######## tlc_prog_timer ########
==> src/rtl/tlc_timer_pkg.sv <==
// Shared constants for the traffic-light phase timer: FSM encoding,
// mode encoding and default widths.
package tlc_timer_pkg;

  // Default widths: count/final_value and prescaler.
  localparam int N_DEF = 13;
  localparam int P_DEF = 16;

  // FSM encoding. 2'b11 is unused and recovers to IDLE.
  localparam logic [1:0] ST_IDLE  = 2'd0;
  localparam logic [1:0] ST_RUN   = 2'd1;
  localparam logic [1:0] ST_PAUSE = 2'd2;

  // Timing mode, latched on start.
  localparam logic MODE_ONESHOT = 1'b0;
  localparam logic MODE_RELOAD  = 1'b1;

  // True while a phase is being timed (running or frozen).
  function automatic logic is_active(input logic [1:0] st);
    return (st == ST_RUN) || (st == ST_PAUSE);
  endfunction

endpackage

==> src/rtl/tlc_prescaler.sv <==
// P-bit clock divider. While enabled it counts 0..limit and asserts tick
// combinationally during the cycle the counter equals limit, wrapping to 0
// on that edge. Clear has priority and forces the counter to 0.
module tlc_prescaler
  import tlc_timer_pkg::*;
#(
  parameter int P = P_DEF
) (
  input  logic         clk,
  input  logic         reset,
  input  logic         en,
  input  logic         clr,
  input  logic [P-1:0] limit,
  output logic         tick
);

  localparam logic [P-1:0] PSC_ONE = {{(P-1){1'b0}}, 1'b1};

  logic [P-1:0] psc_q;
  logic [P-1:0] psc_d;

  // Tick fires on the last prescaler count of each period.
  assign tick = en && (psc_q == limit);

  // Next prescaler value: clear, wrap on tick, increment, or hold.
  always_comb begin
    psc_d = psc_q;
    if (clr) begin
      psc_d = '0;
    end else if (en) begin
      if (tick) begin
        psc_d = '0;
      end else begin
        psc_d = psc_q + PSC_ONE;
      end
    end
  end

  // Prescaler register.
  always_ff @(posedge clk or posedge reset) begin
    if (reset) begin
      psc_q <= '0;
    end else begin
      psc_q <= psc_d;
    end
  end

endmodule

==> src/rtl/tlc_prog_timer.sv <==
// Programmable phase timer for the traffic-light controller.
//
// Control protocol: start and abort are single-cycle pulses sampled on the
// rising clock edge; pause is a level. When several are high on the same
// edge, abort beats start, start beats pause, and pause beats a tick.
// final_value, prescale and mode are only sampled on an edge with start
// high (and abort low); they may change freely at any other time.
// timer_done is a registered one-cycle pulse following the terminal tick.
//
// The PAUSE state means "pause was high at the last edge". The edge that
// leaves PAUSE (pause low) already advances the prescaler, so the phase
// stretches by exactly the number of edges pause was sampled high.
module tlc_prog_timer
  import tlc_timer_pkg::*;
#(
  parameter int N = N_DEF,
  parameter int P = P_DEF
) (
  input  logic         clk,
  input  logic         reset,
  input  logic         start,
  input  logic         pause,
  input  logic         abort,
  input  logic         mode,
  input  logic [N-1:0] final_value,
  input  logic [P-1:0] prescale,
  output logic         busy,
  output logic         paused,
  output logic [N-1:0] count,
  output logic         timer_done
);

  localparam logic [N-1:0] CNT_ONE = {{(N-1){1'b0}}, 1'b1};

  logic [1:0]   state_q, state_d;
  logic [N-1:0] fv_q, fv_d;
  logic [P-1:0] ps_q, ps_d;
  logic         md_q, md_d;
  logic [N-1:0] count_q, count_d;
  logic         done_q, done_d;

  logic         run_en;
  logic         psc_clr;
  logic         tick;

  // Prescaler runs whenever a phase is active and pause is low; it is held
  // at zero in IDLE and on every start/abort.
  assign run_en  = is_active(state_q) && !pause;
  assign psc_clr = start || abort || (state_q == ST_IDLE);

  tlc_prescaler #(
    .P (P)
  ) u_prescaler (
    .clk   (clk),
    .reset (reset),
    .en    (run_en),
    .clr   (psc_clr),
    .limit (ps_q),
    .tick  (tick)
  );

  // FSM, config latch, count and done pulse next-state logic.
  always_comb begin
    state_d = state_q;
    fv_d    = fv_q;
    ps_d    = ps_q;
    md_d    = md_q;
    count_d = count_q;
    done_d  = 1'b0;

    if (abort) begin
      // Cancel: any tick on this edge is discarded.
      state_d = ST_IDLE;
      count_d = '0;
    end else if (start) begin
      // (Re)start from any state with freshly latched config.
      fv_d    = final_value;
      ps_d    = prescale;
      md_d    = mode;
      count_d = '0;
      state_d = ST_RUN;
    end else begin
      case (state_q)
        ST_IDLE: begin
          // Pause is meaningless here; count keeps its last value.
        end
        ST_RUN, ST_PAUSE: begin
          if (pause) begin
            state_d = ST_PAUSE;
          end else begin
            state_d = ST_RUN;
            if (tick) begin
              if (count_q == fv_q) begin
                done_d = 1'b1;
                if (md_q == MODE_RELOAD) begin
                  count_d = '0;
                end else begin
                  // One-shot: finish with count parked at final value.
                  state_d = ST_IDLE;
                end
              end else begin
                count_d = count_q + CNT_ONE;
              end
            end
          end
        end
        default: begin
          state_d = ST_IDLE;
          count_d = '0;
        end
      endcase
    end
  end

  // State, config and count registers.
  always_ff @(posedge clk or posedge reset) begin
    if (reset) begin
      state_q <= ST_IDLE;
      fv_q    <= '0;
      ps_q    <= '0;
      md_q    <= MODE_ONESHOT;
      count_q <= '0;
      done_q  <= 1'b0;
    end else begin
      state_q <= state_d;
      fv_q    <= fv_d;
      ps_q    <= ps_d;
      md_q    <= md_d;
      count_q <= count_d;
      done_q  <= done_d;
    end
  end

  assign busy       = is_active(state_q);
  assign paused     = (state_q == ST_PAUSE);
  assign count      = count_q;
  assign timer_done = done_q;

endmodule

==> config.mk <==
export PLATFORM = sky130hd
export DESIGN_NAME = tlc_prog_timer
export DESIGN_NICKNAME = d
export VERILOG_FILES = /design/src/rtl/tlc_timer_pkg.sv /design/src/rtl/tlc_prescaler.sv /design/src/rtl/tlc_prog_timer.sv
export SDC_FILE = /design/constraint.sdc
export NUM_CORES = 1
export LEC_CHECK = 0
export CAP_MARGIN = 10
export CORE_MARGIN = 2
export CORE_UTILIZATION = 50
export CTS_CLUSTER_SIZE = 20
export DETAILED_ROUTE_END_ITERATION = 10
export DONT_BUFFER_PORTS = 1
export PLACE_DENSITY = 0.63
export SLEW_MARGIN = 5
export SYNTH_ARGS = -nofsm -noshare
export SYNTH_HDL_FRONTEND = slang
export SYNTH_SLANG_ARGS = --single-unit
==> constraint.sdc <==
create_clock -name clk -period 2.3 [get_ports clk]
set_input_delay 0.23 -clock clk [delete_from_list [all_inputs] [get_ports clk]]
set_output_delay 0.23 -clock clk [all_outputs]
set_load 0.02 [all_outputs]
==> qor.txt <==
Seq/total area = 41.5%
CTS sink count = 62
Pwr Total = 2.50 mW
Reg clk slew, reported paths = 70 ps
Final Cycle Share = 91.3%
Logic area = 1630 sq um
Status = complete, no violations
Clock root buffer = clkbuf_8
Post-synth top flop = dfrtp_1
Final nets = 369
Top area cell types = dfrtp_1 (48%), mux2_2 (10%), xor2_1 (7.3%)
GR Util met3 = 5.01%
Top Consumer = sequential cells
Clk cell area share = 5.38%
Final Critical Period = 2100 ps
Total GRT Usage = 21.3%
HP Class = primary input to flip-flop
Vias in the first global route = 2292
H-tree levels = 3
Top delay family on crit path = simple AND/OR/NAND/NOR gates
R2r startpoint = u_prescaler.psc_q[3]
Crit Path Max Fanout = 11
Max incr delay on CP = 550 ps
Fig. 1: tlc_prog_timer, clock routing
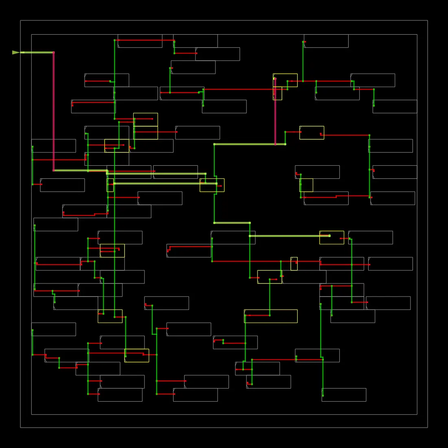
CTS Buf Count: 9
# clk buffers: 13
worst-skew pair later-pin latency: 330 ps

Fig. 2: tlc_prog_timer, the metal 2 layer
Drawn at 4 px/um.
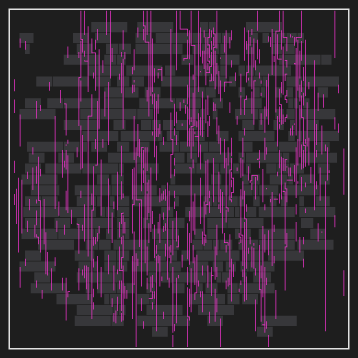
wire length on this layer: 3060 um
share of all routed wire: 44%
longest straight run: 37.4 um
nets with wire on the layer: 321
main direction: vertical
met2 Use GR: 29.4%
WL final: 6.98 mm


######## key_debounce ########
Fig. 3: key_debounce, I/O pins on the die edge
Drawn at 3 px/um. Pins as bars across the die edge, other pins in gray.
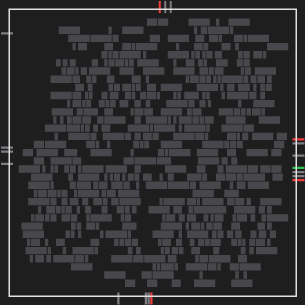
[src/rtl/key_debounce_pkg.sv]
// Shared helpers for the key_debounce input-conditioning slice.
package key_debounce_pkg;

    // A debounce counter never shrinks below one bit, even for settle_cycles = 1.
    localparam int unsigned MIN_CNT_W = 1;

    // Convert a debounce window in milliseconds to clock cycles.
    function automatic int unsigned settle_from_ms(input int unsigned clk_mhz,
                                                   input int unsigned ms);
        return clk_mhz * 1000 * ms;
    endfunction

    // Width needed to hold counts 0 .. settle, never below MIN_CNT_W.
    function automatic int unsigned cnt_width(input int unsigned settle);
        int unsigned w;
        w = $clog2(settle + 1);
        return (w < MIN_CNT_W) ? MIN_CNT_W : w;
    endfunction

endpackage

[src/rtl/key_debounce_bit.sv]
// One debounce channel: polarity fix, two-flop synchroniser, stability
// counter, debounced level and registered press/release pulses.
module debounce_bit
    import key_debounce_pkg::*;
#(
    parameter int unsigned settle_cycles = 4,
    parameter bit          active_low    = 1'b1
) (
    input  logic clk,
    input  logic rst,
    input  logic raw_i,
    output logic level_o,
    output logic pressed_o,
    output logic released_o
);

    localparam int unsigned          CNT_W    = cnt_width(settle_cycles);
    localparam logic [CNT_W-1:0]     CNT_LAST = CNT_W'(settle_cycles - 1);

    logic             norm;
    logic             sync1_q;
    logic             sync2_q;
    logic             level_q,    level_d;
    logic             pressed_q,  pressed_d;
    logic             released_q, released_d;
    logic [CNT_W-1:0] cnt_q,      cnt_d;

    // Normalise to active-high before the first synchroniser flop.
    assign norm = active_low ? ~raw_i : raw_i;

    // Synchroniser and debounce state registers.
    always_ff @(posedge clk) begin
        if (rst) begin
            sync1_q    <= 1'b0;
            sync2_q    <= 1'b0;
            level_q    <= 1'b0;
            pressed_q  <= 1'b0;
            released_q <= 1'b0;
            cnt_q      <= '0;
        end else begin
            sync1_q    <= norm;
            sync2_q    <= sync1_q;
            level_q    <= level_d;
            pressed_q  <= pressed_d;
            released_q <= released_d;
            cnt_q      <= cnt_d;
        end
    end

    // Accept a new level only after settle_cycles consecutive disagreeing
    // samples; any agreeing sample restarts the window.
    always_comb begin
        cnt_d      = '0;
        level_d    = level_q;
        pressed_d  = 1'b0;
        released_d = 1'b0;
        if (sync2_q != level_q) begin
            if (cnt_q == CNT_LAST) begin
                level_d    = sync2_q;
                pressed_d  = sync2_q;
                released_d = ~sync2_q;
            end else begin
                cnt_d = cnt_q + CNT_W'(1);
            end
        end
    end

    assign level_o    = level_q;
    assign pressed_o  = pressed_q;
    assign released_o = released_q;

endmodule

[src/rtl/key_debounce.sv]
// Input-conditioning stage: w_key independent debounce channels.
module key_debounce
    import key_debounce_pkg::*;
#(
    parameter int unsigned clk_mhz       = 50,
    parameter int unsigned w_key         = 4,
    parameter int unsigned debounce_ms   = 10,
    parameter int unsigned settle_cycles = settle_from_ms(clk_mhz, debounce_ms),
    parameter bit          active_low    = 1'b1
) (
    input  logic             clk,
    input  logic             rst,
    input  logic [w_key-1:0] raw,
    output logic [w_key-1:0] level,
    output logic [w_key-1:0] pressed,
    output logic [w_key-1:0] released
);

    // One fully independent channel per input bit.
    for (genvar g = 0; g < int'(w_key); g++) begin : g_bit
        debounce_bit #(
            .settle_cycles (settle_cycles),
            .active_low    (active_low)
        ) u_bit (
            .clk        (clk),
            .rst        (rst),
            .raw_i      (raw[g]),
            .level_o    (level[g]),
            .pressed_o  (pressed[g]),
            .released_o (released[g])
        );
    end

endmodule

[config.mk]
export PLATFORM = sky130hd
export DESIGN_NAME = key_debounce
export DESIGN_NICKNAME = d
export VERILOG_FILES = /design/src/rtl/key_debounce_pkg.sv /design/src/rtl/key_debounce_bit.sv /design/src/rtl/key_debounce.sv
export SDC_FILE = /design/constraint.sdc
export NUM_CORES = 1
export LEC_CHECK = 0
export CAP_MARGIN = 20
export CORE_MARGIN = 2
export CORE_UTILIZATION = 50
export DETAILED_ROUTE_END_ITERATION = 8
export GPL_ROUTABILITY_DRIVEN = 0
export HOLD_SLACK_MARGIN = 0.08
export PLACE_DENSITY = 0.68
export SLEW_MARGIN = 20
export SYNTH_ARGS = -nofsm -noshare
export SYNTH_HDL_FRONTEND = slang
export SYNTH_SLANG_ARGS = --single-unit
[constraint.sdc]
create_clock -name clk -period 3.9 [get_ports clk]
set_input_delay 0.975 -clock clk [delete_from_list [all_inputs] [get_ports clk]]
set_output_delay 0.975 -clock clk [all_outputs]
set_load 0.03 [all_outputs]
==> qor.txt <==
Die area = 9050 sq um
Seq power = 988 uW
Max Slew Vio Count = 0
Top-area cell share = 46.3%
Dominant cell type by area after synthesis = dfxtp_1
WL/cell = 12.7 um
Antenna violations before repair = 0
Critical Path Start Type = flip-flop
Top Consumer = sequential cells
Mi-comb count = 334
Core area = 8130 sq um
Sw power = 342 uW
H-tree levels = 3
Area fraction in xor and xnor cells = 12.4%
Clock root buffer = clkbuf_8
Mapped Cells = 470
Status = complete, no violations
Area delta synth->final = 8.28%
Notes on Fig. 3 above:
legend:
  level:
    color: red
    pins: 4
    direction: output
    edge: 2 right, 1 bottom, 1 top
  rst:
    color: green
    pins: 1
    direction: input
    edge: right
all pins by edge: 7 right, 4 left, 4 bottom, 3 top
IO buf count: 17
Die W: 95.2 um


######## mem_port_arbiter ########
Fig. 4: mem_port_arbiter, clock routing
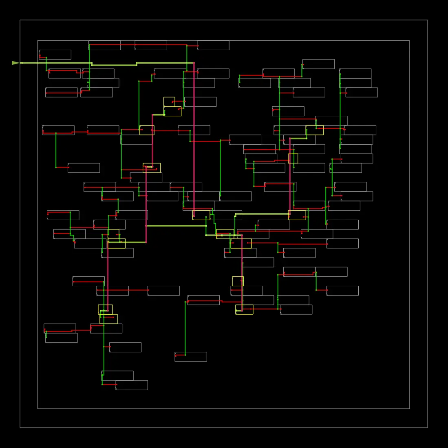
Fig. 5: mem_port_arbiter, I/O pins on the die edge
Drawn at 2 px/um. Pins as bars across the die edge, other pins in gray.
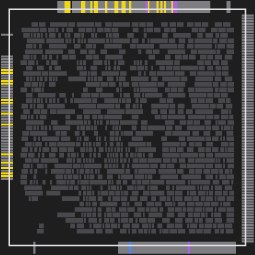
[config.mk]
export PLATFORM = sky130hd
export DESIGN_NAME = mem_port_arbiter
export DESIGN_NICKNAME = d
export VERILOG_FILES = /design/src/rtl/mem_arb_pkg.sv /design/src/rtl/mem_arb_grant.sv /design/src/rtl/mem_port_arbiter.sv
export SDC_FILE = /design/constraint.sdc
export NUM_CORES = 1
export LEC_CHECK = 0
export ABC_AREA = 1
export CAP_MARGIN = 20
export CORE_MARGIN = 5
export CORE_UTILIZATION = 38
export CTS_BUF_LIST = sky130_fd_sc_hd__clkbuf_4 sky130_fd_sc_hd__clkbuf_8
export CTS_CLUSTER_SIZE = 30
export DETAILED_ROUTE_END_ITERATION = 10
export PLACE_DENSITY_LB_ADDON = 0.08
export SYNTH_ARGS = -nofsm -noshare
export SYNTH_HDL_FRONTEND = slang
export SYNTH_SLANG_ARGS = --single-unit
[constraint.sdc]
create_clock -name clk -period 1.9 [get_ports clk]
set_input_delay 0.38 -clock clk [delete_from_list [all_inputs] [get_ports clk]]
set_output_delay 0.38 -clock clk [all_outputs]
set_load 0.02 [all_outputs]
[src/rtl/mem_arb_pkg.sv]
// Shared types and constants for the NPC memory port arbiter.
// Latency: n/a (types only).
// Backpressure: n/a (types only).
package mem_arb_pkg;

  typedef enum logic [1:0] {
    IDLE = 2'd0,
    REQ  = 2'd1,
    RESP = 2'd2
  } state_t;

  typedef enum logic {
    OWN_IFU = 1'b0,
    OWN_LSU = 1'b1
  } owner_t;

  localparam int TIMEOUT_DEF = 255;
  // Wide enough for the largest legal TIMEOUT (65535).
  localparam int CNT_W = 16;

endpackage

[src/rtl/mem_arb_grant.sv]
// Grant selection between IFU and LSU for the shared memory port.
// Latency: combinational grant; optional last_grant register updates on the granting edge.
// Backpressure: grants only while en is high (arbiter idle); at most one grant per cycle.
// Ports: en (arbiter idle), ifu_valid/lsu_valid (requests), ifu_gnt/lsu_gnt (one-hot grant);
//        clk/rst_n exist only when MEM_ARB_RR_EN is defined.
// Build option: MEM_ARB_RR_EN selects round-robin; otherwise fixed LSU-over-IFU priority.
module mem_arb_grant
  import mem_arb_pkg::*;
(
`ifdef MEM_ARB_RR_EN
  input  logic clk,
  input  logic rst_n,
`endif
  input  logic en,
  input  logic ifu_valid,
  input  logic lsu_valid,
  output logic ifu_gnt,
  output logic lsu_gnt
);

`ifdef MEM_ARB_RR_EN
  owner_t last_grant;
  logic   lsu_first;

  // On a conflict the requester that did not win last time goes first.
  assign lsu_first = (last_grant == OWN_IFU);
  assign lsu_gnt   = en && lsu_valid && (!ifu_valid || lsu_first);
  assign ifu_gnt   = en && ifu_valid && (!lsu_valid || !lsu_first);

  always_ff @(posedge clk or negedge rst_n) begin
    if (!rst_n) begin
      last_grant <= OWN_IFU;
    end else if (lsu_gnt) begin
      last_grant <= OWN_LSU;
    end else if (ifu_gnt) begin
      last_grant <= OWN_IFU;
    end
  end
`else
  assign lsu_gnt = en && lsu_valid;
  assign ifu_gnt = en && ifu_valid && !lsu_valid;
`endif

endmodule

[src/rtl/mem_port_arbiter.sv]
// Shares the single memory port between IFU fetches and LSU loads/stores, one access in flight.
// Latency: grant at T, mem_req_valid at T+1, response passed through combinationally (min 2 cycles).
// Backpressure: requesters stall on *_req_ready while busy; mem_req_ready stalls REQ; watchdog ends hung accesses.
// Ports: ifu_* / lsu_* requester handshakes and responses, mem_* registered request to memory and
//        response from memory, busy = state != IDLE.
// Build option: MEM_ARB_RR_EN enables round-robin arbitration (default fixed LSU priority).
module mem_port_arbiter
  import mem_arb_pkg::*;
#(
  parameter int ADDR_W  = 32,
  parameter int DATA_W  = 32,
  parameter int TIMEOUT = TIMEOUT_DEF
) (
  input  logic                clk,
  input  logic                rst_n,
  input  logic                ifu_req_valid,
  output logic                ifu_req_ready,
  input  logic [ADDR_W-1:0]   ifu_addr,
  output logic                ifu_resp_valid,
  output logic [DATA_W-1:0]   ifu_rdata,
  output logic                ifu_resp_err,
  input  logic                lsu_req_valid,
  output logic                lsu_req_ready,
  input  logic [ADDR_W-1:0]   lsu_addr,
  input  logic                lsu_wen,
  input  logic [DATA_W-1:0]   lsu_wdata,
  input  logic [DATA_W/8-1:0] lsu_wmask,
  output logic                lsu_resp_valid,
  output logic [DATA_W-1:0]   lsu_rdata,
  output logic                lsu_resp_err,
  output logic                mem_req_valid,
  input  logic                mem_req_ready,
  output logic [ADDR_W-1:0]   mem_addr,
  output logic                mem_wen,
  output logic [DATA_W-1:0]   mem_wdata,
  output logic [DATA_W/8-1:0] mem_wmask,
  input  logic                mem_resp_valid,
  input  logic [DATA_W-1:0]   mem_rdata,
  output logic                busy
);

  localparam logic [CNT_W-1:0] CNT_LAST = CNT_W'(TIMEOUT - 1);

  state_t            state;
  owner_t            owner;
  logic [CNT_W-1:0]  cnt;
  logic              ifu_gnt;
  logic              lsu_gnt;
  logic              resp_ok;
  logic              timeout;
  logic              resp_fire;

  mem_arb_grant u_grant (
`ifdef MEM_ARB_RR_EN
    .clk       (clk),
    .rst_n     (rst_n),
`endif
    .en        (state == IDLE),
    .ifu_valid (ifu_req_valid),
    .lsu_valid (lsu_req_valid),
    .ifu_gnt   (ifu_gnt),
    .lsu_gnt   (lsu_gnt)
  );

  assign ifu_req_ready = ifu_gnt;
  assign lsu_req_ready = lsu_gnt;

  // Responses only count in RESP; stray strobes in IDLE/REQ are dropped.
  // A real response in the watchdog's last cycle wins over the error.
  assign resp_ok   = (state == RESP) && mem_resp_valid;
  assign timeout   = (state != IDLE) && (cnt == CNT_LAST) && !resp_ok;
  assign resp_fire = resp_ok || timeout;

  // Drop the request once the watchdog fires so memory cannot accept an abandoned access.
  assign mem_req_valid = (state == REQ) && !timeout;
  assign busy          = (state != IDLE);

  assign ifu_resp_valid = resp_fire && (owner == OWN_IFU);
  assign lsu_resp_valid = resp_fire && (owner == OWN_LSU);
  assign ifu_resp_err   = ifu_resp_valid && !resp_ok;
  assign lsu_resp_err   = lsu_resp_valid && !resp_ok;
  assign ifu_rdata      = (ifu_resp_valid && resp_ok) ? mem_rdata : '0;
  assign lsu_rdata      = (lsu_resp_valid && resp_ok) ? mem_rdata : '0;

  always_ff @(posedge clk or negedge rst_n) begin
    if (!rst_n) begin
      state     <= IDLE;
      owner     <= OWN_IFU;
      cnt       <= '0;
      mem_addr  <= '0;
      mem_wen   <= 1'b0;
      mem_wdata <= '0;
      mem_wmask <= '0;
    end else begin
      case (state)
        IDLE: begin
          if (lsu_gnt) begin
            owner     <= OWN_LSU;
            mem_addr  <= lsu_addr;
            mem_wen   <= lsu_wen;
            mem_wdata <= lsu_wdata;
            mem_wmask <= lsu_wmask;
            cnt       <= '0;
            state     <= REQ;
          end else if (ifu_gnt) begin
            // Fetches are always plain reads.
            owner     <= OWN_IFU;
            mem_addr  <= ifu_addr;
            mem_wen   <= 1'b0;
            mem_wdata <= '0;
            mem_wmask <= '0;
            cnt       <= '0;
            state     <= REQ;
          end
        end
        REQ: begin
          if (timeout) begin
            cnt   <= '0;
            state <= IDLE;
          end else begin
            cnt <= cnt + 1'b1;
            if (mem_req_ready) begin
              state <= RESP;
            end
          end
        end
        RESP: begin
          if (resp_fire) begin
            cnt   <= '0;
            state <= IDLE;
          end else begin
            cnt <= cnt + 1'b1;
          end
        end
        default: begin
          cnt   <= '0;
          state <= IDLE;
        end
      endcase
    end
  end

endmodule

==> qor.txt <==
Dominant cell type by area after synthesis = dfrtp_1
Detail Route Antenna Nets = 0
Final Hold Viols = 0
Worst Hold Depth = 2
Leak = 3.89 nW
CTS tree = done
Simple-gate share of the synthesized area = 21.5%
Post-route cell area = 8610 sq um
Logic area = 2280 sq um
Row cnt = 39
Metal1 wirelength = 7.05 mm
R2r startpoint = cnt[0]
Endpoints failing setup = 69
Max Slew Vio Count = 0
Hold Crit Endpoint = mem_addr[6]
Comb pwr share = 58.7%
Layout non-clock buf frac = 41.0%
IR drop worst, VDD = 0.839 mV
Status = complete, but fails checks
Top delay family on crit path = buffers and inverters
CTS Buf Count = 9
AO/OA Area Share = 17.1%
Combinational share of cell area = 26.5%
Failing checks = negative setup slack
Final setup margin = -247 ps
Largest logic family = simple AND/OR/NAND/NOR gates
Seq/total area = 25.6%
About Fig. 4:
CTS sink count: 88
sequential cells: 88
clk_skew: 11.7 ps
Clk. pwr: 1.28 mW

About Fig. 5:
legend:
  mem_wmask:
    color: purple
    pins: 4
    direction: output
    edge: 3 top, 1 bottom
  mem_req_ready:
    color: blue
    pins: 1
    direction: input
    edge: bottom
  mem_addr:
    color: yellow
    pins: 32
    direction: output
    edge: 19 top, 13 left
all pins by edge: 84 top, 84 right, 65 bottom, 47 left
IO buf count: 279
Die H: 117 um
Die W: 117 um


######## cpu_datapath_flat ########
Fig. 6: cpu_datapath_flat, I/O pins on the die edge
Drawn at 1.5 px/um. Pins as bars across the die edge, other pins in gray.
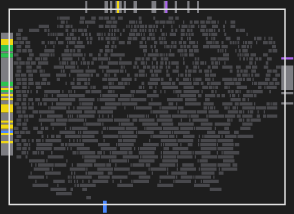
Fig. 7: cpu_datapath_flat, clock wires, drivers and flops
Drawn at 3 px/um.
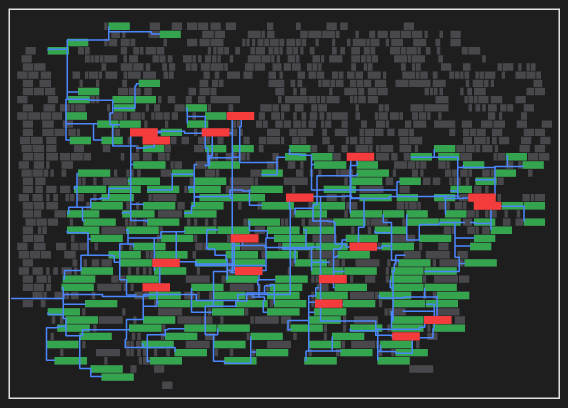
Fig. 8: cpu_datapath_flat, cell classes on the final placement
Drawn at 2 px/um. Fill, decap, tap and diode cells in gray.
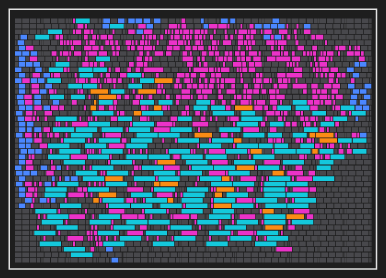
## config.mk

```make
export PLATFORM = sky130hd
export DESIGN_NAME = cpu_datapath_flat
export DESIGN_NICKNAME = d
export VERILOG_FILES = /design/src/rtl/cpu_datapath_if.sv /design/src/rtl/cpu_datapath.sv /design/src/flat_wrapper.sv
export SDC_FILE = /design/constraint.sdc
export NUM_CORES = 1
export LEC_CHECK = 0
export CAP_MARGIN = 0
export CORE_ASPECT_RATIO = 0.7
export CORE_MARGIN = 2
export CORE_UTILIZATION = 45
export CTS_CLUSTER_DIAMETER = 60
export DETAILED_ROUTE_END_ITERATION = 8
export PLACE_DENSITY = 0.65
export SLEW_MARGIN = 20
export SYNTH_ARGS = -nofsm -noshare
export SYNTH_HDL_FRONTEND = slang
export SYNTH_SLANG_ARGS = --single-unit
```

## constraint.sdc

```tcl
create_clock -name clk -period 9.8 [get_ports clk]
set_input_delay 1.96 -clock clk [delete_from_list [all_inputs] [get_ports clk]]
set_output_delay 1.96 -clock clk [all_outputs]
set_load 0.05 [all_outputs]
```

## src/rtl/cpu_datapath_if.sv

```systemverilog
// Control-word / status bundle between the CPU controller and cpu_datapath.
//   master : controller side, drives the strobes and operands, reads C and the flags
//   slave  : datapath side
// Signals: write, writenum, readnum, vsel, loada, loadb, asel, bsel, shift, ALUop,
//          loadc, loads, sximm8, sximm5, mdata, PC  (controller -> datapath)
//          datapath_out, Z_out, N_out, V_out        (datapath -> controller)
interface cpu_datapath_if #(
  parameter int unsigned WIDTH    = 16,
  parameter int unsigned PC_WIDTH = 8,
  parameter int unsigned IDX_W    = 3
);
  logic                write;
  logic [IDX_W-1:0]    writenum;
  logic [IDX_W-1:0]    readnum;
  logic [1:0]          vsel;
  logic                loada;
  logic                loadb;
  logic                asel;
  logic                bsel;
  logic [1:0]          shift;
  logic [1:0]          ALUop;
  logic                loadc;
  logic                loads;
  logic [WIDTH-1:0]    sximm8;
  logic [WIDTH-1:0]    sximm5;
  logic [WIDTH-1:0]    mdata;
  logic [PC_WIDTH-1:0] PC;
  logic [WIDTH-1:0]    datapath_out;
  logic                Z_out;
  logic                N_out;
  logic                V_out;

  modport master (
    output write, writenum, readnum, vsel, loada, loadb, asel, bsel,
           shift, ALUop, loadc, loads, sximm8, sximm5, mdata, PC,
    input  datapath_out, Z_out, N_out, V_out
  );

  modport slave (
    input  write, writenum, readnum, vsel, loada, loadb, asel, bsel,
           shift, ALUop, loadc, loads, sximm8, sximm5, mdata, PC,
    output datapath_out, Z_out, N_out, V_out
  );
endinterface

```

## src/rtl/cpu_datapath.sv

```systemverilog
// Execution datapath: 8x16 register file, operand registers A/B, B-side shifter,
// ALU, result register C and the Z/N/V status flags.
// Ports:
//   clk   : rising-edge clock
//   reset : synchronous active-high reset, overrides every load and write
//   dp    : cpu_datapath_if.slave control word in, datapath_out/Z_out/N_out/V_out out
// Build option:
//   REGFILE_FORWARD_EN : a write to the register being read is bypassed onto the
//                        read data in the same cycle; otherwise the old value is read.
module cpu_datapath #(
  parameter int unsigned WIDTH    = 16,
  parameter int unsigned NREGS    = 8,
  parameter int unsigned PC_WIDTH = 8
) (
  input logic           clk,
  input logic           reset,
  cpu_datapath_if.slave dp
);
  localparam int unsigned IDX_W = $clog2(NREGS);

  logic [WIDTH-1:0] rf_q [NREGS];
  logic [WIDTH-1:0] a_q, a_d, b_q, b_d, c_q, c_d;
  logic             z_q, z_d, n_q, n_d, v_q, v_d;
  logic [WIDTH-1:0] data_in, read_data, b_sh, ain, bin, alu_res;
  logic             alu_v;

  // Writeback source select
  always_comb begin
    data_in = c_q;
    case (dp.vsel)
      2'b00:   data_in = c_q;
      2'b01:   data_in = WIDTH'(dp.PC);
      2'b10:   data_in = dp.sximm8;
      default: data_in = dp.mdata;
    endcase
  end

  // Combinational register read, optionally bypassing a same-index write
  always_comb begin
    read_data = rf_q[dp.readnum];
`ifdef REGFILE_FORWARD_EN
    if (dp.write && (dp.writenum == dp.readnum)) read_data = data_in;
`endif
  end

  // Shifter on B
  always_comb begin
    b_sh = b_q;
    case (dp.shift)
      2'b00:   b_sh = b_q;
      2'b01:   b_sh = {b_q[WIDTH-2:0], 1'b0};
      2'b10:   b_sh = {1'b0, b_q[WIDTH-1:1]};
      default: b_sh = {b_q[WIDTH-1], b_q[WIDTH-1:1]};
    endcase
  end

  assign ain = dp.asel ? '0 : a_q;
  assign bin = dp.bsel ? dp.sximm5 : b_sh;

  // ALU; overflow judged from operand and result sign bits
  always_comb begin
    alu_res = '0;
    alu_v   = 1'b0;
    case (dp.ALUop)
      2'b00: begin
        alu_res = ain + bin;
        alu_v   = (ain[WIDTH-1] == bin[WIDTH-1]) && (alu_res[WIDTH-1] != ain[WIDTH-1]);
      end
      2'b01: begin
        alu_res = ain - bin;
        alu_v   = (ain[WIDTH-1] != bin[WIDTH-1]) && (alu_res[WIDTH-1] != ain[WIDTH-1]);
      end
      2'b10:   alu_res = ain & bin;
      default: alu_res = ~bin;
    endcase
  end

  // Next-state for the operand, result and status registers
  always_comb begin
    a_d = a_q;
    b_d = b_q;
    c_d = c_q;
    z_d = z_q;
    n_d = n_q;
    v_d = v_q;
    if (dp.loada) a_d = read_data;
    if (dp.loadb) b_d = read_data;
    if (dp.loadc) c_d = alu_res;
    if (dp.loads) begin
      z_d = (alu_res == '0);
      n_d = alu_res[WIDTH-1];
      v_d = alu_v;
    end
  end

  // Register file
  always_ff @(posedge clk) begin
    if (reset) begin
      for (int unsigned i = 0; i < NREGS; i++) rf_q[IDX_W'(i)] <= '0;
    end else if (dp.write) begin
      rf_q[dp.writenum] <= data_in;
    end
  end

  // Operand / result / status registers
  always_ff @(posedge clk) begin
    if (reset) begin
      a_q <= '0;
      b_q <= '0;
      c_q <= '0;
      z_q <= 1'b0;
      n_q <= 1'b0;
      v_q <= 1'b0;
    end else begin
      a_q <= a_d;
      b_q <= b_d;
      c_q <= c_d;
      z_q <= z_d;
      n_q <= n_d;
      v_q <= v_d;
    end
  end

  assign dp.datapath_out = c_q;
  assign dp.Z_out        = z_q;
  assign dp.N_out        = n_q;
  assign dp.V_out        = v_q;
endmodule

```

## src/flat_wrapper.sv

```systemverilog
// flat-port wrapper written by rule: the top's interface ports become plain ports
module cpu_datapath_flat 
#(
  parameter int unsigned WIDTH    = 16,
  parameter int unsigned NREGS    = 8,
  parameter int unsigned PC_WIDTH = 8
)
  (clk, reset, dp_write, dp_writenum, dp_readnum, dp_vsel, dp_loada, dp_loadb, dp_asel, dp_bsel, dp_shift, dp_ALUop, dp_loadc, dp_loads, dp_sximm8, dp_sximm5, dp_mdata, dp_PC, dp_datapath_out, dp_Z_out, dp_N_out, dp_V_out);
  cpu_datapath_if #(.WIDTH(WIDTH), .PC_WIDTH(PC_WIDTH), .IDX_W(3)) dp_i ();
  input logic clk;
  input logic reset;
  input wire logic [$bits(dp_i.write)-1:0] dp_write;
  input wire logic [$bits(dp_i.writenum)-1:0] dp_writenum;
  input wire logic [$bits(dp_i.readnum)-1:0] dp_readnum;
  input wire logic [$bits(dp_i.vsel)-1:0] dp_vsel;
  input wire logic [$bits(dp_i.loada)-1:0] dp_loada;
  input wire logic [$bits(dp_i.loadb)-1:0] dp_loadb;
  input wire logic [$bits(dp_i.asel)-1:0] dp_asel;
  input wire logic [$bits(dp_i.bsel)-1:0] dp_bsel;
  input wire logic [$bits(dp_i.shift)-1:0] dp_shift;
  input wire logic [$bits(dp_i.ALUop)-1:0] dp_ALUop;
  input wire logic [$bits(dp_i.loadc)-1:0] dp_loadc;
  input wire logic [$bits(dp_i.loads)-1:0] dp_loads;
  input wire logic [$bits(dp_i.sximm8)-1:0] dp_sximm8;
  input wire logic [$bits(dp_i.sximm5)-1:0] dp_sximm5;
  input wire logic [$bits(dp_i.mdata)-1:0] dp_mdata;
  input wire logic [$bits(dp_i.PC)-1:0] dp_PC;
  output wire logic [$bits(dp_i.datapath_out)-1:0] dp_datapath_out;
  output wire logic [$bits(dp_i.Z_out)-1:0] dp_Z_out;
  output wire logic [$bits(dp_i.N_out)-1:0] dp_N_out;
  output wire logic [$bits(dp_i.V_out)-1:0] dp_V_out;
  assign dp_i.write = dp_write;
  assign dp_i.writenum = dp_writenum;
  assign dp_i.readnum = dp_readnum;
  assign dp_i.vsel = dp_vsel;
  assign dp_i.loada = dp_loada;
  assign dp_i.loadb = dp_loadb;
  assign dp_i.asel = dp_asel;
  assign dp_i.bsel = dp_bsel;
  assign dp_i.shift = dp_shift;
  assign dp_i.ALUop = dp_ALUop;
  assign dp_i.loadc = dp_loadc;
  assign dp_i.loads = dp_loads;
  assign dp_i.sximm8 = dp_sximm8;
  assign dp_i.sximm5 = dp_sximm5;
  assign dp_i.mdata = dp_mdata;
  assign dp_i.PC = dp_PC;
  assign dp_datapath_out = dp_i.datapath_out;
  assign dp_Z_out = dp_i.Z_out;
  assign dp_N_out = dp_i.N_out;
  assign dp_V_out = dp_i.V_out;
  cpu_datapath #(.WIDTH(WIDTH), .NREGS(NREGS), .PC_WIDTH(PC_WIDTH)) u_core (.clk(clk), .reset(reset), .dp(dp_i));
endmodule
```

==> qor.txt <==
Post-synth top cells = nor2_1 (211), edfxtp_1 (128), dfxtp_1 (51)
Init Core Util = 46.1%
Post-CTS setup buffer count = 0
Crit path required time = 10190 ps
Pin count of the biggest net entering global routing = 53
Sequential cells = 179
Seq share, synth = 48.3%
Status = complete, no violations
Placed Cells = 1277
GR Util met1 = 40.4%
Number of flip-flops under the largest register name = 128
Synth Area in Adders = 4.50%
Comb pwr share = 19.8%
Crit Path Max Fanout = 23
Clock buffer depth = 2
## Picture notes: Fig. 6
legend:
  dp_ALUop:
    color: purple
    pins: 2
    direction: input
    edge: 1 top, 1 right
  dp_writenum:
    color: blue
    pins: 3
    direction: input
    edge: 2 bottom, 1 left
  dp_sximm8:
    color: yellow
    pins: 16
    direction: input
    edge: 15 left, 1 top
  dp_PC:
    color: green
    pins: 8
    direction: input
    edge: left
Die W: 183 um
Die H: 129 um
IO buf count: 95

## Picture notes: Fig. 7
legend:
  clock drivers:
    color: red
    count: 17
  clock wires:
    color: blue
    length: 2160 um
  flip-flops:
    color: green
    count: 179
routed clock nets: 18
clock network fraction of total power: 35.1%
Clk. pwr: 679 uW
clk_skew: 18.3 ps

## Picture notes: Fig. 8
legend:
  clock drivers and dummy loads:
    color: orange
    cells: 32
  remaining buffers and delay cells:
    color: blue
    cells: 103
  combinational and other logic:
    color: magenta
    cells: 713
  sequential cells:
    color: cyan
    cells: 179
core area: 21800 sq um
Core Util, Final: 53.9%
row cnt: 45
post-route cell area: 11800 sq um


######## alu_seq ########
Fig. 9: alu_seq, the metal 2 layer
Drawn at 2 px/um.
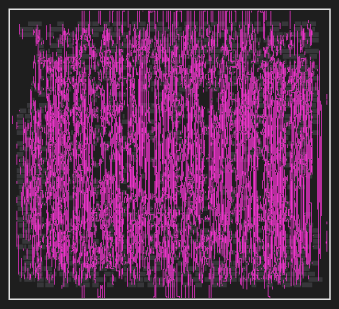
Fig. 10: alu_seq, clock routing
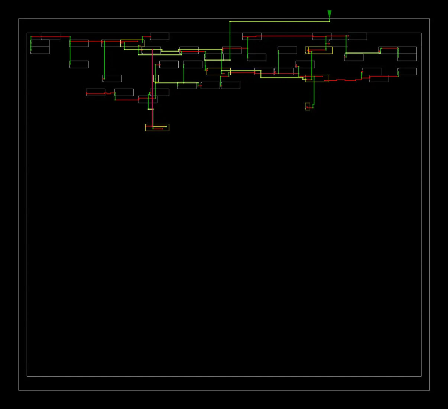
Fig. 11: alu_seq, clock wires, drivers and flops
Drawn at 4 px/um.
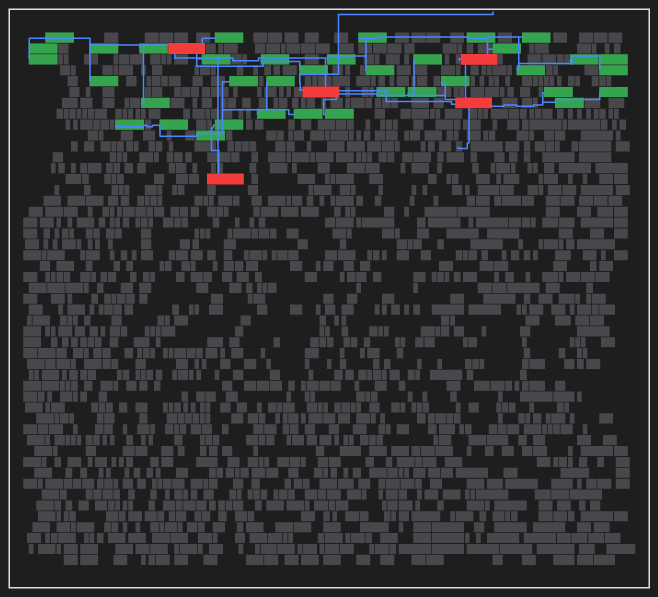
<file path="src/rtl/alu_seq.sv">
// Registered ALU with valid/ready handshakes on both sides and per-result status flags.
// Optional feature macro: ALU_MUL_EN builds the iterative shift-add multiplier (opcode 1000).

module alu_seq #(
    parameter int WIDTH = 32,
    localparam int SHW = $clog2(WIDTH)
) (
    input  logic             clk,
    input  logic             reset,
    input  logic             in_valid,
    output logic             in_ready,
    input  logic [3:0]       ALUControl,
    input  logic [WIDTH-1:0] A,
    input  logic [WIDTH-1:0] B,
    output logic             out_valid,
    input  logic             out_ready,
    output logic [WIDTH-1:0] Result,
    output logic             Zero,
    output logic             Negative,
    output logic             Carry,
    output logic             Overflow,
    output logic             OpErr
);

    localparam logic [3:0] OP_ADD = 4'b0000;
    localparam logic [3:0] OP_SUB = 4'b0001;
    localparam logic [3:0] OP_AND = 4'b0010;
    localparam logic [3:0] OP_OR  = 4'b0011;
    localparam logic [3:0] OP_XOR = 4'b0100;
    localparam logic [3:0] OP_SLT = 4'b0101;
    localparam logic [3:0] OP_SLL = 4'b0110;
    localparam logic [3:0] OP_SRL = 4'b0111;

    typedef struct packed {
        logic zero;
        logic negative;
        logic carry;
        logic overflow;
        logic op_err;
    } flags_t;

`ifdef ALU_MUL_EN
    localparam logic [3:0]     OP_MUL   = 4'b1000;
    localparam logic [SHW-1:0] CNT_LAST = SHW'(WIDTH - 1);

    typedef enum logic [1:0] {S_IDLE, S_BUSY, S_DONE} state_t;
`else
    typedef enum logic {S_IDLE, S_DONE} state_t;
`endif

    state_t           state_q, state_d;
    logic [WIDTH-1:0] result_q, result_d;
    flags_t           flags_q, flags_d;

    logic [WIDTH:0]   sum_ext;
    logic [WIDTH:0]   dif_ext;
    logic [SHW-1:0]   shamt;
    logic [WIDTH-1:0] alu_res;
    logic             alu_carry;
    logic             alu_ovf;
    logic             alu_err;
    logic             accept;

`ifdef ALU_MUL_EN
    logic [WIDTH-1:0] mcand_q, mcand_d;
    logic [WIDTH-1:0] mplier_q, mplier_d;
    logic [WIDTH-1:0] acc_q, acc_d;
    logic [WIDTH-1:0] acc_sum;
    logic [SHW-1:0]   cnt_q, cnt_d;

    assign acc_sum = acc_q + (mplier_q[0] ? mcand_q : '0);
`endif

    assign shamt   = B[SHW-1:0];
    assign sum_ext = {1'b0, A} + {1'b0, B};
    // Top bit of the widened difference is the borrow; Carry reports its inverse.
    assign dif_ext = {1'b0, A} - {1'b0, B};

    function automatic flags_t make_flags(input logic [WIDTH-1:0] res, input logic c,
                                          input logic v, input logic e);
        flags_t f;
        f.zero     = (res == '0);
        f.negative = res[WIDTH-1];
        f.carry    = c;
        f.overflow = v;
        f.op_err   = e;
        return f;
    endfunction

    always_comb begin
        // NOTE: every combinational output gets a default first so no path infers a latch.
        alu_res   = '0;
        alu_carry = 1'b0;
        alu_ovf   = 1'b0;
        alu_err   = 1'b0;
        case (ALUControl)
            OP_ADD: begin
                alu_res   = sum_ext[WIDTH-1:0];
                alu_carry = sum_ext[WIDTH];
                alu_ovf   = (A[WIDTH-1] == B[WIDTH-1]) && (sum_ext[WIDTH-1] != A[WIDTH-1]);
            end
            OP_SUB: begin
                alu_res   = dif_ext[WIDTH-1:0];
                alu_carry = ~dif_ext[WIDTH];
                alu_ovf   = (A[WIDTH-1] != B[WIDTH-1]) && (dif_ext[WIDTH-1] != A[WIDTH-1]);
            end
            OP_AND: alu_res = A & B;
            OP_OR:  alu_res = A | B;
            OP_XOR: alu_res = A ^ B;
            OP_SLT: alu_res = {{(WIDTH-1){1'b0}}, ($signed(A) < $signed(B))};
            OP_SLL: alu_res = A << shamt;
            OP_SRL: alu_res = A >> shamt;
            default: alu_err = 1'b1;
        endcase
    end

    assign in_ready  = (state_q == S_IDLE) || ((state_q == S_DONE) && out_ready);
    assign out_valid = (state_q == S_DONE);
    assign accept    = in_valid && in_ready;

    always_comb begin
        state_d  = state_q;
        result_d = result_q;
        flags_d  = flags_q;
`ifdef ALU_MUL_EN
        mcand_d  = mcand_q;
        mplier_d = mplier_q;
        acc_d    = acc_q;
        cnt_d    = cnt_q;
`endif
        case (state_q)
            S_IDLE, S_DONE: begin
                // A new accept in DONE replaces the pending result on the same edge.
                if (accept) begin
`ifdef ALU_MUL_EN
                    if (ALUControl == OP_MUL) begin
                        state_d  = S_BUSY;
                        mcand_d  = A;
                        mplier_d = B;
                        acc_d    = '0;
                        cnt_d    = '0;
                    end else
`endif
                    begin
                        state_d  = S_DONE;
                        result_d = alu_res;
                        flags_d  = make_flags(alu_res, alu_carry, alu_ovf, alu_err);
                    end
                end else if ((state_q == S_DONE) && out_ready) begin
                    state_d = S_IDLE;
                end
            end
`ifdef ALU_MUL_EN
            S_BUSY: begin
                acc_d    = acc_sum;
                mcand_d  = mcand_q << 1;
                mplier_d = mplier_q >> 1;
                cnt_d    = cnt_q + SHW'(1);
                if (cnt_q == CNT_LAST) begin
                    state_d  = S_DONE;
                    result_d = acc_sum;
                    flags_d  = make_flags(acc_sum, 1'b0, 1'b0, 1'b0);
                end
            end
`endif
            default: state_d = S_IDLE;
        endcase
    end

    always_ff @(posedge clk) begin
        // NOTE: non-blocking assignments so every register samples pre-edge values.
        if (reset) begin
            state_q  <= S_IDLE;
            result_q <= '0;
            flags_q  <= '0;
`ifdef ALU_MUL_EN
            mcand_q  <= '0;
            mplier_q <= '0;
            acc_q    <= '0;
            cnt_q    <= '0;
`endif
        end else begin
            state_q  <= state_d;
            result_q <= result_d;
            flags_q  <= flags_d;
`ifdef ALU_MUL_EN
            mcand_q  <= mcand_d;
            mplier_q <= mplier_d;
            acc_q    <= acc_d;
            cnt_q    <= cnt_d;
`endif
        end
    end

    assign Result   = result_q;
    assign Zero     = flags_q.zero;
    assign Negative = flags_q.negative;
    assign Carry    = flags_q.carry;
    assign Overflow = flags_q.overflow;
    assign OpErr    = flags_q.op_err;

endmodule

</file>
<file path="config.mk">
export PLATFORM = sky130hd
export DESIGN_NAME = alu_seq
export DESIGN_NICKNAME = d
export VERILOG_FILES = /design/src/rtl/alu_seq.sv
export SDC_FILE = /design/constraint.sdc
export NUM_CORES = 1
export LEC_CHECK = 0
export CORE_ASPECT_RATIO = 0.9
export CORE_MARGIN = 3
export CORE_UTILIZATION = 50
export CTS_CLUSTER_DIAMETER = 60
export DETAILED_ROUTE_END_ITERATION = 10
export GPL_ROUTABILITY_DRIVEN = 1
export GPL_TIMING_DRIVEN = 0
export PLACE_DENSITY_LB_ADDON = 0.3
export SLEW_MARGIN = 0
export SYNTH_ARGS = -nofsm -noshare
export SYNTH_HDL_FRONTEND = slang
export SYNTH_SLANG_ARGS = --single-unit
</file>
<file path="constraint.sdc">
create_clock -name clk -period 17.3 [get_ports clk]
set_input_delay 5.19 -clock clk [delete_from_list [all_inputs] [get_ports clk]]
set_output_delay 5.19 -clock clk [all_outputs]
set_load 0.01 [all_outputs]
</file>
==> qor.txt <==
Final setup margin = 5710 ps
Final Critical Period = 11590 ps
Sw power = 305 uW
Worst slack, placed = 5780 ps
Mux area share = 17.9%
Status = complete, no violations
Top logic cell by instance count in the layout = nor2_1
Clock root buffer = clkbuf_16
Layout fillers = 1981
CTS tree = done
Mapped Avg Cell Area = 7.29 sq um
Post-synth top flop = dfxtp_1
# hold bufs at CTS = 0
Final Cycle Share = 67.0%
Comb pwr = 402 uW
Top-count cell post-synth = nor2_1
Distinct lib cells used = 100
Synth Area in Adders = 12.4%
Vias in the first global route = 12700
Most frequent CP cell = clkdlybuf4s50_1
Logic area = 8930 sq um
WL/cell = 30.2 um
## Picture notes: Fig. 9
nets with wire on the layer: 1462
share of all routed wire: 39%
met2 Use GR: 67.3%
vias: 13600
WL final: 55.9 mm

## Picture notes: Fig. 10
CTS sink count: 37
sequential cells: 37
clk_skew: 2.31 ps
worst-skew pair later-pin latency: 290 ps
CTS Buf Count: 5

## Picture notes: Fig. 11
legend:
  clock wires:
    color: blue
    length: 644 um
  clock drivers:
    color: red
    count: 5
  flip-flops:
    color: green
    count: 37
routed clock nets: 6
flops lie: a horizontal strip, top
clock network fraction of total power: 15.7%
Clk. pwr: 93.1 uW


######## pio_in_edge ########
Fig. 12: pio_in_edge, clock routing
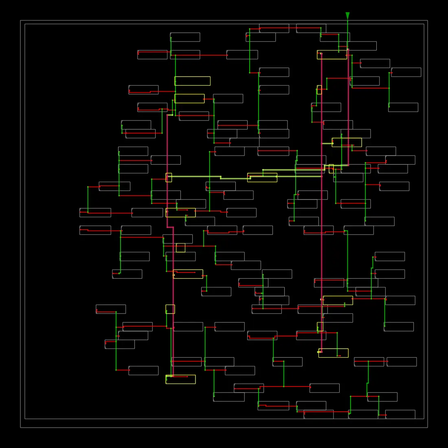
Fig. 13: pio_in_edge, clock wires, drivers and flops
Drawn at 4 px/um.
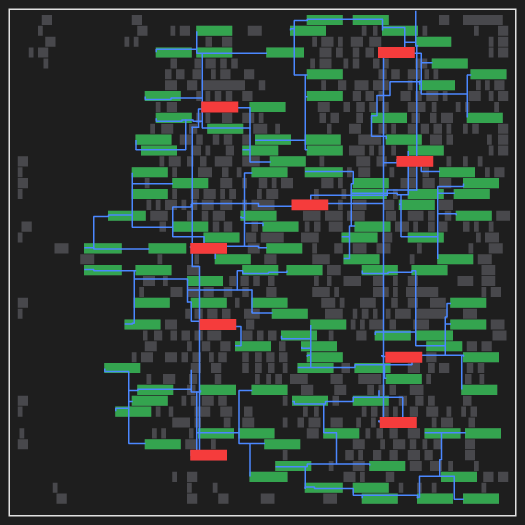
**src/rtl/pio_pkg.sv**
```systemverilog
// Shared constants for the PIO input peripheral: register addresses and
// edge-capture mode encodings.
package pio_pkg;

  localparam logic [1:0] ADDR_DATA    = 2'd0;
  localparam logic [1:0] ADDR_IRQMASK = 2'd1;
  localparam logic [1:0] ADDR_EDGECAP = 2'd2;
  localparam logic [1:0] ADDR_MODE    = 2'd3;

  localparam logic [1:0] MODE_NONE = 2'b00;
  localparam logic [1:0] MODE_RISE = 2'b01;
  localparam logic [1:0] MODE_FALL = 2'b10;
  localparam logic [1:0] MODE_ANY  = 2'b11;

endpackage

```
**src/rtl/pio_debounce.sv**
```systemverilog
// Single-bit pad conditioner: 2-FF synchroniser, polarity fix-up and a
// consecutive-cycle counter debouncer (bypassed when DEBOUNCE_CYCLES is 0).
module pio_debounce
  import pio_pkg::*;
#(
  parameter int unsigned DEBOUNCE_CYCLES = 500000,
  parameter bit          INVERT          = 1'b1,
  parameter int unsigned CNT_W           = 19
) (
  input  logic clk,
  input  logic rst_n,
  input  logic pad,
  output logic stable
);

  logic sync1_q, sync2_q, syn;

  // Reset to the idle pad level so reset release never looks like an edge.
  always_ff @(posedge clk or negedge rst_n) begin
    if (!rst_n) begin
      sync1_q <= INVERT;
      sync2_q <= INVERT;
    end else begin
      sync1_q <= pad;
      sync2_q <= sync1_q;
    end
  end

  assign syn = sync2_q ^ INVERT;

  if (DEBOUNCE_CYCLES == 0) begin : g_bypass
    assign stable = syn;
  end else begin : g_count
    logic [CNT_W-1:0] cnt_q;
    logic             stable_q;

    always_ff @(posedge clk or negedge rst_n) begin
      if (!rst_n) begin
        cnt_q    <= '0;
        stable_q <= 1'b0;
      end else if (syn == stable_q) begin
        cnt_q <= '0;
      end else if (cnt_q == CNT_W'(DEBOUNCE_CYCLES - 1)) begin
        stable_q <= syn;
        cnt_q    <= '0;
      end else begin
        cnt_q <= cnt_q + CNT_W'(1);
      end
    end

    assign stable = stable_q;
  end

endmodule

```
**src/rtl/pio_in_edge.sv**
```systemverilog
// Debounced general-purpose input PIO with Avalon-MM register file,
// per-bit edge capture (rise/fall/any) and a maskable level interrupt.
module pio_in_edge
  import pio_pkg::*;
#(
  parameter int unsigned WIDTH           = 4,
  parameter int unsigned DEBOUNCE_CYCLES = 500000,
  parameter bit          INVERT          = 1'b1
) (
  input  logic             clk_clk,
  input  logic             reset_reset_n,
  input  logic [1:0]       avs_address,
  input  logic             avs_read,
  input  logic             avs_write,
  input  logic [31:0]      avs_writedata,
  output logic [31:0]      avs_readdata,
  output logic             irq,
  input  logic [WIDTH-1:0] pio_export
);

  localparam int unsigned CNT_W = (DEBOUNCE_CYCLES > 0) ? $clog2(DEBOUNCE_CYCLES + 1) : 1;

  logic [WIDTH-1:0] stable, prev_q, rise, fall, cap, clr;
  logic [WIDTH-1:0] edgecap_q, edgecap_d, irqmask_q;
  logic [1:0]       mode_q;
  logic [31:0]      rdata_d;
  logic             unused_wdata;

  assign unused_wdata = ^avs_writedata;

  for (genvar i = 0; i < WIDTH; i++) begin : g_bit
    pio_debounce #(
      .DEBOUNCE_CYCLES(DEBOUNCE_CYCLES),
      .INVERT         (INVERT),
      .CNT_W          (CNT_W)
    ) u_debounce (
      .clk   (clk_clk),
      .rst_n (reset_reset_n),
      .pad   (pio_export[i]),
      .stable(stable[i])
    );
  end

  always_comb begin
    rise = stable & ~prev_q;
    fall = ~stable & prev_q;
    case (mode_q)
      MODE_RISE: cap = rise;
      MODE_FALL: cap = fall;
      MODE_ANY:  cap = rise | fall;
      default:   cap = '0;
    endcase
    clr = (avs_write && (avs_address == ADDR_EDGECAP)) ? avs_writedata[WIDTH-1:0] : '0;
    // A fresh capture beats a same-cycle clear so no edge is ever dropped.
    edgecap_d = (edgecap_q & ~clr) | cap;
  end

  always_comb begin
    rdata_d = '0;
    case (avs_address)
      ADDR_DATA:    rdata_d = 32'(stable);
      ADDR_IRQMASK: rdata_d = 32'(irqmask_q);
      ADDR_EDGECAP: rdata_d = 32'(edgecap_q);
      ADDR_MODE:    rdata_d = 32'(mode_q);
      default:      rdata_d = '0;
    endcase
  end

  always_ff @(posedge clk_clk or negedge reset_reset_n) begin
    if (!reset_reset_n) begin
      prev_q       <= '0;
      edgecap_q    <= '0;
      irqmask_q    <= '0;
      mode_q       <= MODE_RISE;
      avs_readdata <= '0;
      irq          <= 1'b0;
    end else begin
      prev_q    <= stable;
      edgecap_q <= edgecap_d;
      irq       <= |(edgecap_q & irqmask_q);
      if (avs_read) begin
        avs_readdata <= rdata_d;
      end
      if (avs_write && (avs_address == ADDR_IRQMASK)) begin
        irqmask_q <= avs_writedata[WIDTH-1:0];
      end
      if (avs_write && (avs_address == ADDR_MODE)) begin
        mode_q <= avs_writedata[1:0];
      end
    end
  end

endmodule

```
**config.mk**
```make
export PLATFORM = sky130hd
export DESIGN_NAME = pio_in_edge
export DESIGN_NICKNAME = d
export VERILOG_FILES = /design/src/rtl/pio_pkg.sv /design/src/rtl/pio_debounce.sv /design/src/rtl/pio_in_edge.sv
export SDC_FILE = /design/constraint.sdc
export NUM_CORES = 1
export LEC_CHECK = 0
export ABC_AREA = 0
export CELL_PAD_IN_SITES_DETAIL_PLACEMENT = 1
export CELL_PAD_IN_SITES_GLOBAL_PLACEMENT = 1
export CORE_UTILIZATION = 35
export CTS_CLUSTER_DIAMETER = 30
export CTS_CLUSTER_SIZE = 12
export DETAILED_ROUTE_END_ITERATION = 8
export GPL_TIMING_DRIVEN = 0
export PLACE_DENSITY = 0.73
export SKIP_CTS_REPAIR_TIMING = 1
export SYNTH_ARGS = -nofsm -noshare
export SYNTH_HDL_FRONTEND = slang
export SYNTH_SLANG_ARGS = --single-unit
export TNS_END_PERCENT = 50
```
**constraint.sdc**
```tcl
create_clock -name clk_clk -period 2.3 [get_ports clk_clk]
set_input_delay 0.46 -clock clk_clk [delete_from_list [all_inputs] [get_ports clk_clk]]
set_output_delay 0.46 -clock clk_clk [all_outputs]
set_load 0.02 [all_outputs]
```
==> qor.txt <==
RSZ-0062 raised after global routing = no
Row cnt = 45
# clk buffers = 11
Internal Power = 3.00 mW
Status = complete, no violations
Signal inverters = 22
Detail Route Antenna Nets = 0
Largest register by flop count = g_bit.u_debounce.g_count.cnt_q
Fmax = 0.456 GHz
Post-synthesis async set-or-reset flop share = 100%
# Cells Yosys = 528
Vias = 3886
HP Class = primary input to async pin
Total GRT Usage = 15.6%
Comb pwr = 407 uW
Max incr delay on CP = 550 ps
GR peak layer = met2
Top-count cell post-synth = dfrtp_1
Die H = 126 um
Worst path bufs/invs = 1
Mux area share = 3.43%
Mapped Avg Cell Area = 10.2 sq um
Final setup margin = 105 ps
Notes on Fig. 12 above:
worst-skew pair later-pin latency: 360 ps
sequential cells: 107

Notes on Fig. 13 above:
legend:
  clock drivers:
    color: red
    count: 9
  flip-flops:
    color: green
    count: 107
  clock wires:
    color: blue
    length: 1430 um
flops lie: spread over the die
clk_skew: 9.06 ps
clock network fraction of total power: 38.9%
Clk. pwr: 1.55 mW


######## cla_seq_adder_ctrl ########
Fig. 14: cla_seq_adder_ctrl, the metal 2 layer
Drawn at 4 px/um.
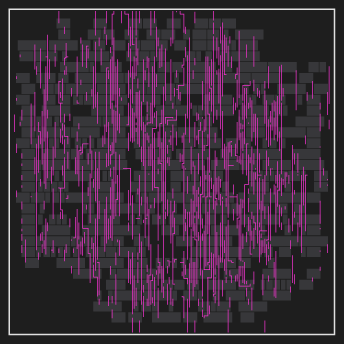
Fig. 15: cla_seq_adder_ctrl, I/O pins on the die edge
Drawn at 3 px/um. Pins as bars across the die edge, other pins in gray.
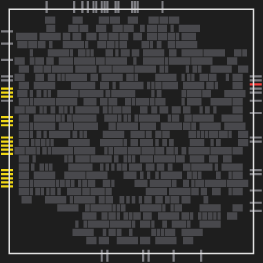
Fig. 16: cla_seq_adder_ctrl, clock routing
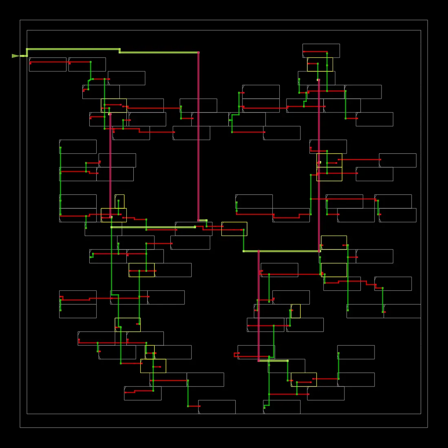
### src/rtl/cla_seq_adder_ctrl.sv
// Multi-cycle WIDTH-bit add/subtract that reuses one 4-bit carry look-ahead slice,
// one nibble per cycle (LSB first), behind a start/busy/done handshake.

module cla4 (
    input  logic [3:0] A,
    input  logic [3:0] B,
    input  logic       C0,
    output logic       Carry,
    output logic [3:0] Sum
);
    logic [3:0] p, g;
    logic [4:0] c;

    assign p    = A ^ B;
    assign g    = A & B;
    assign c[0] = C0;
    assign c[1] = g[0] | (p[0] & C0);
    assign c[2] = g[1] | (p[1] & g[0]) | (p[1] & p[0] & C0);
    assign c[3] = g[2] | (p[2] & g[1]) | (p[2] & p[1] & g[0]) | (p[2] & p[1] & p[0] & C0);
    assign c[4] = g[3] | (p[3] & g[2]) | (p[3] & p[2] & g[1]) | (p[3] & p[2] & p[1] & g[0])
                | (p[3] & p[2] & p[1] & p[0] & C0);
    assign Sum   = p ^ c[3:0];
    assign Carry = c[4];
endmodule

module cla_seq_adder_ctrl #(
    parameter int WIDTH = 16
) (
    input  logic             clk,
    input  logic             rst,
    input  logic             start,
    input  logic             sub,
    input  logic             cin,
    input  logic [WIDTH-1:0] a,
    input  logic [WIDTH-1:0] b,
    output logic             busy,
    output logic             done,
    output logic [WIDTH-1:0] sum,
    output logic             cout,
    output logic             overflow
);
    localparam int NIB  = WIDTH / 4;
    localparam int IDXW = (NIB > 1) ? $clog2(NIB) : 1;

    typedef enum logic [1:0] {IDLE, ADD, DONE} state_t;

    state_t            state;
    logic [IDXW-1:0]   idx;
    logic [WIDTH-1:0]  a_r, b_r, work, work_nxt;
    logic              carry_r;
    logic [3:0]        slice_a, slice_b, slice_s;
    logic              slice_c;
    logic              last;

    cla4 u_cla4 (
        .A     (slice_a),
        .B     (slice_b),
        .C0    (carry_r),
        .Carry (slice_c),
        .Sum   (slice_s)
    );

    // The final edge of ADD writes the top nibble, so the outputs are loaded from
    // the merged next value to make them valid in the done cycle itself.
    always_comb begin
        slice_a  = a_r[4*idx +: 4];
        slice_b  = b_r[4*idx +: 4];
        work_nxt = work;
        work_nxt[4*idx +: 4] = slice_s;
        last     = (idx == IDXW'(NIB - 1));
    end

    always_ff @(posedge clk) begin
        if (rst) begin
            state    <= IDLE;
            idx      <= '0;
            a_r      <= '0;
            b_r      <= '0;
            work     <= '0;
            carry_r  <= 1'b0;
            busy     <= 1'b0;
            done     <= 1'b0;
            sum      <= '0;
            cout     <= 1'b0;
            overflow <= 1'b0;
        end else begin
            done <= 1'b0;
            case (state)
                IDLE, DONE: begin
                    if (start) begin
                        a_r     <= a;
                        b_r     <= sub ? ~b : b;
                        carry_r <= sub ? 1'b1 : cin;
                        idx     <= '0;
                        work    <= '0;
                        busy    <= 1'b1;
                        state   <= ADD;
                    end else begin
                        state <= IDLE;
                    end
                end
                ADD: begin
                    work    <= work_nxt;
                    carry_r <= slice_c;
                    if (last) begin
                        state    <= DONE;
                        busy     <= 1'b0;
                        done     <= 1'b1;
                        sum      <= work_nxt;
                        cout     <= slice_c;
                        overflow <= (a_r[WIDTH-1] == b_r[WIDTH-1]) &&
                                    (work_nxt[WIDTH-1] != a_r[WIDTH-1]);
                    end else begin
                        idx <= idx + 1'b1;
                    end
                end
                default: state <= IDLE;
            endcase
        end
    end
endmodule

### config.mk
export PLATFORM = sky130hd
export DESIGN_NAME = cla_seq_adder_ctrl
export DESIGN_NICKNAME = d
export VERILOG_FILES = /design/src/rtl/cla_seq_adder_ctrl.sv
export SDC_FILE = /design/constraint.sdc
export NUM_CORES = 1
export LEC_CHECK = 0
export CAP_MARGIN = 20
export CORE_UTILIZATION = 53
export DETAILED_ROUTE_END_ITERATION = 8
export GPL_TIMING_DRIVEN = 1
export PLACE_DENSITY = 0.8
export SLEW_MARGIN = 20
export SYNTH_ARGS = -nofsm -noshare
export SYNTH_HDL_FRONTEND = slang
export SYNTH_SLANG_ARGS = --single-unit
### constraint.sdc
create_clock -name clk -period 3.05 [get_ports clk]
set_input_delay 0.915 -clock clk [delete_from_list [all_inputs] [get_ports clk]]
set_output_delay 0.915 -clock clk [all_outputs]
set_load 0.01 [all_outputs]
==> qor.txt <==
Vias per Instance = 5.58
Top-count cell post-synth = dfxtp_1
TritonRoute pass-1 iters = 5
Stage-log warning count = 31
HP Class = flip-flop to flip-flop
Status = complete, no violations
Syn nets = 422
Tap Cells = 75
# clk buffers = 12
Fmax = 0.371 GHz
Sw frac = 26.2%
Endpoints failing setup = 0
Top logic cell by instance count in the layout = dfxtp_1
Mapped Avg Cell Area = 8.83 sq um
Hold Crit Endpoint = a_r[2]
Clock network fraction of total power = 33.2%
AO/OA Area Share = 18.6%
Total GRT Usage = 24.2%
About Fig. 14:
wire length on this layer: 3440 um
nets with wire on the layer: 374
longest straight run: 49.0 um
share of all routed wire: 48%
main direction: vertical
met2 Use GR: 39.4%
vias: 2795

About Fig. 15:
legend:
  cout:
    color: red
    pins: 1
    direction: output
    edge: right
  a:
    color: yellow
    pins: 16
    direction: input
    edge: left
IO buf count: 56
Die H: 80.9 um
Die W: 80.9 um

About Fig. 16:
Clk. pwr: 678 uW
CTS Buf Count: 9
worst-skew pair later-pin latency: 340 ps
CTS sink count: 73
clk_skew: 7.10 ps


######## mux151_scan_ctrl ########
Fig. 17: mux151_scan_ctrl, cell classes on the final placement
Drawn at 6 px/um. Fill, decap, tap and diode cells in gray.
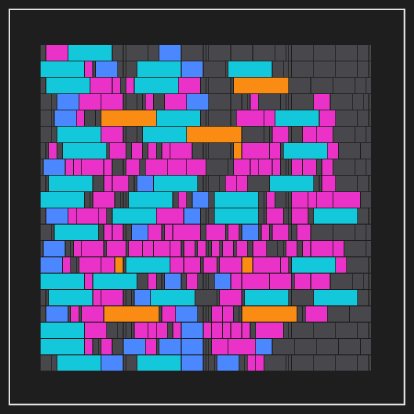
Fig. 18: mux151_scan_ctrl, I/O pins on the die edge
Drawn at 4 px/um. Pins as bars across the die edge, other pins in gray.
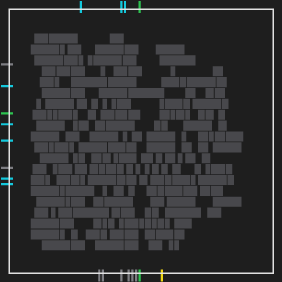
[src/rtl/mux151_scan_ctrl.sv]
// Scan controller for an IC74HC151 8:1 mux: walks every select value, samples Y/YF and
// assembles a readback word. Optional macro MUX151_SCAN_AUTO_EN enables back-to-back scans.
module mux151_scan_ctrl #(
  parameter int DATA_SelectPart  = 3,
  parameter int DATA_Single_Part = 8,
  parameter int SETTLE_CYCLES    = 1
) (
  input  logic                        clk,
  input  logic                        rst,
  input  logic                        Start,
  output logic                        Busy,
  output logic                        Done,
  output logic                        EN_Part,
  output logic [DATA_SelectPart-1:0]  SelectPart,
  input  logic                        Y,
  input  logic                        YF,
  output logic [DATA_Single_Part-1:0] Word,
  output logic                        Err
);

  localparam int N = 2 ** DATA_SelectPart;
  localparam logic [7:0] SETTLE_RELOAD = 8'(SETTLE_CYCLES - 1);
  localparam logic [DATA_SelectPart-1:0] SEL_LAST = DATA_SelectPart'(N - 1);

  typedef enum logic [1:0] {
    IDLE   = 2'd0,
    SETTLE = 2'd1,
    SAMPLE = 2'd2,
    DONE   = 2'd3
  } state_e;

  state_e                        state_q;
  logic [7:0]                    cnt_q;
  logic [DATA_SelectPart-1:0]    sel_q;
  logic [DATA_Single_Part-1:0]   shadow_q;
  logic [DATA_Single_Part-1:0]   word_q;
  logic                          flag_q;
  logic                          err_q;
  logic                          busy_q;
  logic                          done_q;
  logic                          en_n_q;
  logic [DATA_SelectPart-1:0]    sel_d;
  logic                          scan_go_d;

  // A new scan is launched from IDLE, or straight out of DONE when auto-repeat is built in.
  always_comb begin
    sel_d     = sel_q + 1'b1;
    scan_go_d = (state_q == IDLE) && Start;
`ifdef MUX151_SCAN_AUTO_EN
    if ((state_q == DONE) && Start) scan_go_d = 1'b1;
`endif
  end

  // NOTE: sequential state uses non-blocking assignments only, so every register here
  // sees the pre-edge value of every other register regardless of statement order.
  always_ff @(posedge clk) begin
    if (rst) begin
      state_q  <= IDLE;
      cnt_q    <= '0;
      sel_q    <= '0;
      shadow_q <= '0;
      word_q   <= '0;
      flag_q   <= 1'b0;
      err_q    <= 1'b0;
      busy_q   <= 1'b0;
      done_q   <= 1'b0;
      en_n_q   <= 1'b1;
    end else begin
      done_q <= 1'b0;
      case (state_q)
        IDLE: ;
        SETTLE: begin
          if (cnt_q == 8'd0) state_q <= SAMPLE;
          else               cnt_q   <= cnt_q - 8'd1;
        end
        SAMPLE: begin
          shadow_q[sel_q] <= Y;
          if (YF == Y) flag_q <= 1'b1;
          if (sel_q == SEL_LAST) begin
            state_q <= DONE;
          end else begin
            sel_q   <= sel_d;
            cnt_q   <= SETTLE_RELOAD;
            state_q <= SETTLE;
          end
        end
        DONE: begin
          word_q  <= shadow_q;
          err_q   <= flag_q;
          done_q  <= 1'b1;
          en_n_q  <= 1'b1;
          busy_q  <= 1'b0;
          sel_q   <= '0;
          state_q <= IDLE;
        end
        default: state_q <= IDLE;
      endcase

      // Launch overrides the DONE wind-down so Busy/EN stay asserted between auto scans.
      if (scan_go_d) begin
        state_q  <= SETTLE;
        sel_q    <= '0;
        en_n_q   <= 1'b0;
        busy_q   <= 1'b1;
        shadow_q <= '0;
        flag_q   <= 1'b0;
        cnt_q    <= SETTLE_RELOAD;
      end
    end
  end

  assign Busy       = busy_q;
  assign Done       = done_q;
  assign EN_Part    = en_n_q;
  assign SelectPart = sel_q;
  assign Word       = word_q;
  assign Err        = err_q;

endmodule

[config.mk]
export PLATFORM = sky130hd
export DESIGN_NAME = mux151_scan_ctrl
export DESIGN_NICKNAME = d
export VERILOG_FILES = /design/src/rtl/mux151_scan_ctrl.sv
export SDC_FILE = /design/constraint.sdc
export NUM_CORES = 1
export LEC_CHECK = 0
export ABC_AREA = 0
export CAP_MARGIN = 40
export CORE_MARGIN = 5
export CORE_UTILIZATION = 52
export CTS_BUF_LIST = sky130_fd_sc_hd__clkbuf_16
export DETAILED_ROUTE_END_ITERATION = 8
export GPL_ROUTABILITY_DRIVEN = 0
export PLACE_DENSITY = 0.83
export SYNTH_ARGS = -nofsm -noshare
export SYNTH_HDL_FRONTEND = slang
export SYNTH_SLANG_ARGS = --single-unit
[constraint.sdc]
create_clock -name clk -period 2 [get_ports clk]
set_input_delay 0.4 -clock clk [delete_from_list [all_inputs] [get_ports clk]]
set_output_delay 0.4 -clock clk [all_outputs]
set_load 0.01 [all_outputs]
==> qor.txt <==
Largest class = combinational gates
Max incr delay on CP = 480 ps
Tap Cells = 33
Pin count of the biggest net entering global routing = 17
Status = complete, no violations
Comb pwr share = 42.7%
Metal1 wirelength = 1.46 mm
Combinational share of cell area = 42.4%
Pwr Total = 2.88 mW
Final nets = 216
Synth Area in Adders = 6.22%
Clock buffer depth = 2
Mapped Cells = 179
Sw power = 1.10 mW
Synthesized area = 1610 sq um
Notes on Fig. 17 above:
legend:
  clock drivers and dummy loads:
    color: orange
    cells: 8
  sequential cells:
    color: cyan
    cells: 34
  combinational and other logic:
    color: magenta
    cells: 134
  remaining buffers and delay cells:
    color: blue
    cells: 28
row cnt: 20
core area: 3000 sq um
Core Util, Final: 66.3%
Seq/total area: 34.2%

Notes on Fig. 18 above:
legend:
  Start:
    color: yellow
    pins: 1
    direction: input
    edge: bottom
  Word:
    color: cyan
    pins: 8
    direction: output
    edge: 5 left, 3 top
  SelectPart:
    color: green
    pins: 3
    direction: output
    edge: 1 left, 1 top, 1 bottom
Die H: 65.6 um
Die W: 65.6 um
IO buf count: 19


######## ifetch_controller ########
Fig. 19: ifetch_controller, I/O pins on the die edge
Drawn at 2 px/um. Pins as bars across the die edge, other pins in gray.
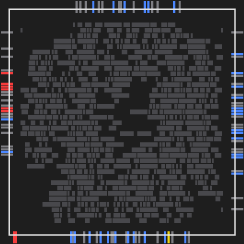
Fig. 20: ifetch_controller, clock wires, drivers and flops
Drawn at 4 px/um.
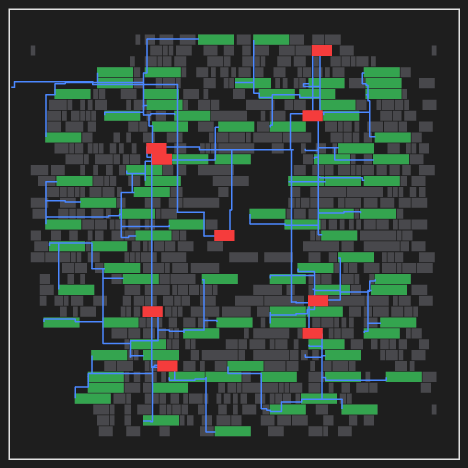
Fig. 21: ifetch_controller, the metal 2 layer
Drawn at 3 px/um.
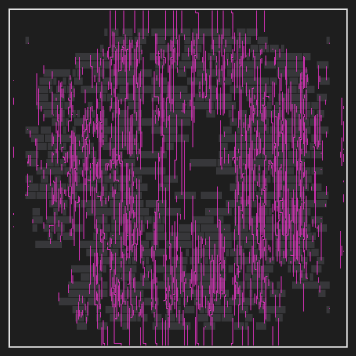
`src/rtl/ifetch_pkg.sv`:
```
// Shared definitions for the instruction-fetch sequencer.
//   AddrWidth  : default byte-address width of the instruction memory
//   InstrWidth : default instruction width
//   PcInc      : fetch PC increment per instruction (bytes)
//   ifetch_state_e : sequencer states
//   ifetch_entry_t : fetch-queue entry {pc, instr} at the default widths
package ifetch_pkg;

  localparam int unsigned AddrWidth  = 8;
  localparam int unsigned InstrWidth = 32;
  localparam int unsigned PcInc      = 4;

  typedef enum logic [1:0] {
    StRun,
    StHalted,
    StFault
  } ifetch_state_e;

  typedef struct packed {
    logic [AddrWidth-1:0]  pc;
    logic [InstrWidth-1:0] instr;
  } ifetch_entry_t;

endpackage

```
`src/rtl/ifetch_queue.sv`:
```
// Small FIFO holding fetched {pc, instr} entries ahead of decode.
// Ports:
//   clk, rst_n : clock, asynchronous active-low reset
//   push/wdata : write an entry (caller guarantees !full || pop)
//   pop        : retire the head (caller guarantees !empty)
//   flush      : empty the queue; wins over push and pop
//   rdata      : head entry storage (registered, zero after reset)
//   full/empty : occupancy flags
module ifetch_queue
  import ifetch_pkg::*;
#(
  parameter int unsigned Depth   = 2,
  parameter type         entry_t = ifetch_entry_t
) (
  input  logic   clk,
  input  logic   rst_n,
  input  logic   push,
  input  logic   pop,
  input  logic   flush,
  input  entry_t wdata,
  output entry_t rdata,
  output logic   full,
  output logic   empty
);

  localparam int unsigned PtrW = $clog2(Depth);
  localparam int unsigned CntW = $clog2(Depth + 1);

  entry_t            mem_q [Depth];
  logic [PtrW-1:0]   wr_ptr_q, rd_ptr_q;
  logic [CntW-1:0]   count_q, count_d;

  assign full  = (count_q == CntW'(Depth));
  assign empty = (count_q == '0);
  assign rdata = mem_q[rd_ptr_q];

  always_comb begin
    count_d = count_q;
    unique case ({push, pop})
      2'b10:   count_d = count_q + 1'b1;
      2'b01:   count_d = count_q - 1'b1;
      default: count_d = count_q;
    endcase
  end

  // Depth is a power of two, so pointers wrap naturally.
  always_ff @(posedge clk or negedge rst_n) begin
    if (!rst_n) begin
      wr_ptr_q <= '0;
      rd_ptr_q <= '0;
      count_q  <= '0;
      for (int i = 0; i < int'(Depth); i++) mem_q[i] <= '0;
    end else if (flush) begin
      wr_ptr_q <= '0;
      rd_ptr_q <= '0;
      count_q  <= '0;
    end else begin
      if (push) begin
        mem_q[wr_ptr_q] <= wdata;
        wr_ptr_q        <= wr_ptr_q + 1'b1;
      end
      if (pop) rd_ptr_q <= rd_ptr_q + 1'b1;
      count_q <= count_d;
    end
  end

endmodule

```
`src/rtl/ifetch_controller.sv`:
```
// Instruction-fetch sequencer: owns the fetch PC, reads the instruction memory
// combinationally at that PC, queues {pc, instr} and presents the queue head to
// decode over valid/ready. Supports redirect (flush + new PC) and halt.
// Optional macro IFETCH_ALIGN_CHECK_EN: misaligned redirects enter a FAULT
// state (fetch stopped, fault=1) until an aligned redirect; when undefined the
// low two redirect bits are ignored and fault is tied 0.
// Ports:
//   clk, rst_n            : clock, asynchronous active-low reset
//   imem_addr / imem_data : instruction memory address (= fetch PC) / read word
//   id_valid, id_ready    : decode handshake; id_instr/id_pc = queue head
//   redirect, redirect_pc : load new fetch PC and flush the queue
//   halt                  : suspend fetching (queue still drains)
//   fault                 : misaligned-redirect fault flag
module ifetch_controller
  import ifetch_pkg::*;
#(
  parameter int unsigned       ADDR_W   = AddrWidth,
  parameter int unsigned       INSTR_W  = InstrWidth,
  parameter int unsigned       QDEPTH   = 2,
  parameter logic [ADDR_W-1:0] RESET_PC = '0
) (
  input  logic               clk,
  input  logic               rst_n,
  output logic [ADDR_W-1:0]  imem_addr,
  input  logic [INSTR_W-1:0] imem_data,
  output logic               id_valid,
  input  logic               id_ready,
  output logic [INSTR_W-1:0] id_instr,
  output logic [ADDR_W-1:0]  id_pc,
  input  logic               redirect,
  input  logic [ADDR_W-1:0]  redirect_pc,
  input  logic               halt,
  output logic               fault
);

  typedef struct packed {
    logic [ADDR_W-1:0]  pc;
    logic [INSTR_W-1:0] instr;
  } entry_t;

  ifetch_state_e     state_q, state_d;
  logic [ADDR_W-1:0] pc_q, pc_d;
  logic [ADDR_W-1:0] target;
  logic              misaligned;
  logic              push, pop, flush, full, empty;
  entry_t            wdata, head;

`ifdef IFETCH_ALIGN_CHECK_EN
  assign target     = redirect_pc;
  assign misaligned = |redirect_pc[1:0];
  assign fault      = (state_q == StFault);
`else
  assign target     = redirect_pc & ~ADDR_W'(3);
  assign misaligned = 1'b0;
  assign fault      = 1'b0;
`endif

  assign pop       = id_valid && id_ready;
  assign imem_addr = pc_q;
  assign id_valid  = !empty;
  assign id_instr  = head.instr;
  assign id_pc     = head.pc;
  assign wdata     = '{pc: pc_q, instr: imem_data};

  always_comb begin
    state_d = state_q;
    pc_d    = pc_q;
    push    = 1'b0;
    flush   = 1'b0;
    case (state_q)
      StRun: begin
        if (redirect) begin
          flush = 1'b1;
          pc_d  = target;
          if (misaligned) state_d = StFault;
        end else if (halt) begin
          state_d = StHalted;
        end else if (!full || pop) begin
          push = 1'b1;
          pc_d = pc_q + ADDR_W'(PcInc);
        end
      end
      StHalted: begin
        if (redirect) begin
          flush = 1'b1;
          pc_d  = target;
          if (misaligned) state_d = StFault;
        end else if (!halt) begin
          state_d = StRun;
        end
      end
`ifdef IFETCH_ALIGN_CHECK_EN
      StFault: begin
        if (redirect) begin
          flush = 1'b1;
          pc_d  = target;
          if (!misaligned) state_d = StRun;
        end
      end
`endif
      default: state_d = StRun;
    endcase
  end

  always_ff @(posedge clk or negedge rst_n) begin
    if (!rst_n) begin
      state_q <= StRun;
      pc_q    <= RESET_PC;
    end else begin
      state_q <= state_d;
      pc_q    <= pc_d;
    end
  end

  ifetch_queue #(
    .Depth   (QDEPTH),
    .entry_t (entry_t)
  ) u_queue (
    .clk   (clk),
    .rst_n (rst_n),
    .push  (push),
    .pop   (pop),
    .flush (flush),
    .wdata (wdata),
    .rdata (head),
    .full  (full),
    .empty (empty)
  );

endmodule

```
`config.mk`:
```
export PLATFORM = sky130hd
export DESIGN_NAME = ifetch_controller
export DESIGN_NICKNAME = d
export VERILOG_FILES = /design/src/rtl/ifetch_pkg.sv /design/src/rtl/ifetch_queue.sv /design/src/rtl/ifetch_controller.sv
export SDC_FILE = /design/constraint.sdc
export NUM_CORES = 1
export LEC_CHECK = 0
export ABC_AREA = 1
export CAP_MARGIN = 5
export CORE_MARGIN = 5
export CORE_UTILIZATION = 40
export DETAILED_ROUTE_END_ITERATION = 16
export PLACE_DENSITY_LB_ADDON = 0.25
export SKIP_CTS_REPAIR_TIMING = 1
export SYNTH_ARGS = -nofsm -noshare
export SYNTH_HDL_FRONTEND = slang
export SYNTH_SLANG_ARGS = --single-unit
```
`constraint.sdc`:
```
create_clock -name clk -period 1.48 [get_ports clk]
set_clock_uncertainty 0.05 [all_clocks]
set_input_delay 0.296 -clock clk [delete_from_list [all_inputs] [get_ports clk]]
set_output_delay 0.296 -clock clk [all_outputs]
set_load 0.02 [all_outputs]
```
==> qor.txt <==
# clk buffers = 12
Combinational share of cell area = 29.5%
Placed Cells = 727
Pin count of the biggest net entering global routing = 43
Row cnt = 37
Final setup margin = -270 ps
IO buf count = 87
Mi-comb count = 294
Endpoints failing setup = 85
Core Util, Final = 64.2%
Post-synth top flop = dfrtp_1
Reg2reg setup slack = -40 ps
Top Consumer = combinational cells
Top delay family on crit path = buffers and inverters
Sw frac = 39.5%
Failing checks = negative setup slack
Clock buffer depth = 2
Status = complete, but fails checks
## Picture notes: Fig. 19
legend:
  redirect_pc:
    color: red
    pins: 8
    direction: input
    edge: 6 left, 2 bottom
  imem_data:
    color: blue
    pins: 32
    direction: input
    edge: 13 right, 11 bottom, 6 top, 2 left
  fault:
    color: yellow
    pins: 1
    direction: output
    edge: bottom
all pins by edge: 29 right, 25 bottom, 24 left, 17 top
Die H: 112 um
Die W: 112 um

## Picture notes: Fig. 20
legend:
  flip-flops:
    color: green
    count: 87
  clock wires:
    color: blue
    length: 1110 um
  clock drivers:
    color: red
    count: 9
routed clock nets: 10
worst-skew pair later-pin latency: 360 ps
Clk. pwr: 1.39 mW

## Picture notes: Fig. 21
main direction: vertical
nets with wire on the layer: 582
share of all routed wire: 49%
met2 Use GR: 23.8%
vias: 3758
WL final: 12.2 mm


######## trng_sample_ctrl ########
`src/rtl/trng_sample_ctrl.sv`:
```
// TRNG sample controller: warms up the ring generator, decimates its state,
// health-checks captured words and hands them out over valid/ready.
module trng_sample_ctrl #(
  parameter int WARMUP_CYCLES = 64,
  parameter int DECIM_CYCLES  = 32,
  parameter int REP_LIMIT     = 2,
  parameter int CNT_W         = 16
) (
  input  logic        i_clk,
  input  logic        i_rst,
  input  logic        i_en,
  input  logic        i_clr,
  input  logic [31:0] i_rg_data,
  output logic        o_rg_rst,
  output logic        o_valid,
  input  logic        i_ready,
  output logic [31:0] o_data,
  output logic        o_busy,
  output logic        o_fail
);

  localparam int REP_W = $clog2(REP_LIMIT + 1);
  localparam logic [CNT_W-1:0] WARM_LD = CNT_W'(WARMUP_CYCLES - 1);
  localparam logic [CNT_W-1:0] DEC_LD  = CNT_W'(DECIM_CYCLES - 1);
  localparam logic [REP_W-1:0] REP_MAX = REP_W'(REP_LIMIT);

  typedef enum logic [2:0] {
    S_IDLE,
    S_WARMUP,
    S_DECIM,
    S_OUTPUT,
    S_FAIL
  } state_t;

  state_t           state_q, state_d;
  logic [CNT_W-1:0] cnt_q, cnt_d;
  logic [REP_W-1:0] rep_q, rep_d;
  logic [REP_W-1:0] rep_inc;
  logic [31:0]      prev_q, prev_d;
  logic             pvld_q, pvld_d;
  logic             valid_d;
  logic [31:0]      data_d;
  logic             rg_rst_d;
  logic             busy_d;
  logic             fail_d;
  logic             same;

  always_ff @(posedge i_clk or posedge i_rst) begin
    if (i_rst) begin
      state_q  <= S_IDLE;
      cnt_q    <= '0;
      rep_q    <= '0;
      prev_q   <= '0;
      pvld_q   <= 1'b0;
      o_valid  <= 1'b0;
      o_data   <= '0;
      o_rg_rst <= 1'b1;
      o_busy   <= 1'b0;
      o_fail   <= 1'b0;
    end else begin
      state_q  <= state_d;
      cnt_q    <= cnt_d;
      rep_q    <= rep_d;
      prev_q   <= prev_d;
      pvld_q   <= pvld_d;
      o_valid  <= valid_d;
      o_data   <= data_d;
      o_rg_rst <= rg_rst_d;
      o_busy   <= busy_d;
      o_fail   <= fail_d;
    end
  end

  assign rep_inc = rep_q + 1'b1;
  assign same    = pvld_q && (i_rg_data == prev_q);

  always_comb begin
    state_d = state_q;
    cnt_d   = cnt_q;
    rep_d   = rep_q;
    prev_d  = prev_q;
    pvld_d  = pvld_q;
    valid_d = o_valid;
    data_d  = o_data;
    unique case (state_q)
      S_IDLE: begin
        pvld_d = 1'b0;
        rep_d  = '0;
        if (i_en) begin
          state_d = S_WARMUP;
          cnt_d   = WARM_LD;
        end
      end
      S_WARMUP: begin
        if (!i_en) begin
          state_d = S_IDLE;
        end else if (cnt_q == '0) begin
          state_d = S_DECIM;
          cnt_d   = DEC_LD;
        end else begin
          cnt_d = cnt_q - 1'b1;
        end
      end
      S_DECIM: begin
        if (!i_en) begin
          state_d = S_IDLE;
        end else if (cnt_q != '0) begin
          cnt_d = cnt_q - 1'b1;
        end else begin
          // Failing words never reach o_data.
          unique case (1'b1)
            (i_rg_data == '0): state_d = S_FAIL;
            (same && rep_inc == REP_MAX): state_d = S_FAIL;
            default: begin
              rep_d   = same ? rep_inc : '0;
              prev_d  = i_rg_data;
              pvld_d  = 1'b1;
              data_d  = i_rg_data;
              valid_d = 1'b1;
              state_d = S_OUTPUT;
            end
          endcase
        end
      end
      S_OUTPUT: begin
        if (i_ready) begin
          valid_d = 1'b0;
          if (i_en) begin
            state_d = S_DECIM;
            cnt_d   = DEC_LD;
          end else begin
            state_d = S_IDLE;
          end
        end
      end
      S_FAIL: begin
        if (i_clr) state_d = S_IDLE;
      end
      default: state_d = S_IDLE;
    endcase
  end

  // Status outputs are registered from the next state so they track it exactly.
  always_comb begin
    rg_rst_d = (state_d == S_IDLE) || (state_d == S_FAIL);
    busy_d   = (state_d == S_WARMUP) || (state_d == S_DECIM) ||
               (state_d == S_OUTPUT);
    fail_d   = (state_d == S_FAIL);
  end

endmodule

```
`config.mk`:
```
export PLATFORM = sky130hd
export DESIGN_NAME = trng_sample_ctrl
export DESIGN_NICKNAME = d
export VERILOG_FILES = /design/src/rtl/trng_sample_ctrl.sv
export SDC_FILE = /design/constraint.sdc
export NUM_CORES = 1
export LEC_CHECK = 0
export CAP_MARGIN = 20
export CORE_ASPECT_RATIO = 0.5
export CORE_MARGIN = 2
export CORE_UTILIZATION = 30
export CTS_BUF_LIST = sky130_fd_sc_hd__clkbuf_8
export DETAILED_ROUTE_END_ITERATION = 16
export PLACE_DENSITY = 0.63
export SYNTH_ARGS = -nofsm -noshare
export SYNTH_HDL_FRONTEND = slang
export SYNTH_SLANG_ARGS = --single-unit
```
`constraint.sdc`:
```
create_clock -name i_clk -period 2.58 [get_ports i_clk]
set_input_delay 0.387 -clock i_clk [delete_from_list [all_inputs] [get_ports i_clk]]
set_output_delay 0.387 -clock i_clk [all_outputs]
set_load 0.02 [all_outputs]
```
Fig. 22: trng_sample_ctrl, cell classes on the final placement
Drawn at 3 px/um. Fill, decap, tap and diode cells in gray.
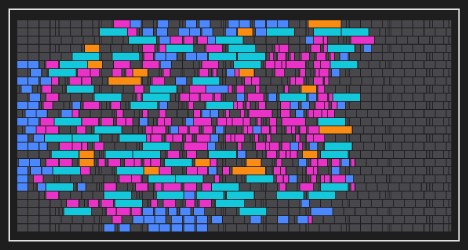
legend:
  combinational and other logic:
    color: magenta
    cells: 213
  clock drivers and dummy loads:
    color: orange
    cells: 16
  sequential cells:
    color: cyan
    cells: 58
  remaining buffers and delay cells:
    color: blue
    cells: 112
post-route cell area: 4670 sq um
core area: 10200 sq um
Core Util, Final: 45.6%
row cnt: 26
Seq/total area: 31.1%

Fig. 23: trng_sample_ctrl, the metal 2 layer
Drawn at 3 px/um.
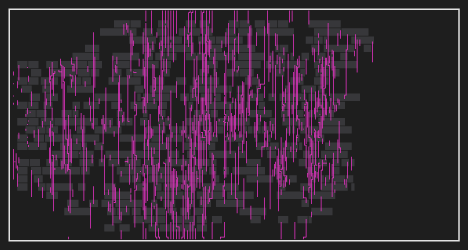
nets with wire on the layer: 386
main direction: vertical
longest straight run: 32.3 um
WL final: 8.07 mm
vias: 2576
met2 Use GR: 22.4%

==> qor.txt <==
Status = complete, no violations
Final Critical Period = 2460 ps
Most frequent cells in the layout = clkdlybuf4s50_1 (72), dfrtp_1 (57), buf_4 (38)
Max-cap violation count = 0
Placed Cells = 517
Area delta synth->final = 47.4%
Fmax = 0.407 GHz
Pin count of the biggest net entering global routing = 59
Yosys warnings = 0
Leak = 2.10 nW
Final hold slack = 412 ps
GR Util met3 = 4.05%
Met2 WL = 3.70 mm
Final Hold Viols = 0
Vias per Instance = 4.78
Sw frac = 21.0%
Worst-Margin Slew = 564 ps
Reg2reg setup slack = 210 ps
Antenna fix cells = 0
Post-synthesis async set-or-reset flop share = 100%
Init Core Util = 30.9%
Sw power = 492 uW
Data arrival time of the worst path = 2680 ps
Synthesized area = 3170 sq um
Signal buffers = 112
Drt drc = 0
HP Class = primary input to async pin
R2r startpoint = cnt_q[10]
Fig. 24: trng_sample_ctrl, clock wires, drivers and flops
Drawn at 4 px/um.
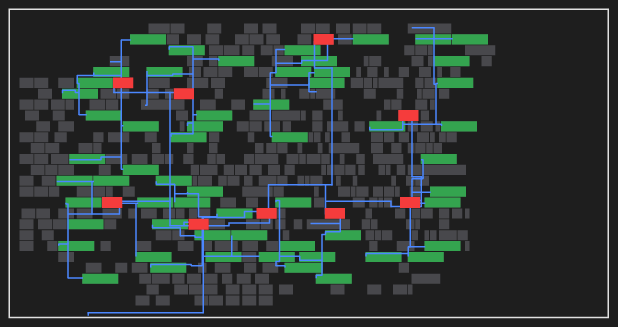
legend:
  clock drivers:
    color: red
    count: 9
  flip-flops:
    color: green
    count: 58
  clock wires:
    color: blue
    length: 864 um
routed clock nets: 10
Clk. pwr: 1.20 mW
worst-skew pair later-pin latency: 350 ps
clk_skew: 8.19 ps
clock network fraction of total power: 51.1%


######## sc_backg_lane_bank_flat ########
--- src/rtl/sc_backg_pkg.sv ---
// Shared types and helpers for the background-type lane bank.
package sc_backg_pkg;

  // Widest lane the rotate helpers support.
  localparam int unsigned MAX_W = 64;

  typedef enum logic {
    EMPTY = 1'b0,
    RUN   = 1'b1
  } state_e;

  // Mask with the low w bits set; w == MAX_W wraps to all ones.
  function automatic logic [MAX_W-1:0] low_mask(input int unsigned w);
    return (MAX_W'(1) << w) - MAX_W'(1);
  endfunction

  // Rotate the low w bits of v toward the MSB; bits above w must be zero.
  function automatic logic [MAX_W-1:0] rotl(input logic [MAX_W-1:0] v, input int unsigned w);
    return ((v << 1) | (v >> (w - 1))) & low_mask(w);
  endfunction

  // Rotate the low w bits of v toward the LSB; bits above w must be zero.
  function automatic logic [MAX_W-1:0] rotr(input logic [MAX_W-1:0] v, input int unsigned w);
    return ((v >> 1) | (v << (w - 1))) & low_mask(w);
  endfunction

  // Bit offset of entry [lvl][lane] in the flat level table.
  function automatic int unsigned table_offset(input int unsigned lvl, input int unsigned lane,
                                               input int unsigned lanes, input int unsigned dw);
    return (lvl * lanes + lane) * dw;
  endfunction

  // Bit offset of a lane's reload value in the flat speed table.
  function automatic int unsigned speed_offset(input int unsigned lane, input int unsigned per_w);
    return lane * per_w;
  endfunction

endpackage

--- src/rtl/sc_backg_lane_bank_if.sv ---
// Control and data bundle between the level controller and the lane bank.
interface sc_backg_lane_bank_if #(
  parameter int unsigned DATAWIDTH = 8,
  parameter int unsigned LANES     = 4,
  parameter int unsigned LVL_W     = 2
);
  logic                       clear_InLow;
  logic                       load_InLow;
  logic [LVL_W-1:0]           level_InBUS;
  logic                       loadfinal_InLow;
  logic [DATAWIDTH-1:0]       lastpoint_InBUS;
  logic                       tick_In;
  logic [LANES-1:0]           dir_InBUS;
  logic                       freeze_In;
  logic [LANES*DATAWIDTH-1:0] data_OutBUS;
  logic [LANES-1:0]           shift_pulse_OutBUS;
  logic                       running_Out;

  modport master (
    output clear_InLow, load_InLow, level_InBUS, loadfinal_InLow, lastpoint_InBUS,
    output tick_In, dir_InBUS, freeze_In,
    input  data_OutBUS, shift_pulse_OutBUS, running_Out
  );

  modport slave (
    input  clear_InLow, load_InLow, level_InBUS, loadfinal_InLow, lastpoint_InBUS,
    input  tick_In, dir_InBUS, freeze_In,
    output data_OutBUS, shift_pulse_OutBUS, running_Out
  );
endinterface

--- src/rtl/sc_backg_lane.sv ---
// One playfield lane: pattern register, movement prescaler and rotate pulse.
module sc_backg_lane
  import sc_backg_pkg::*;
#(
  parameter int unsigned          DATAWIDTH    = 8,
  parameter int unsigned          PER_W        = 4,
  parameter logic [PER_W-1:0]     SPEED        = '0,
  parameter logic [DATAWIDTH-1:0] INIT_PATTERN = '0
) (
  input  logic                 clk,
  input  logic                 rst,
  input  logic                 clr,
  input  logic                 ld,
  input  logic [DATAWIDTH-1:0] ld_val,
  input  logic                 frz,
  input  logic                 merge,
  input  logic [DATAWIDTH-1:0] merge_val,
  input  logic                 step,
  input  logic                 dir,
  output logic [DATAWIDTH-1:0] data,
  output logic                 pulse
);

  logic [PER_W-1:0]     cnt;
  logic [DATAWIDTH-1:0] rot;

  // Candidate rotated value for this cycle's direction.
  always_comb begin
    rot = '0;
    if (dir) rot = DATAWIDTH'(rotr(MAX_W'(data), DATAWIDTH));
    else     rot = DATAWIDTH'(rotl(MAX_W'(data), DATAWIDTH));
  end

  // Lane state: clear > load > freeze > merge > prescaled rotate.
  always_ff @(posedge clk or posedge rst) begin
    if (rst) begin
      data  <= '0;
      cnt   <= '0;
      pulse <= 1'b0;
    end else if (clr) begin
      data  <= INIT_PATTERN;
      cnt   <= '0;
      pulse <= 1'b0;
    end else if (ld) begin
      data  <= ld_val;
      cnt   <= '0;
      pulse <= 1'b0;
    end else begin
      pulse <= 1'b0;
      if (!frz) begin
        if (merge) begin
          // Prescaler deliberately holds while the last-point pattern merges in.
          data <= data | merge_val;
        end else if (step) begin
          if (cnt == SPEED) begin
            data  <= rot;
            cnt   <= '0;
            pulse <= 1'b1;
          end else begin
            cnt <= cnt + PER_W'(1);
          end
        end
      end
    end
  end

endmodule

--- src/rtl/sc_backg_lane_bank.sv ---
// Multi-lane background-type register bank with per-lane speed and direction.
module sc_backg_lane_bank
  import sc_backg_pkg::*;
#(
  parameter int unsigned                          DATAWIDTH    = 8,
  parameter int unsigned                          LANES        = 4,
  parameter int unsigned                          LEVELS       = 4,
  parameter int unsigned                          LVL_W        = 2,
  parameter int unsigned                          PER_W        = 4,
  parameter logic [DATAWIDTH-1:0]                 INIT_PATTERN = '0,
  parameter logic [LEVELS*LANES*DATAWIDTH-1:0]    LEVEL_TABLE  = '0,
  parameter logic [LANES*PER_W-1:0]               SPEED_TABLE  = '0
) (
  input logic              SC_LastRegBACKGTYPE_CLOCK_50,
  input logic              SC_LastRegBACKGTYPE_RESET_InHigh,
  sc_backg_lane_bank_if.slave bus
);

  state_e                     state_q;
  logic                       clr;
  logic                       ld;
  logic                       lf;
  logic                       step;
  logic [LVL_W-1:0]           lvl;
  logic [LANES*DATAWIDTH-1:0] data_flat;
  logic [LANES-1:0]           pulse_vec;

  // Control strobes arrive active-low.
  assign clr  = ~bus.clear_InLow;
  assign ld   = ~bus.load_InLow;
  assign lf   = ~bus.loadfinal_InLow;
  assign step = bus.tick_In & (state_q == RUN);

  // Mode FSM: load starts the playfield moving, clear parks it.
  always_ff @(posedge SC_LastRegBACKGTYPE_CLOCK_50 or posedge SC_LastRegBACKGTYPE_RESET_InHigh) begin
    if (SC_LastRegBACKGTYPE_RESET_InHigh) begin
      state_q <= EMPTY;
    end else if (clr) begin
      state_q <= EMPTY;
    end else if (ld) begin
      state_q <= RUN;
    end
  end

  // Out-of-range levels fall back to the last table entry.
  always_comb begin
    lvl = bus.level_InBUS;
    if (32'(bus.level_InBUS) > LEVELS - 1) lvl = LVL_W'(LEVELS - 1);
  end

  for (genvar i = 0; i < LANES; i++) begin : g_lane
    sc_backg_lane #(
      .DATAWIDTH    (DATAWIDTH),
      .PER_W        (PER_W),
      .SPEED        (SPEED_TABLE[speed_offset(i, PER_W) +: PER_W]),
      .INIT_PATTERN (INIT_PATTERN)
    ) u_lane (
      .clk       (SC_LastRegBACKGTYPE_CLOCK_50),
      .rst       (SC_LastRegBACKGTYPE_RESET_InHigh),
      .clr       (clr),
      .ld        (ld),
      .ld_val    (LEVEL_TABLE[table_offset(32'(lvl), i, LANES, DATAWIDTH) +: DATAWIDTH]),
      .frz       (bus.freeze_In),
      .merge     (lf && (i == LANES - 1)),
      .merge_val (bus.lastpoint_InBUS),
      .step      (step),
      .dir       (bus.dir_InBUS[i]),
      .data      (data_flat[i*DATAWIDTH +: DATAWIDTH]),
      .pulse     (pulse_vec[i])
    );
  end

  assign bus.data_OutBUS        = data_flat;
  assign bus.shift_pulse_OutBUS = pulse_vec;
  assign bus.running_Out        = (state_q == RUN);

endmodule
--- src/flat_wrapper.sv ---
// flat-port wrapper written by rule: the top's interface ports become plain ports
module sc_backg_lane_bank_flat import sc_backg_pkg::*;
#(
  parameter int unsigned                          DATAWIDTH    = 8,
  parameter int unsigned                          LANES        = 4,
  parameter int unsigned                          LEVELS       = 4,
  parameter int unsigned                          LVL_W        = 2,
  parameter int unsigned                          PER_W        = 4,
  parameter logic [DATAWIDTH-1:0]                 INIT_PATTERN = '0,
  parameter logic [LEVELS*LANES*DATAWIDTH-1:0]    LEVEL_TABLE  = '0,
  parameter logic [LANES*PER_W-1:0]               SPEED_TABLE  = '0
)
  (SC_LastRegBACKGTYPE_CLOCK_50, SC_LastRegBACKGTYPE_RESET_InHigh, bus_clear_InLow, bus_load_InLow, bus_level_InBUS, bus_loadfinal_InLow, bus_lastpoint_InBUS, bus_tick_In, bus_dir_InBUS, bus_freeze_In, bus_data_OutBUS, bus_shift_pulse_OutBUS, bus_running_Out);
  sc_backg_lane_bank_if #(.DATAWIDTH(DATAWIDTH), .LANES(LANES), .LVL_W(LVL_W)) bus_i ();
  input logic SC_LastRegBACKGTYPE_CLOCK_50;
  input logic SC_LastRegBACKGTYPE_RESET_InHigh;
  input wire logic [$bits(bus_i.clear_InLow)-1:0] bus_clear_InLow;
  input wire logic [$bits(bus_i.load_InLow)-1:0] bus_load_InLow;
  input wire logic [$bits(bus_i.level_InBUS)-1:0] bus_level_InBUS;
  input wire logic [$bits(bus_i.loadfinal_InLow)-1:0] bus_loadfinal_InLow;
  input wire logic [$bits(bus_i.lastpoint_InBUS)-1:0] bus_lastpoint_InBUS;
  input wire logic [$bits(bus_i.tick_In)-1:0] bus_tick_In;
  input wire logic [$bits(bus_i.dir_InBUS)-1:0] bus_dir_InBUS;
  input wire logic [$bits(bus_i.freeze_In)-1:0] bus_freeze_In;
  output wire logic [$bits(bus_i.data_OutBUS)-1:0] bus_data_OutBUS;
  output wire logic [$bits(bus_i.shift_pulse_OutBUS)-1:0] bus_shift_pulse_OutBUS;
  output wire logic [$bits(bus_i.running_Out)-1:0] bus_running_Out;
  assign bus_i.clear_InLow = bus_clear_InLow;
  assign bus_i.load_InLow = bus_load_InLow;
  assign bus_i.level_InBUS = bus_level_InBUS;
  assign bus_i.loadfinal_InLow = bus_loadfinal_InLow;
  assign bus_i.lastpoint_InBUS = bus_lastpoint_InBUS;
  assign bus_i.tick_In = bus_tick_In;
  assign bus_i.dir_InBUS = bus_dir_InBUS;
  assign bus_i.freeze_In = bus_freeze_In;
  assign bus_data_OutBUS = bus_i.data_OutBUS;
  assign bus_shift_pulse_OutBUS = bus_i.shift_pulse_OutBUS;
  assign bus_running_Out = bus_i.running_Out;
  sc_backg_lane_bank #(.DATAWIDTH(DATAWIDTH), .LANES(LANES), .LEVELS(LEVELS), .LVL_W(LVL_W), .PER_W(PER_W), .INIT_PATTERN(INIT_PATTERN), .LEVEL_TABLE(LEVEL_TABLE), .SPEED_TABLE(SPEED_TABLE)) u_core (.SC_LastRegBACKGTYPE_CLOCK_50(SC_LastRegBACKGTYPE_CLOCK_50), .SC_LastRegBACKGTYPE_RESET_InHigh(SC_LastRegBACKGTYPE_RESET_InHigh), .bus(bus_i));
endmodule
--- config.mk ---
export PLATFORM = sky130hd
export DESIGN_NAME = sc_backg_lane_bank_flat
export DESIGN_NICKNAME = d
export VERILOG_FILES = /design/src/rtl/sc_backg_pkg.sv /design/src/rtl/sc_backg_lane_bank_if.sv /design/src/rtl/sc_backg_lane.sv /design/src/rtl/sc_backg_lane_bank.sv /design/src/flat_wrapper.sv
export SDC_FILE = /design/constraint.sdc
export NUM_CORES = 1
export LEC_CHECK = 0
export ABC_AREA = 1
export CORE_MARGIN = 3
export CORE_UTILIZATION = 40
export CTS_CLUSTER_SIZE = 24
export DETAILED_ROUTE_END_ITERATION = 7
export GPL_ROUTABILITY_DRIVEN = 0
export RECOVER_POWER = 25
export SETUP_SLACK_MARGIN = 0.05
export SLEW_MARGIN = 20
export SYNTH_ARGS = -nofsm -noshare
export SYNTH_HDL_FRONTEND = slang
export SYNTH_HIERARCHICAL = 1
export SYNTH_SLANG_ARGS = --single-unit
export TNS_END_PERCENT = 10
--- constraint.sdc ---
create_clock -name SC_LastRegBACKGTYPE_CLOCK_50 -period 1.49 [get_ports SC_LastRegBACKGTYPE_CLOCK_50]
set_input_delay 0.149 -clock SC_LastRegBACKGTYPE_CLOCK_50 [delete_from_list [all_inputs] [get_ports SC_LastRegBACKGTYPE_CLOCK_50]]
set_output_delay 0.149 -clock SC_LastRegBACKGTYPE_CLOCK_50 [all_outputs]
set_load 0.02 [all_outputs]
Fig. 25: sc_backg_lane_bank_flat, cell classes on the final placement
Drawn at 4 px/um. Fill, decap, tap and diode cells in gray.
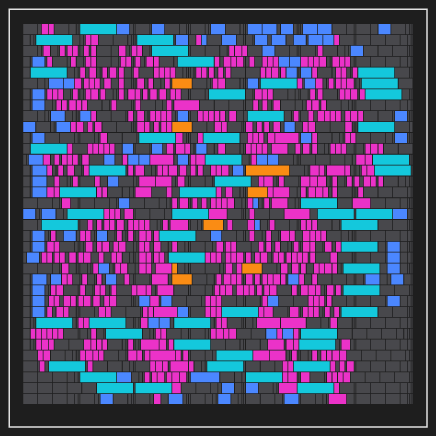
legend:
  sequential cells:
    color: cyan
    cells: 53
  clock drivers and dummy loads:
    color: orange
    cells: 8
  combinational and other logic:
    color: magenta
    cells: 555
  remaining buffers and delay cells:
    color: blue
    cells: 97
core area: 9280 sq um
Core Util, Final: 53.7%
Seq/total area: 26.6%

Fig. 26: sc_backg_lane_bank_flat, clock routing
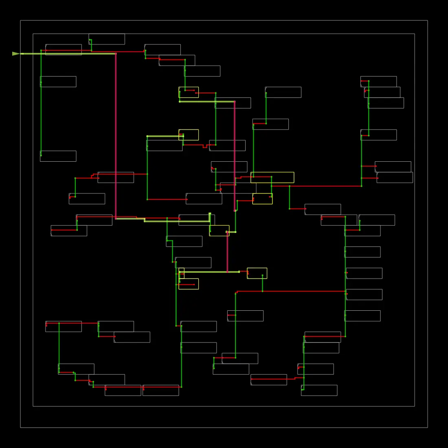
CTS sink count: 53
sequential cells: 53
# clk buffers: 7
clk_skew: 6.70 ps
Clk. pwr: 1.06 mW

==> qor.txt <==
Internal Power = 2.48 mW
Status = complete, no violations
Worst-Margin Slew = 749 ps
Critical Path Start Type = flip-flop
Top Metal Used = met4
WL/cell = 13.1 um
Crit Path Max Fanout = 1
Worst path bufs/invs = 1
Comb pwr = 1.04 mW
Clock network fraction of total power = 28.3%
Distinct lib cells used = 22
IO Pins = 58
AO/OA Area Share = 7.06%
Max incr delay on CP = 600 ps
Signal inverters = 45
Row cnt = 35
Final Hold Viols = 0
Vias = 4079
CTS tree = done
Mi-comb count = 510

######## i2c_config_sequencer_flat ########
File: src/rtl/i2c_pkg.sv
// Shared types for the codec configuration sequencer: FSM encoding, I2C write bit,
// and the 16-bit {reg, data} configuration word layout.
package i2c_pkg;

  typedef enum logic [3:0] {
    StIdle,
    StStart,
    StWStart,
    StAddr,
    StWAddr,
    StHi,
    StWHi,
    StLo,
    StWLo,
    StStop,
    StWStop,
    StGap,
    StNack,
    StWNack
  } state_e;

  localparam logic I2C_WRITE_BIT = 1'b0;

  typedef struct packed {
    logic [6:0] reg_addr;
    logic [8:0] data;
  } cfg_word_t;

  function automatic cfg_word_t make_word(input logic [6:0] reg_addr, input logic [8:0] data);
    cfg_word_t w;
    w.reg_addr = reg_addr;
    w.data     = data;
    return w;
  endfunction

endpackage

File: src/rtl/i2c_config_sequencer_if.sv
// Command/response bus between the configuration sequencer and the byte-level I2C engine.
interface i2c_config_sequencer_if;
  logic       eng_start;
  logic       eng_write;
  logic       eng_stop;
  logic [7:0] eng_byte;
  logic       eng_done;
  logic       eng_ack;

  modport master (
    output eng_start, eng_write, eng_stop, eng_byte,
    input  eng_done, eng_ack
  );

  modport slave (
    input  eng_start, eng_write, eng_stop, eng_byte,
    output eng_done, eng_ack
  );
endinterface

File: src/rtl/i2c_config_rom.sv
// Codec register table: index -> {reg[6:0], data[8:0]}. Unused slots read as zero.
module i2c_config_rom
  import i2c_pkg::*;
(
  input  logic [3:0]  index_i,
  output logic [15:0] word_o
);

  always_comb begin
    word_o = '0;
    case (index_i)
      4'd0:    word_o = make_word(7'h0F, 9'h000);  // soft reset
      4'd1:    word_o = make_word(7'h06, 9'h010);
      4'd2:    word_o = make_word(7'h00, 9'h017);
      4'd3:    word_o = make_word(7'h01, 9'h017);
      4'd4:    word_o = make_word(7'h02, 9'h079);
      4'd5:    word_o = make_word(7'h03, 9'h079);
      4'd6:    word_o = make_word(7'h04, 9'h012);
      4'd7:    word_o = make_word(7'h05, 9'h000);
      4'd8:    word_o = make_word(7'h07, 9'h00A);
      4'd9:    word_o = make_word(7'h09, 9'h001);  // activate last
      default: word_o = '0;
    endcase
  end

endmodule

File: src/rtl/i2c_config_sequencer.sv
// Walks the codec register table, sending each word as a 3-byte I2C write with bounded
// NACK retry, and reports done/error to the init controller.
module i2c_config_sequencer
  import i2c_pkg::*;
#(
  parameter logic [6:0]  DEV_ADDR   = 7'h1A,
  parameter int unsigned NUM_REGS   = 10,
  parameter int unsigned MAX_RETRY  = 3,
  parameter int unsigned GAP_CYCLES = 250
) (
  input  logic                   clk,
  input  logic                   reset,
  input  logic                   go_i,
  i2c_config_sequencer_if.master eng,
  output logic                   busy_o,
  output logic                   done_o,
  output logic                   error_o,
  output logic [3:0]             cur_index_o
);

  localparam int unsigned GapW   = (GAP_CYCLES > 0) ? $clog2(GAP_CYCLES + 1) : 1;
  localparam int unsigned RetryW = (MAX_RETRY > 0) ? $clog2(MAX_RETRY + 1) : 1;
  localparam logic [GapW-1:0]   GapLast  = GapW'(((GAP_CYCLES > 0) ? GAP_CYCLES : 1) - 1);
  localparam logic [RetryW-1:0] RetryMax = RetryW'(MAX_RETRY);
  localparam logic [3:0]        LastIdx  = 4'(NUM_REGS - 1);
  localparam bit                NoGap    = (GAP_CYCLES == 0);

  state_e              state_q;
  logic [3:0]          index_q;
  logic [RetryW-1:0]   retry_q;
  logic [GapW-1:0]     gap_q;
  logic                start_q, write_q, stop_q;
  logic [7:0]          byte_q;
  logic                busy_q, done_q, error_q;
  logic [15:0]         word;
  logic                done_seen;

  i2c_config_rom u_rom (
    .index_i (index_q),
    .word_o  (word)
  );

  // A done arriving while our own command pulse is still on the bus cannot belong to it.
  assign done_seen = eng.eng_done & ~(start_q | write_q | stop_q);

  always_ff @(posedge clk) begin
    if (reset) begin
      state_q <= StIdle;
      index_q <= '0;
      retry_q <= '0;
      gap_q   <= '0;
      start_q <= 1'b0;
      write_q <= 1'b0;
      stop_q  <= 1'b0;
      byte_q  <= '0;
      busy_q  <= 1'b0;
      done_q  <= 1'b0;
      error_q <= 1'b0;
    end else begin
      start_q <= 1'b0;
      write_q <= 1'b0;
      stop_q  <= 1'b0;
      done_q  <= 1'b0;
      unique case (state_q)
        StIdle: begin
          if (go_i) begin
            index_q <= '0;
            retry_q <= '0;
            error_q <= 1'b0;
            busy_q  <= 1'b1;
            state_q <= StStart;
          end
        end
        StStart: begin
          start_q <= 1'b1;
          state_q <= StWStart;
        end
        StWStart: if (done_seen) state_q <= StAddr;
        StAddr: begin
          byte_q  <= {DEV_ADDR, I2C_WRITE_BIT};
          write_q <= 1'b1;
          state_q <= StWAddr;
        end
        StWAddr: if (done_seen) state_q <= eng.eng_ack ? StHi : StNack;
        StHi: begin
          byte_q  <= word[15:8];
          write_q <= 1'b1;
          state_q <= StWHi;
        end
        StWHi: if (done_seen) state_q <= eng.eng_ack ? StLo : StNack;
        StLo: begin
          byte_q  <= word[7:0];
          write_q <= 1'b1;
          state_q <= StWLo;
        end
        StWLo: if (done_seen) state_q <= eng.eng_ack ? StStop : StNack;
        StStop: begin
          stop_q  <= 1'b1;
          state_q <= StWStop;
        end
        StWStop: begin
          if (done_seen) begin
            if (index_q == LastIdx) begin
              done_q  <= 1'b1;
              busy_q  <= 1'b0;
              state_q <= StIdle;
            end else begin
              index_q <= index_q + 4'd1;
              retry_q <= '0;
              gap_q   <= '0;
              // START goes out exactly GAP_CYCLES+1 cycles after the STOP completes.
              if (NoGap) begin
                start_q <= 1'b1;
                state_q <= StWStart;
              end else begin
                state_q <= StGap;
              end
            end
          end
        end
        StGap: begin
          if (gap_q == GapLast) begin
            start_q <= 1'b1;
            state_q <= StWStart;
          end else begin
            gap_q <= gap_q + 1'b1;
          end
        end
        StNack: begin
          stop_q  <= 1'b1;
          state_q <= StWNack;
        end
        StWNack: begin
          if (done_seen) begin
            if (retry_q < RetryMax) begin
              retry_q <= retry_q + 1'b1;
              gap_q   <= '0;
              if (NoGap) begin
                start_q <= 1'b1;
                state_q <= StWStart;
              end else begin
                state_q <= StGap;
              end
            end else begin
              error_q <= 1'b1;
              busy_q  <= 1'b0;
              state_q <= StIdle;
            end
          end
        end
        default: state_q <= StIdle;
      endcase
    end
  end

  assign eng.eng_start = start_q;
  assign eng.eng_write = write_q;
  assign eng.eng_stop  = stop_q;
  assign eng.eng_byte  = byte_q;
  assign busy_o        = busy_q;
  assign done_o        = done_q;
  assign error_o       = error_q;
  assign cur_index_o   = index_q;

endmodule

File: src/flat_wrapper.sv
// flat-port wrapper written by rule: the top's interface ports become plain ports
module i2c_config_sequencer_flat import i2c_pkg::*;
#(
  parameter logic [6:0]  DEV_ADDR   = 7'h1A,
  parameter int unsigned NUM_REGS   = 10,
  parameter int unsigned MAX_RETRY  = 3,
  parameter int unsigned GAP_CYCLES = 250
)
  (clk, reset, go_i, busy_o, done_o, error_o, cur_index_o, eng_eng_start, eng_eng_write, eng_eng_stop, eng_eng_byte, eng_eng_done, eng_eng_ack);
  i2c_config_sequencer_if eng_i ();
  input  logic clk;
  input  logic reset;
  input  logic go_i;
  output logic busy_o;
  output logic done_o;
  output logic error_o;
  output logic [3:0] cur_index_o;
  output wire logic [$bits(eng_i.eng_start)-1:0] eng_eng_start;
  output wire logic [$bits(eng_i.eng_write)-1:0] eng_eng_write;
  output wire logic [$bits(eng_i.eng_stop)-1:0] eng_eng_stop;
  output wire logic [$bits(eng_i.eng_byte)-1:0] eng_eng_byte;
  input wire logic [$bits(eng_i.eng_done)-1:0] eng_eng_done;
  input wire logic [$bits(eng_i.eng_ack)-1:0] eng_eng_ack;
  assign eng_eng_start = eng_i.eng_start;
  assign eng_eng_write = eng_i.eng_write;
  assign eng_eng_stop = eng_i.eng_stop;
  assign eng_eng_byte = eng_i.eng_byte;
  assign eng_i.eng_done = eng_eng_done;
  assign eng_i.eng_ack = eng_eng_ack;
  i2c_config_sequencer #(.DEV_ADDR(DEV_ADDR), .NUM_REGS(NUM_REGS), .MAX_RETRY(MAX_RETRY), .GAP_CYCLES(GAP_CYCLES)) u_core (.clk(clk), .reset(reset), .go_i(go_i), .eng(eng_i), .busy_o(busy_o), .done_o(done_o), .error_o(error_o), .cur_index_o(cur_index_o));
endmodule
File: config.mk
export PLATFORM = sky130hd
export DESIGN_NAME = i2c_config_sequencer_flat
export DESIGN_NICKNAME = d
export VERILOG_FILES = /design/src/rtl/i2c_pkg.sv /design/src/rtl/i2c_config_sequencer_if.sv /design/src/rtl/i2c_config_rom.sv /design/src/rtl/i2c_config_sequencer.sv /design/src/flat_wrapper.sv
export SDC_FILE = /design/constraint.sdc
export NUM_CORES = 1
export LEC_CHECK = 0
export ABC_AREA = 1
export CORE_ASPECT_RATIO = 0.8
export CORE_MARGIN = 10
export CORE_UTILIZATION = 30
export CTS_CLUSTER_DIAMETER = 80
export DETAILED_ROUTE_END_ITERATION = 12
export GPL_TIMING_DRIVEN = 0
export HOLD_SLACK_MARGIN = 0.03
export SLEW_MARGIN = 20
export SYNTH_ARGS = -nofsm -noshare
export SYNTH_HDL_FRONTEND = slang
export SYNTH_SLANG_ARGS = --single-unit
File: constraint.sdc
create_clock -name clk -period 2.8 [get_ports clk]
set_clock_uncertainty 0.1 [all_clocks]
set_input_delay 0.42 -clock clk [delete_from_list [all_inputs] [get_ports clk]]
set_output_delay 0.42 -clock clk [all_outputs]
set_load 0.005 [all_outputs]
Fig. 27: i2c_config_sequencer_flat, the metal 2 layer
Drawn at 3 px/um.
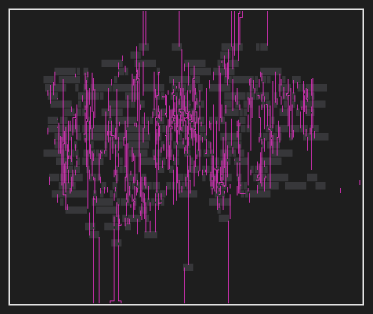
nets with wire on the layer: 282
longest straight run: 31.6 um
main direction: vertical
share of all routed wire: 46%
wire length on this layer: 2480 um
met2 Use GR: 16.4%
WL final: 5.39 mm

Fig. 28: i2c_config_sequencer_flat, I/O pins on the die edge
Drawn at 2 px/um. Pins as bars across the die edge, other pins in gray.
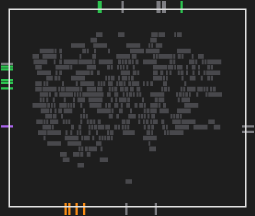
legend:
  cur_index_o:
    color: orange
    pins: 4
    direction: output
    edge: bottom
  eng_eng_byte:
    color: green
    pins: 8
    direction: output
    edge: 5 left, 3 top
  reset:
    color: purple
    pins: 1
    direction: input
    edge: left
Die W: 118 um
Die H: 98.0 um

==> qor.txt <==
Status = complete, no violations
Seq pwr share = 36.7%
Clk. pwr = 486 uW
Internal Power = 1.31 mW
Synthesized registers = 41
Antenna violations before repair = 0
Final nets = 367
Mapped Avg Cell Area = 7.07 sq um
Max incr delay on CP = 460 ps
Hold_sp = u_core.u_rom.word_o[0]
Endpoints failing setup = 0
CTS sink count = 41
Syn nets = 339
Setup tns final = 0 ps
Top area cell types = dfxtp_1 (36%), nand2_1 (16%), ha_1 (6.0%)
Worst path bufs/invs = 3
Cell Area, Placed = 2620 sq um
R2r startpoint = u_core.cur_index_o[1]

######## display_mux_7seg ########
Fig. 29: display_mux_7seg, clock routing
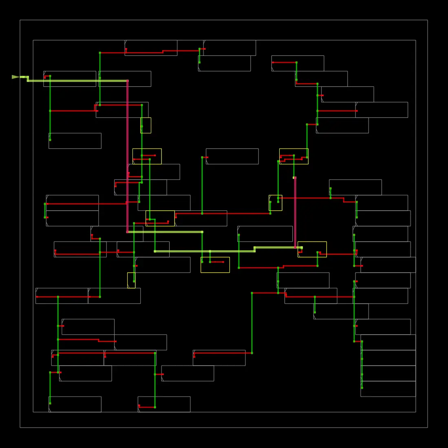
Fig. 30: display_mux_7seg, the metal 2 layer
Drawn at 4 px/um.
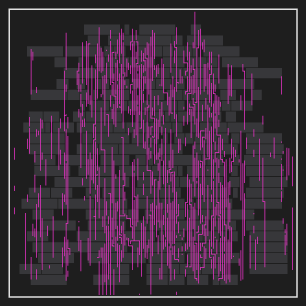
Fig. 31: display_mux_7seg, cell classes on the final placement
Drawn at 4 px/um. Fill, decap, tap and diode cells in gray.
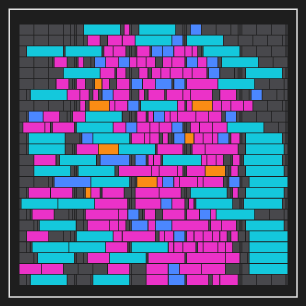
===== src/rtl/display_pkg.sv =====
// display_pkg: shared segment constants, digit index type and BCD segment table
package display_pkg;
  localparam logic [6:0] SEG_BLANK = 7'b1111111;
  localparam logic [6:0] SEG_DASH  = 7'b0111111;
  typedef logic [1:0] digit_idx_t;
  localparam logic [6:0] SEG_LUT [16] = '{
    7'b1000000, 7'b1111001, 7'b0100100, 7'b0110000,
    7'b0011001, 7'b0010010, 7'b0000010, 7'b1111000,
    7'b0000000, 7'b0010000, SEG_DASH,   SEG_DASH,
    SEG_DASH,   SEG_DASH,   SEG_DASH,   SEG_DASH
  };
endpackage


===== src/rtl/bcd_to_7seg.sv =====
// bcd_to_7seg: combinational BCD to active-low {g..a} segment decode, non-BCD codes show a dash
module bcd_to_7seg
  import display_pkg::*;
(
  input  logic [3:0] bcd,
  output logic [6:0] seg
);
  assign seg = SEG_LUT[bcd];
endmodule


===== src/rtl/display_mux_7seg.sv =====
// display_mux_7seg: 4-digit multiplexed 7-segment driver with frame-coherent sampling and leading-zero blanking
module display_mux_7seg
  import display_pkg::*;
#(
  parameter int REFRESH_DIV = 50000,
  parameter int CNT_W       = 20
) (
  input  logic        clk,
  input  logic        reset,
  input  logic        enable,
  input  logic [15:0] bcd_in,
  input  logic [3:0]  dp_mask,
  input  logic        blank_lz,
  output logic [6:0]  seg,
  output logic        dp,
  output logic [3:0]  an,
  output logic        frame_tick
);
  logic [CNT_W-1:0] cnt;
  digit_idx_t       idx;
  logic [15:0]      shadow;
  logic [3:0]       digit;
  logic [6:0]       dec;
  logic [3:0]       zero_above;
  logic             wrap;
  logic             blank;
  assign wrap  = enable && cnt == CNT_W'(REFRESH_DIV - 1);
  assign digit = shadow[{idx, 2'b00} +: 4];
  // zero_above[k] is set when digit k and every digit above it are zero
  always_comb begin
    zero_above[3] = shadow[15:12] == 4'd0;
    zero_above[2] = zero_above[3] && shadow[11:8] == 4'd0;
    zero_above[1] = zero_above[2] && shadow[7:4] == 4'd0;
    zero_above[0] = zero_above[1] && shadow[3:0] == 4'd0;
  end
  assign blank = blank_lz && idx != 2'd0 && zero_above[idx];
  bcd_to_7seg u_dec (
    .bcd (digit),
    .seg (dec)
  );
  // scan position; the shadow copy of bcd_in only refreshes at the frame boundary
  always_ff @(posedge clk or posedge reset) begin
    if (reset) begin
      cnt        <= '0;
      idx        <= '0;
      shadow     <= '0;
      frame_tick <= 1'b0;
    end else begin
      frame_tick <= wrap && idx == 2'd3;
      if (enable) cnt <= wrap ? '0 : cnt + 1'b1;
      if (wrap) idx <= idx + 2'd1;
      if (wrap && idx == 2'd3) shadow <= bcd_in;
    end
  end
  // registered drive: dark when disabled or when the current digit is a blanked leading zero
  always_ff @(posedge clk or posedge reset) begin
    if (reset) begin
      an  <= 4'b1111;
      seg <= SEG_BLANK;
      dp  <= 1'b1;
    end else begin
      an  <= (enable && !blank) ? ~(4'b0001 << idx) : 4'b1111;
      seg <= (enable && !blank) ? dec : SEG_BLANK;
      dp  <= (enable && !blank) ? ~dp_mask[idx] : 1'b1;
    end
  end
endmodule

===== config.mk =====
export PLATFORM = sky130hd
export DESIGN_NAME = display_mux_7seg
export DESIGN_NICKNAME = d
export VERILOG_FILES = /design/src/rtl/display_pkg.sv /design/src/rtl/bcd_to_7seg.sv /design/src/rtl/display_mux_7seg.sv
export SDC_FILE = /design/constraint.sdc
export NUM_CORES = 1
export LEC_CHECK = 0
export CAP_MARGIN = 20
export CORE_MARGIN = 2
export CORE_UTILIZATION = 57
export DETAILED_ROUTE_END_ITERATION = 8
export DONT_BUFFER_PORTS = 1
export GPL_ROUTABILITY_DRIVEN = 0
export PLACE_DENSITY = 0.74
export SETUP_SLACK_MARGIN = 0.2
export SLEW_MARGIN = 10
export SYNTH_ARGS = -nofsm -noshare
export SYNTH_HDL_FRONTEND = slang
export SYNTH_SLANG_ARGS = --single-unit

===== constraint.sdc =====
create_clock -name clk -period 1.9 [get_ports clk]
set_input_delay 0.38 -clock clk [delete_from_list [all_inputs] [get_ports clk]]
set_output_delay 0.38 -clock clk [all_outputs]
set_load 0.03 [all_outputs]

==> qor.txt <==
Comb pwr = 325 uW
GR peak layer = met2
Seq power = 1.21 mW
Synth Area in Adders = 4.81%
Sw power = 580 uW
Detail Route Antenna Nets = 0
Leak = 1.48 nW
GR Util met1 = 32.8%
Status = complete, no violations
R2r startpoint = cnt[4]
# hold bufs at CTS = 1
Placed Cells = 278
TritonRoute pass-1 iters = 4
Setup CP Type = flip-flop to flip-flop
Crit path required time = 2140 ps
Total GRT Usage = 22.8%
Clk_skew = 5.28 ps
Clock network fraction of total power = 28.6%
Drt drc = 0
Number of flip-flops under the largest register name = 20
Cell Pwr Density = 671 nW/um^2
Max-cap violation count = 0
Layout fillers = 271
Synthesized area = 2600 sq um
Largest register by flop count = cnt
Top Metal Used = met4
Mi-comb count = 147
About Fig. 29:
CTS sink count: 51
worst-skew pair later-pin latency: 300 ps
CTS Buf Count: 5

About Fig. 30:
wire length on this layer: 2900 um
share of all routed wire: 47%
met2 Use GR: 35.9%
WL final: 6.13 mm
vias: 1943

About Fig. 31:
legend:
  sequential cells:
    color: cyan
    cells: 51
  clock drivers and dummy loads:
    color: orange
    cells: 8
  remaining buffers and delay cells:
    color: blue
    cells: 36
  combinational and other logic:
    color: magenta
    cells: 159
Seq/total area: 40.3%
row cnt: 24
core area: 4380 sq um
post-route cell area: 3210 sq um
Core Util, Final: 73.3%



==> layout pictures side by side <==
Clock wires, drivers and flops.
Plate I
Drawn at 6 px/um.
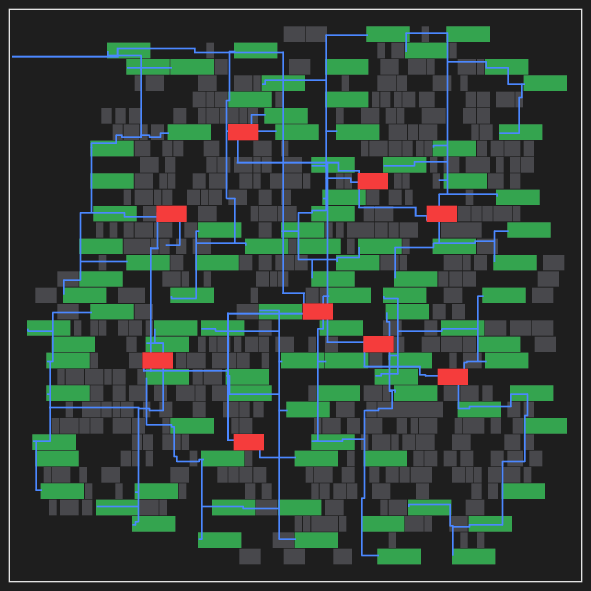
Plate II
Drawn at 8 px/um.
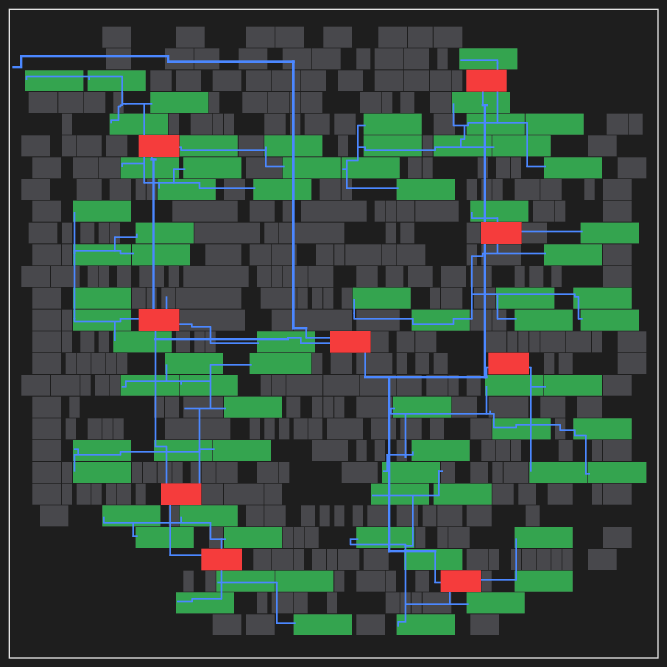
Plate III
Drawn at 8 px/um.
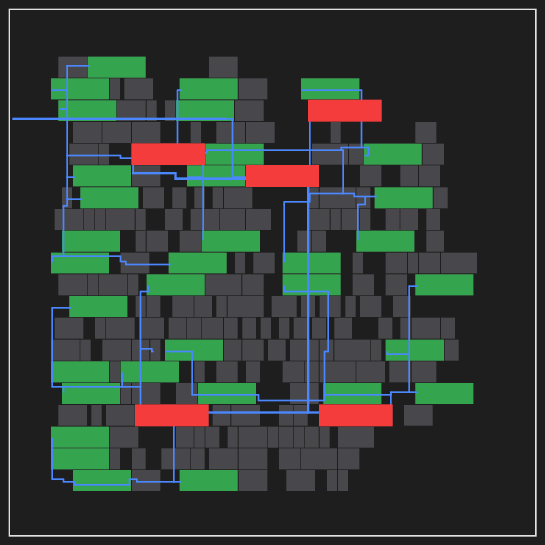
Plate IV
Drawn at 4 px/um.
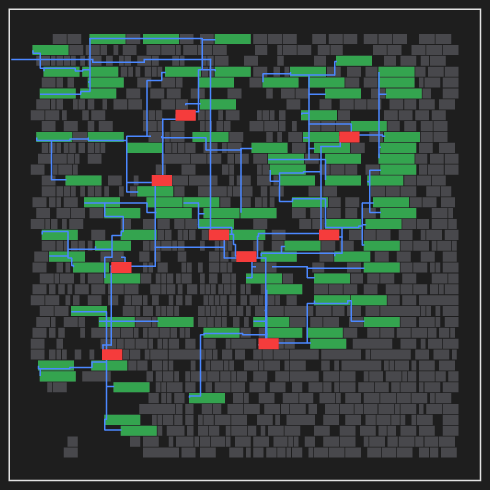
Plate V
Drawn at 6 px/um.
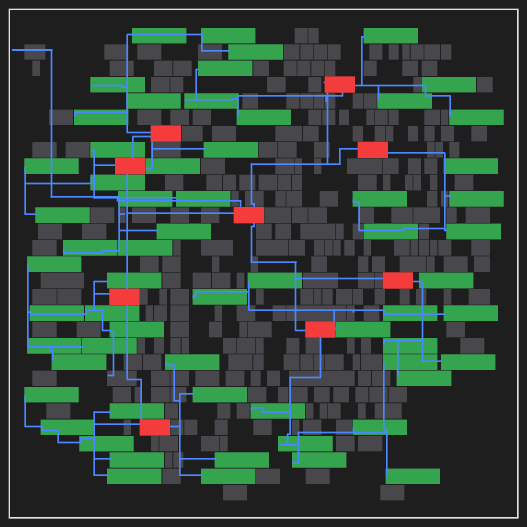
Plate VI
Drawn at 8 px/um.
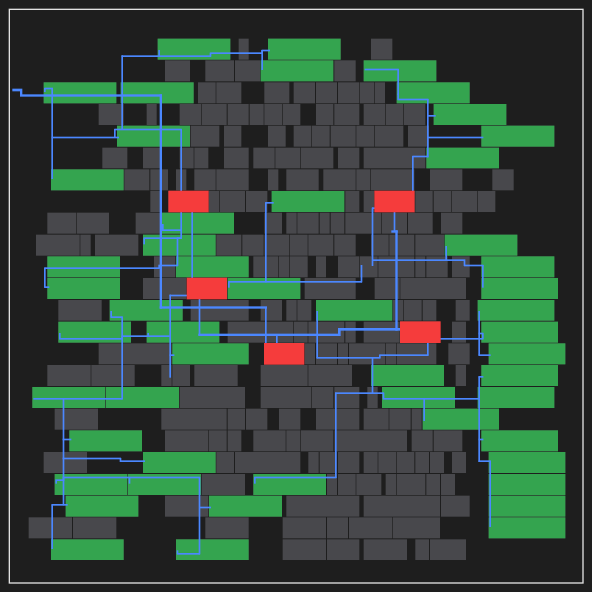
| picture | from |
|---|---|
| Plate II | cla_seq_adder_ctrl |
| Plate VI | display_mux_7seg |
| Plate V | tlc_prog_timer |
| Plate I | key_debounce |
| Plate IV | mem_port_arbiter |
| Plate III | mux151_scan_ctrl |
Of these, fewest sequential cells: Plate III
Of these, largest die: Plate IV


## Gallery

Cell classes on the final placement.
(a)
Drawn at 3 px/um. Fill, decap, tap and diode cells in gray.
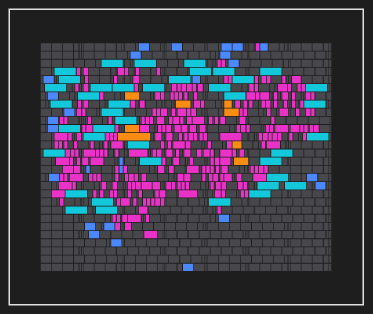
(b)
Drawn at 3 px/um. Fill, decap, tap and diode cells in gray.
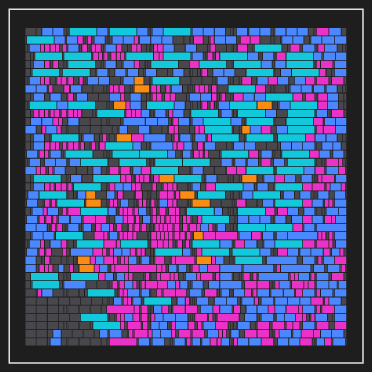
(c)
Drawn at 4 px/um. Fill, decap, tap and diode cells in gray.
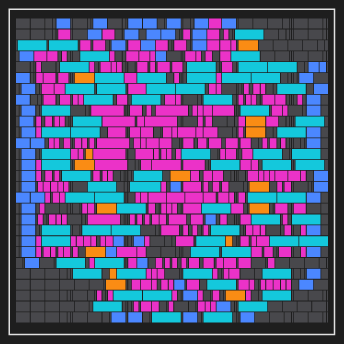
(d)
Drawn at 4 px/um. Fill, decap, tap and diode cells in gray.
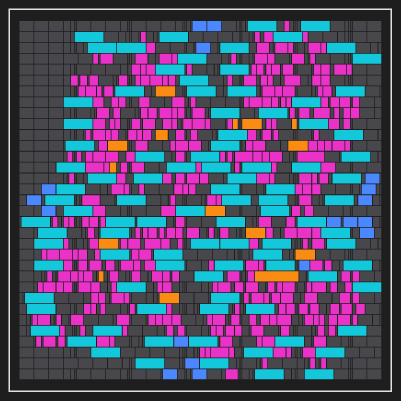
(e)
Drawn at 3 px/um. Fill, decap, tap and diode cells in gray.
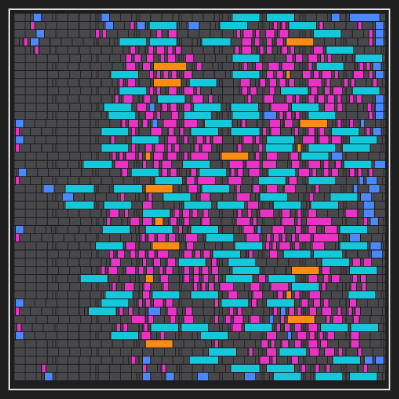
(f)
Drawn at 4 px/um. Fill, decap, tap and diode cells in gray.
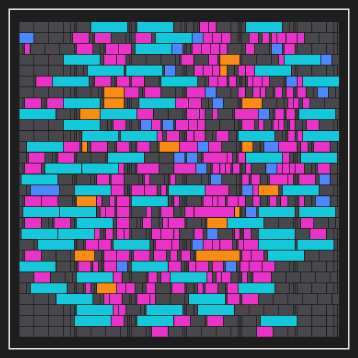
- largest die: (e)
- tlc_prog_timer = (f)
- mem_port_arbiter = (b)
- key_debounce = (d)
- i2c_config_sequencer_flat = (a)
- pio_in_edge = (e)
- cla_seq_adder_ctrl = (c)

Power is estimated from default activity; no workload was simulated.
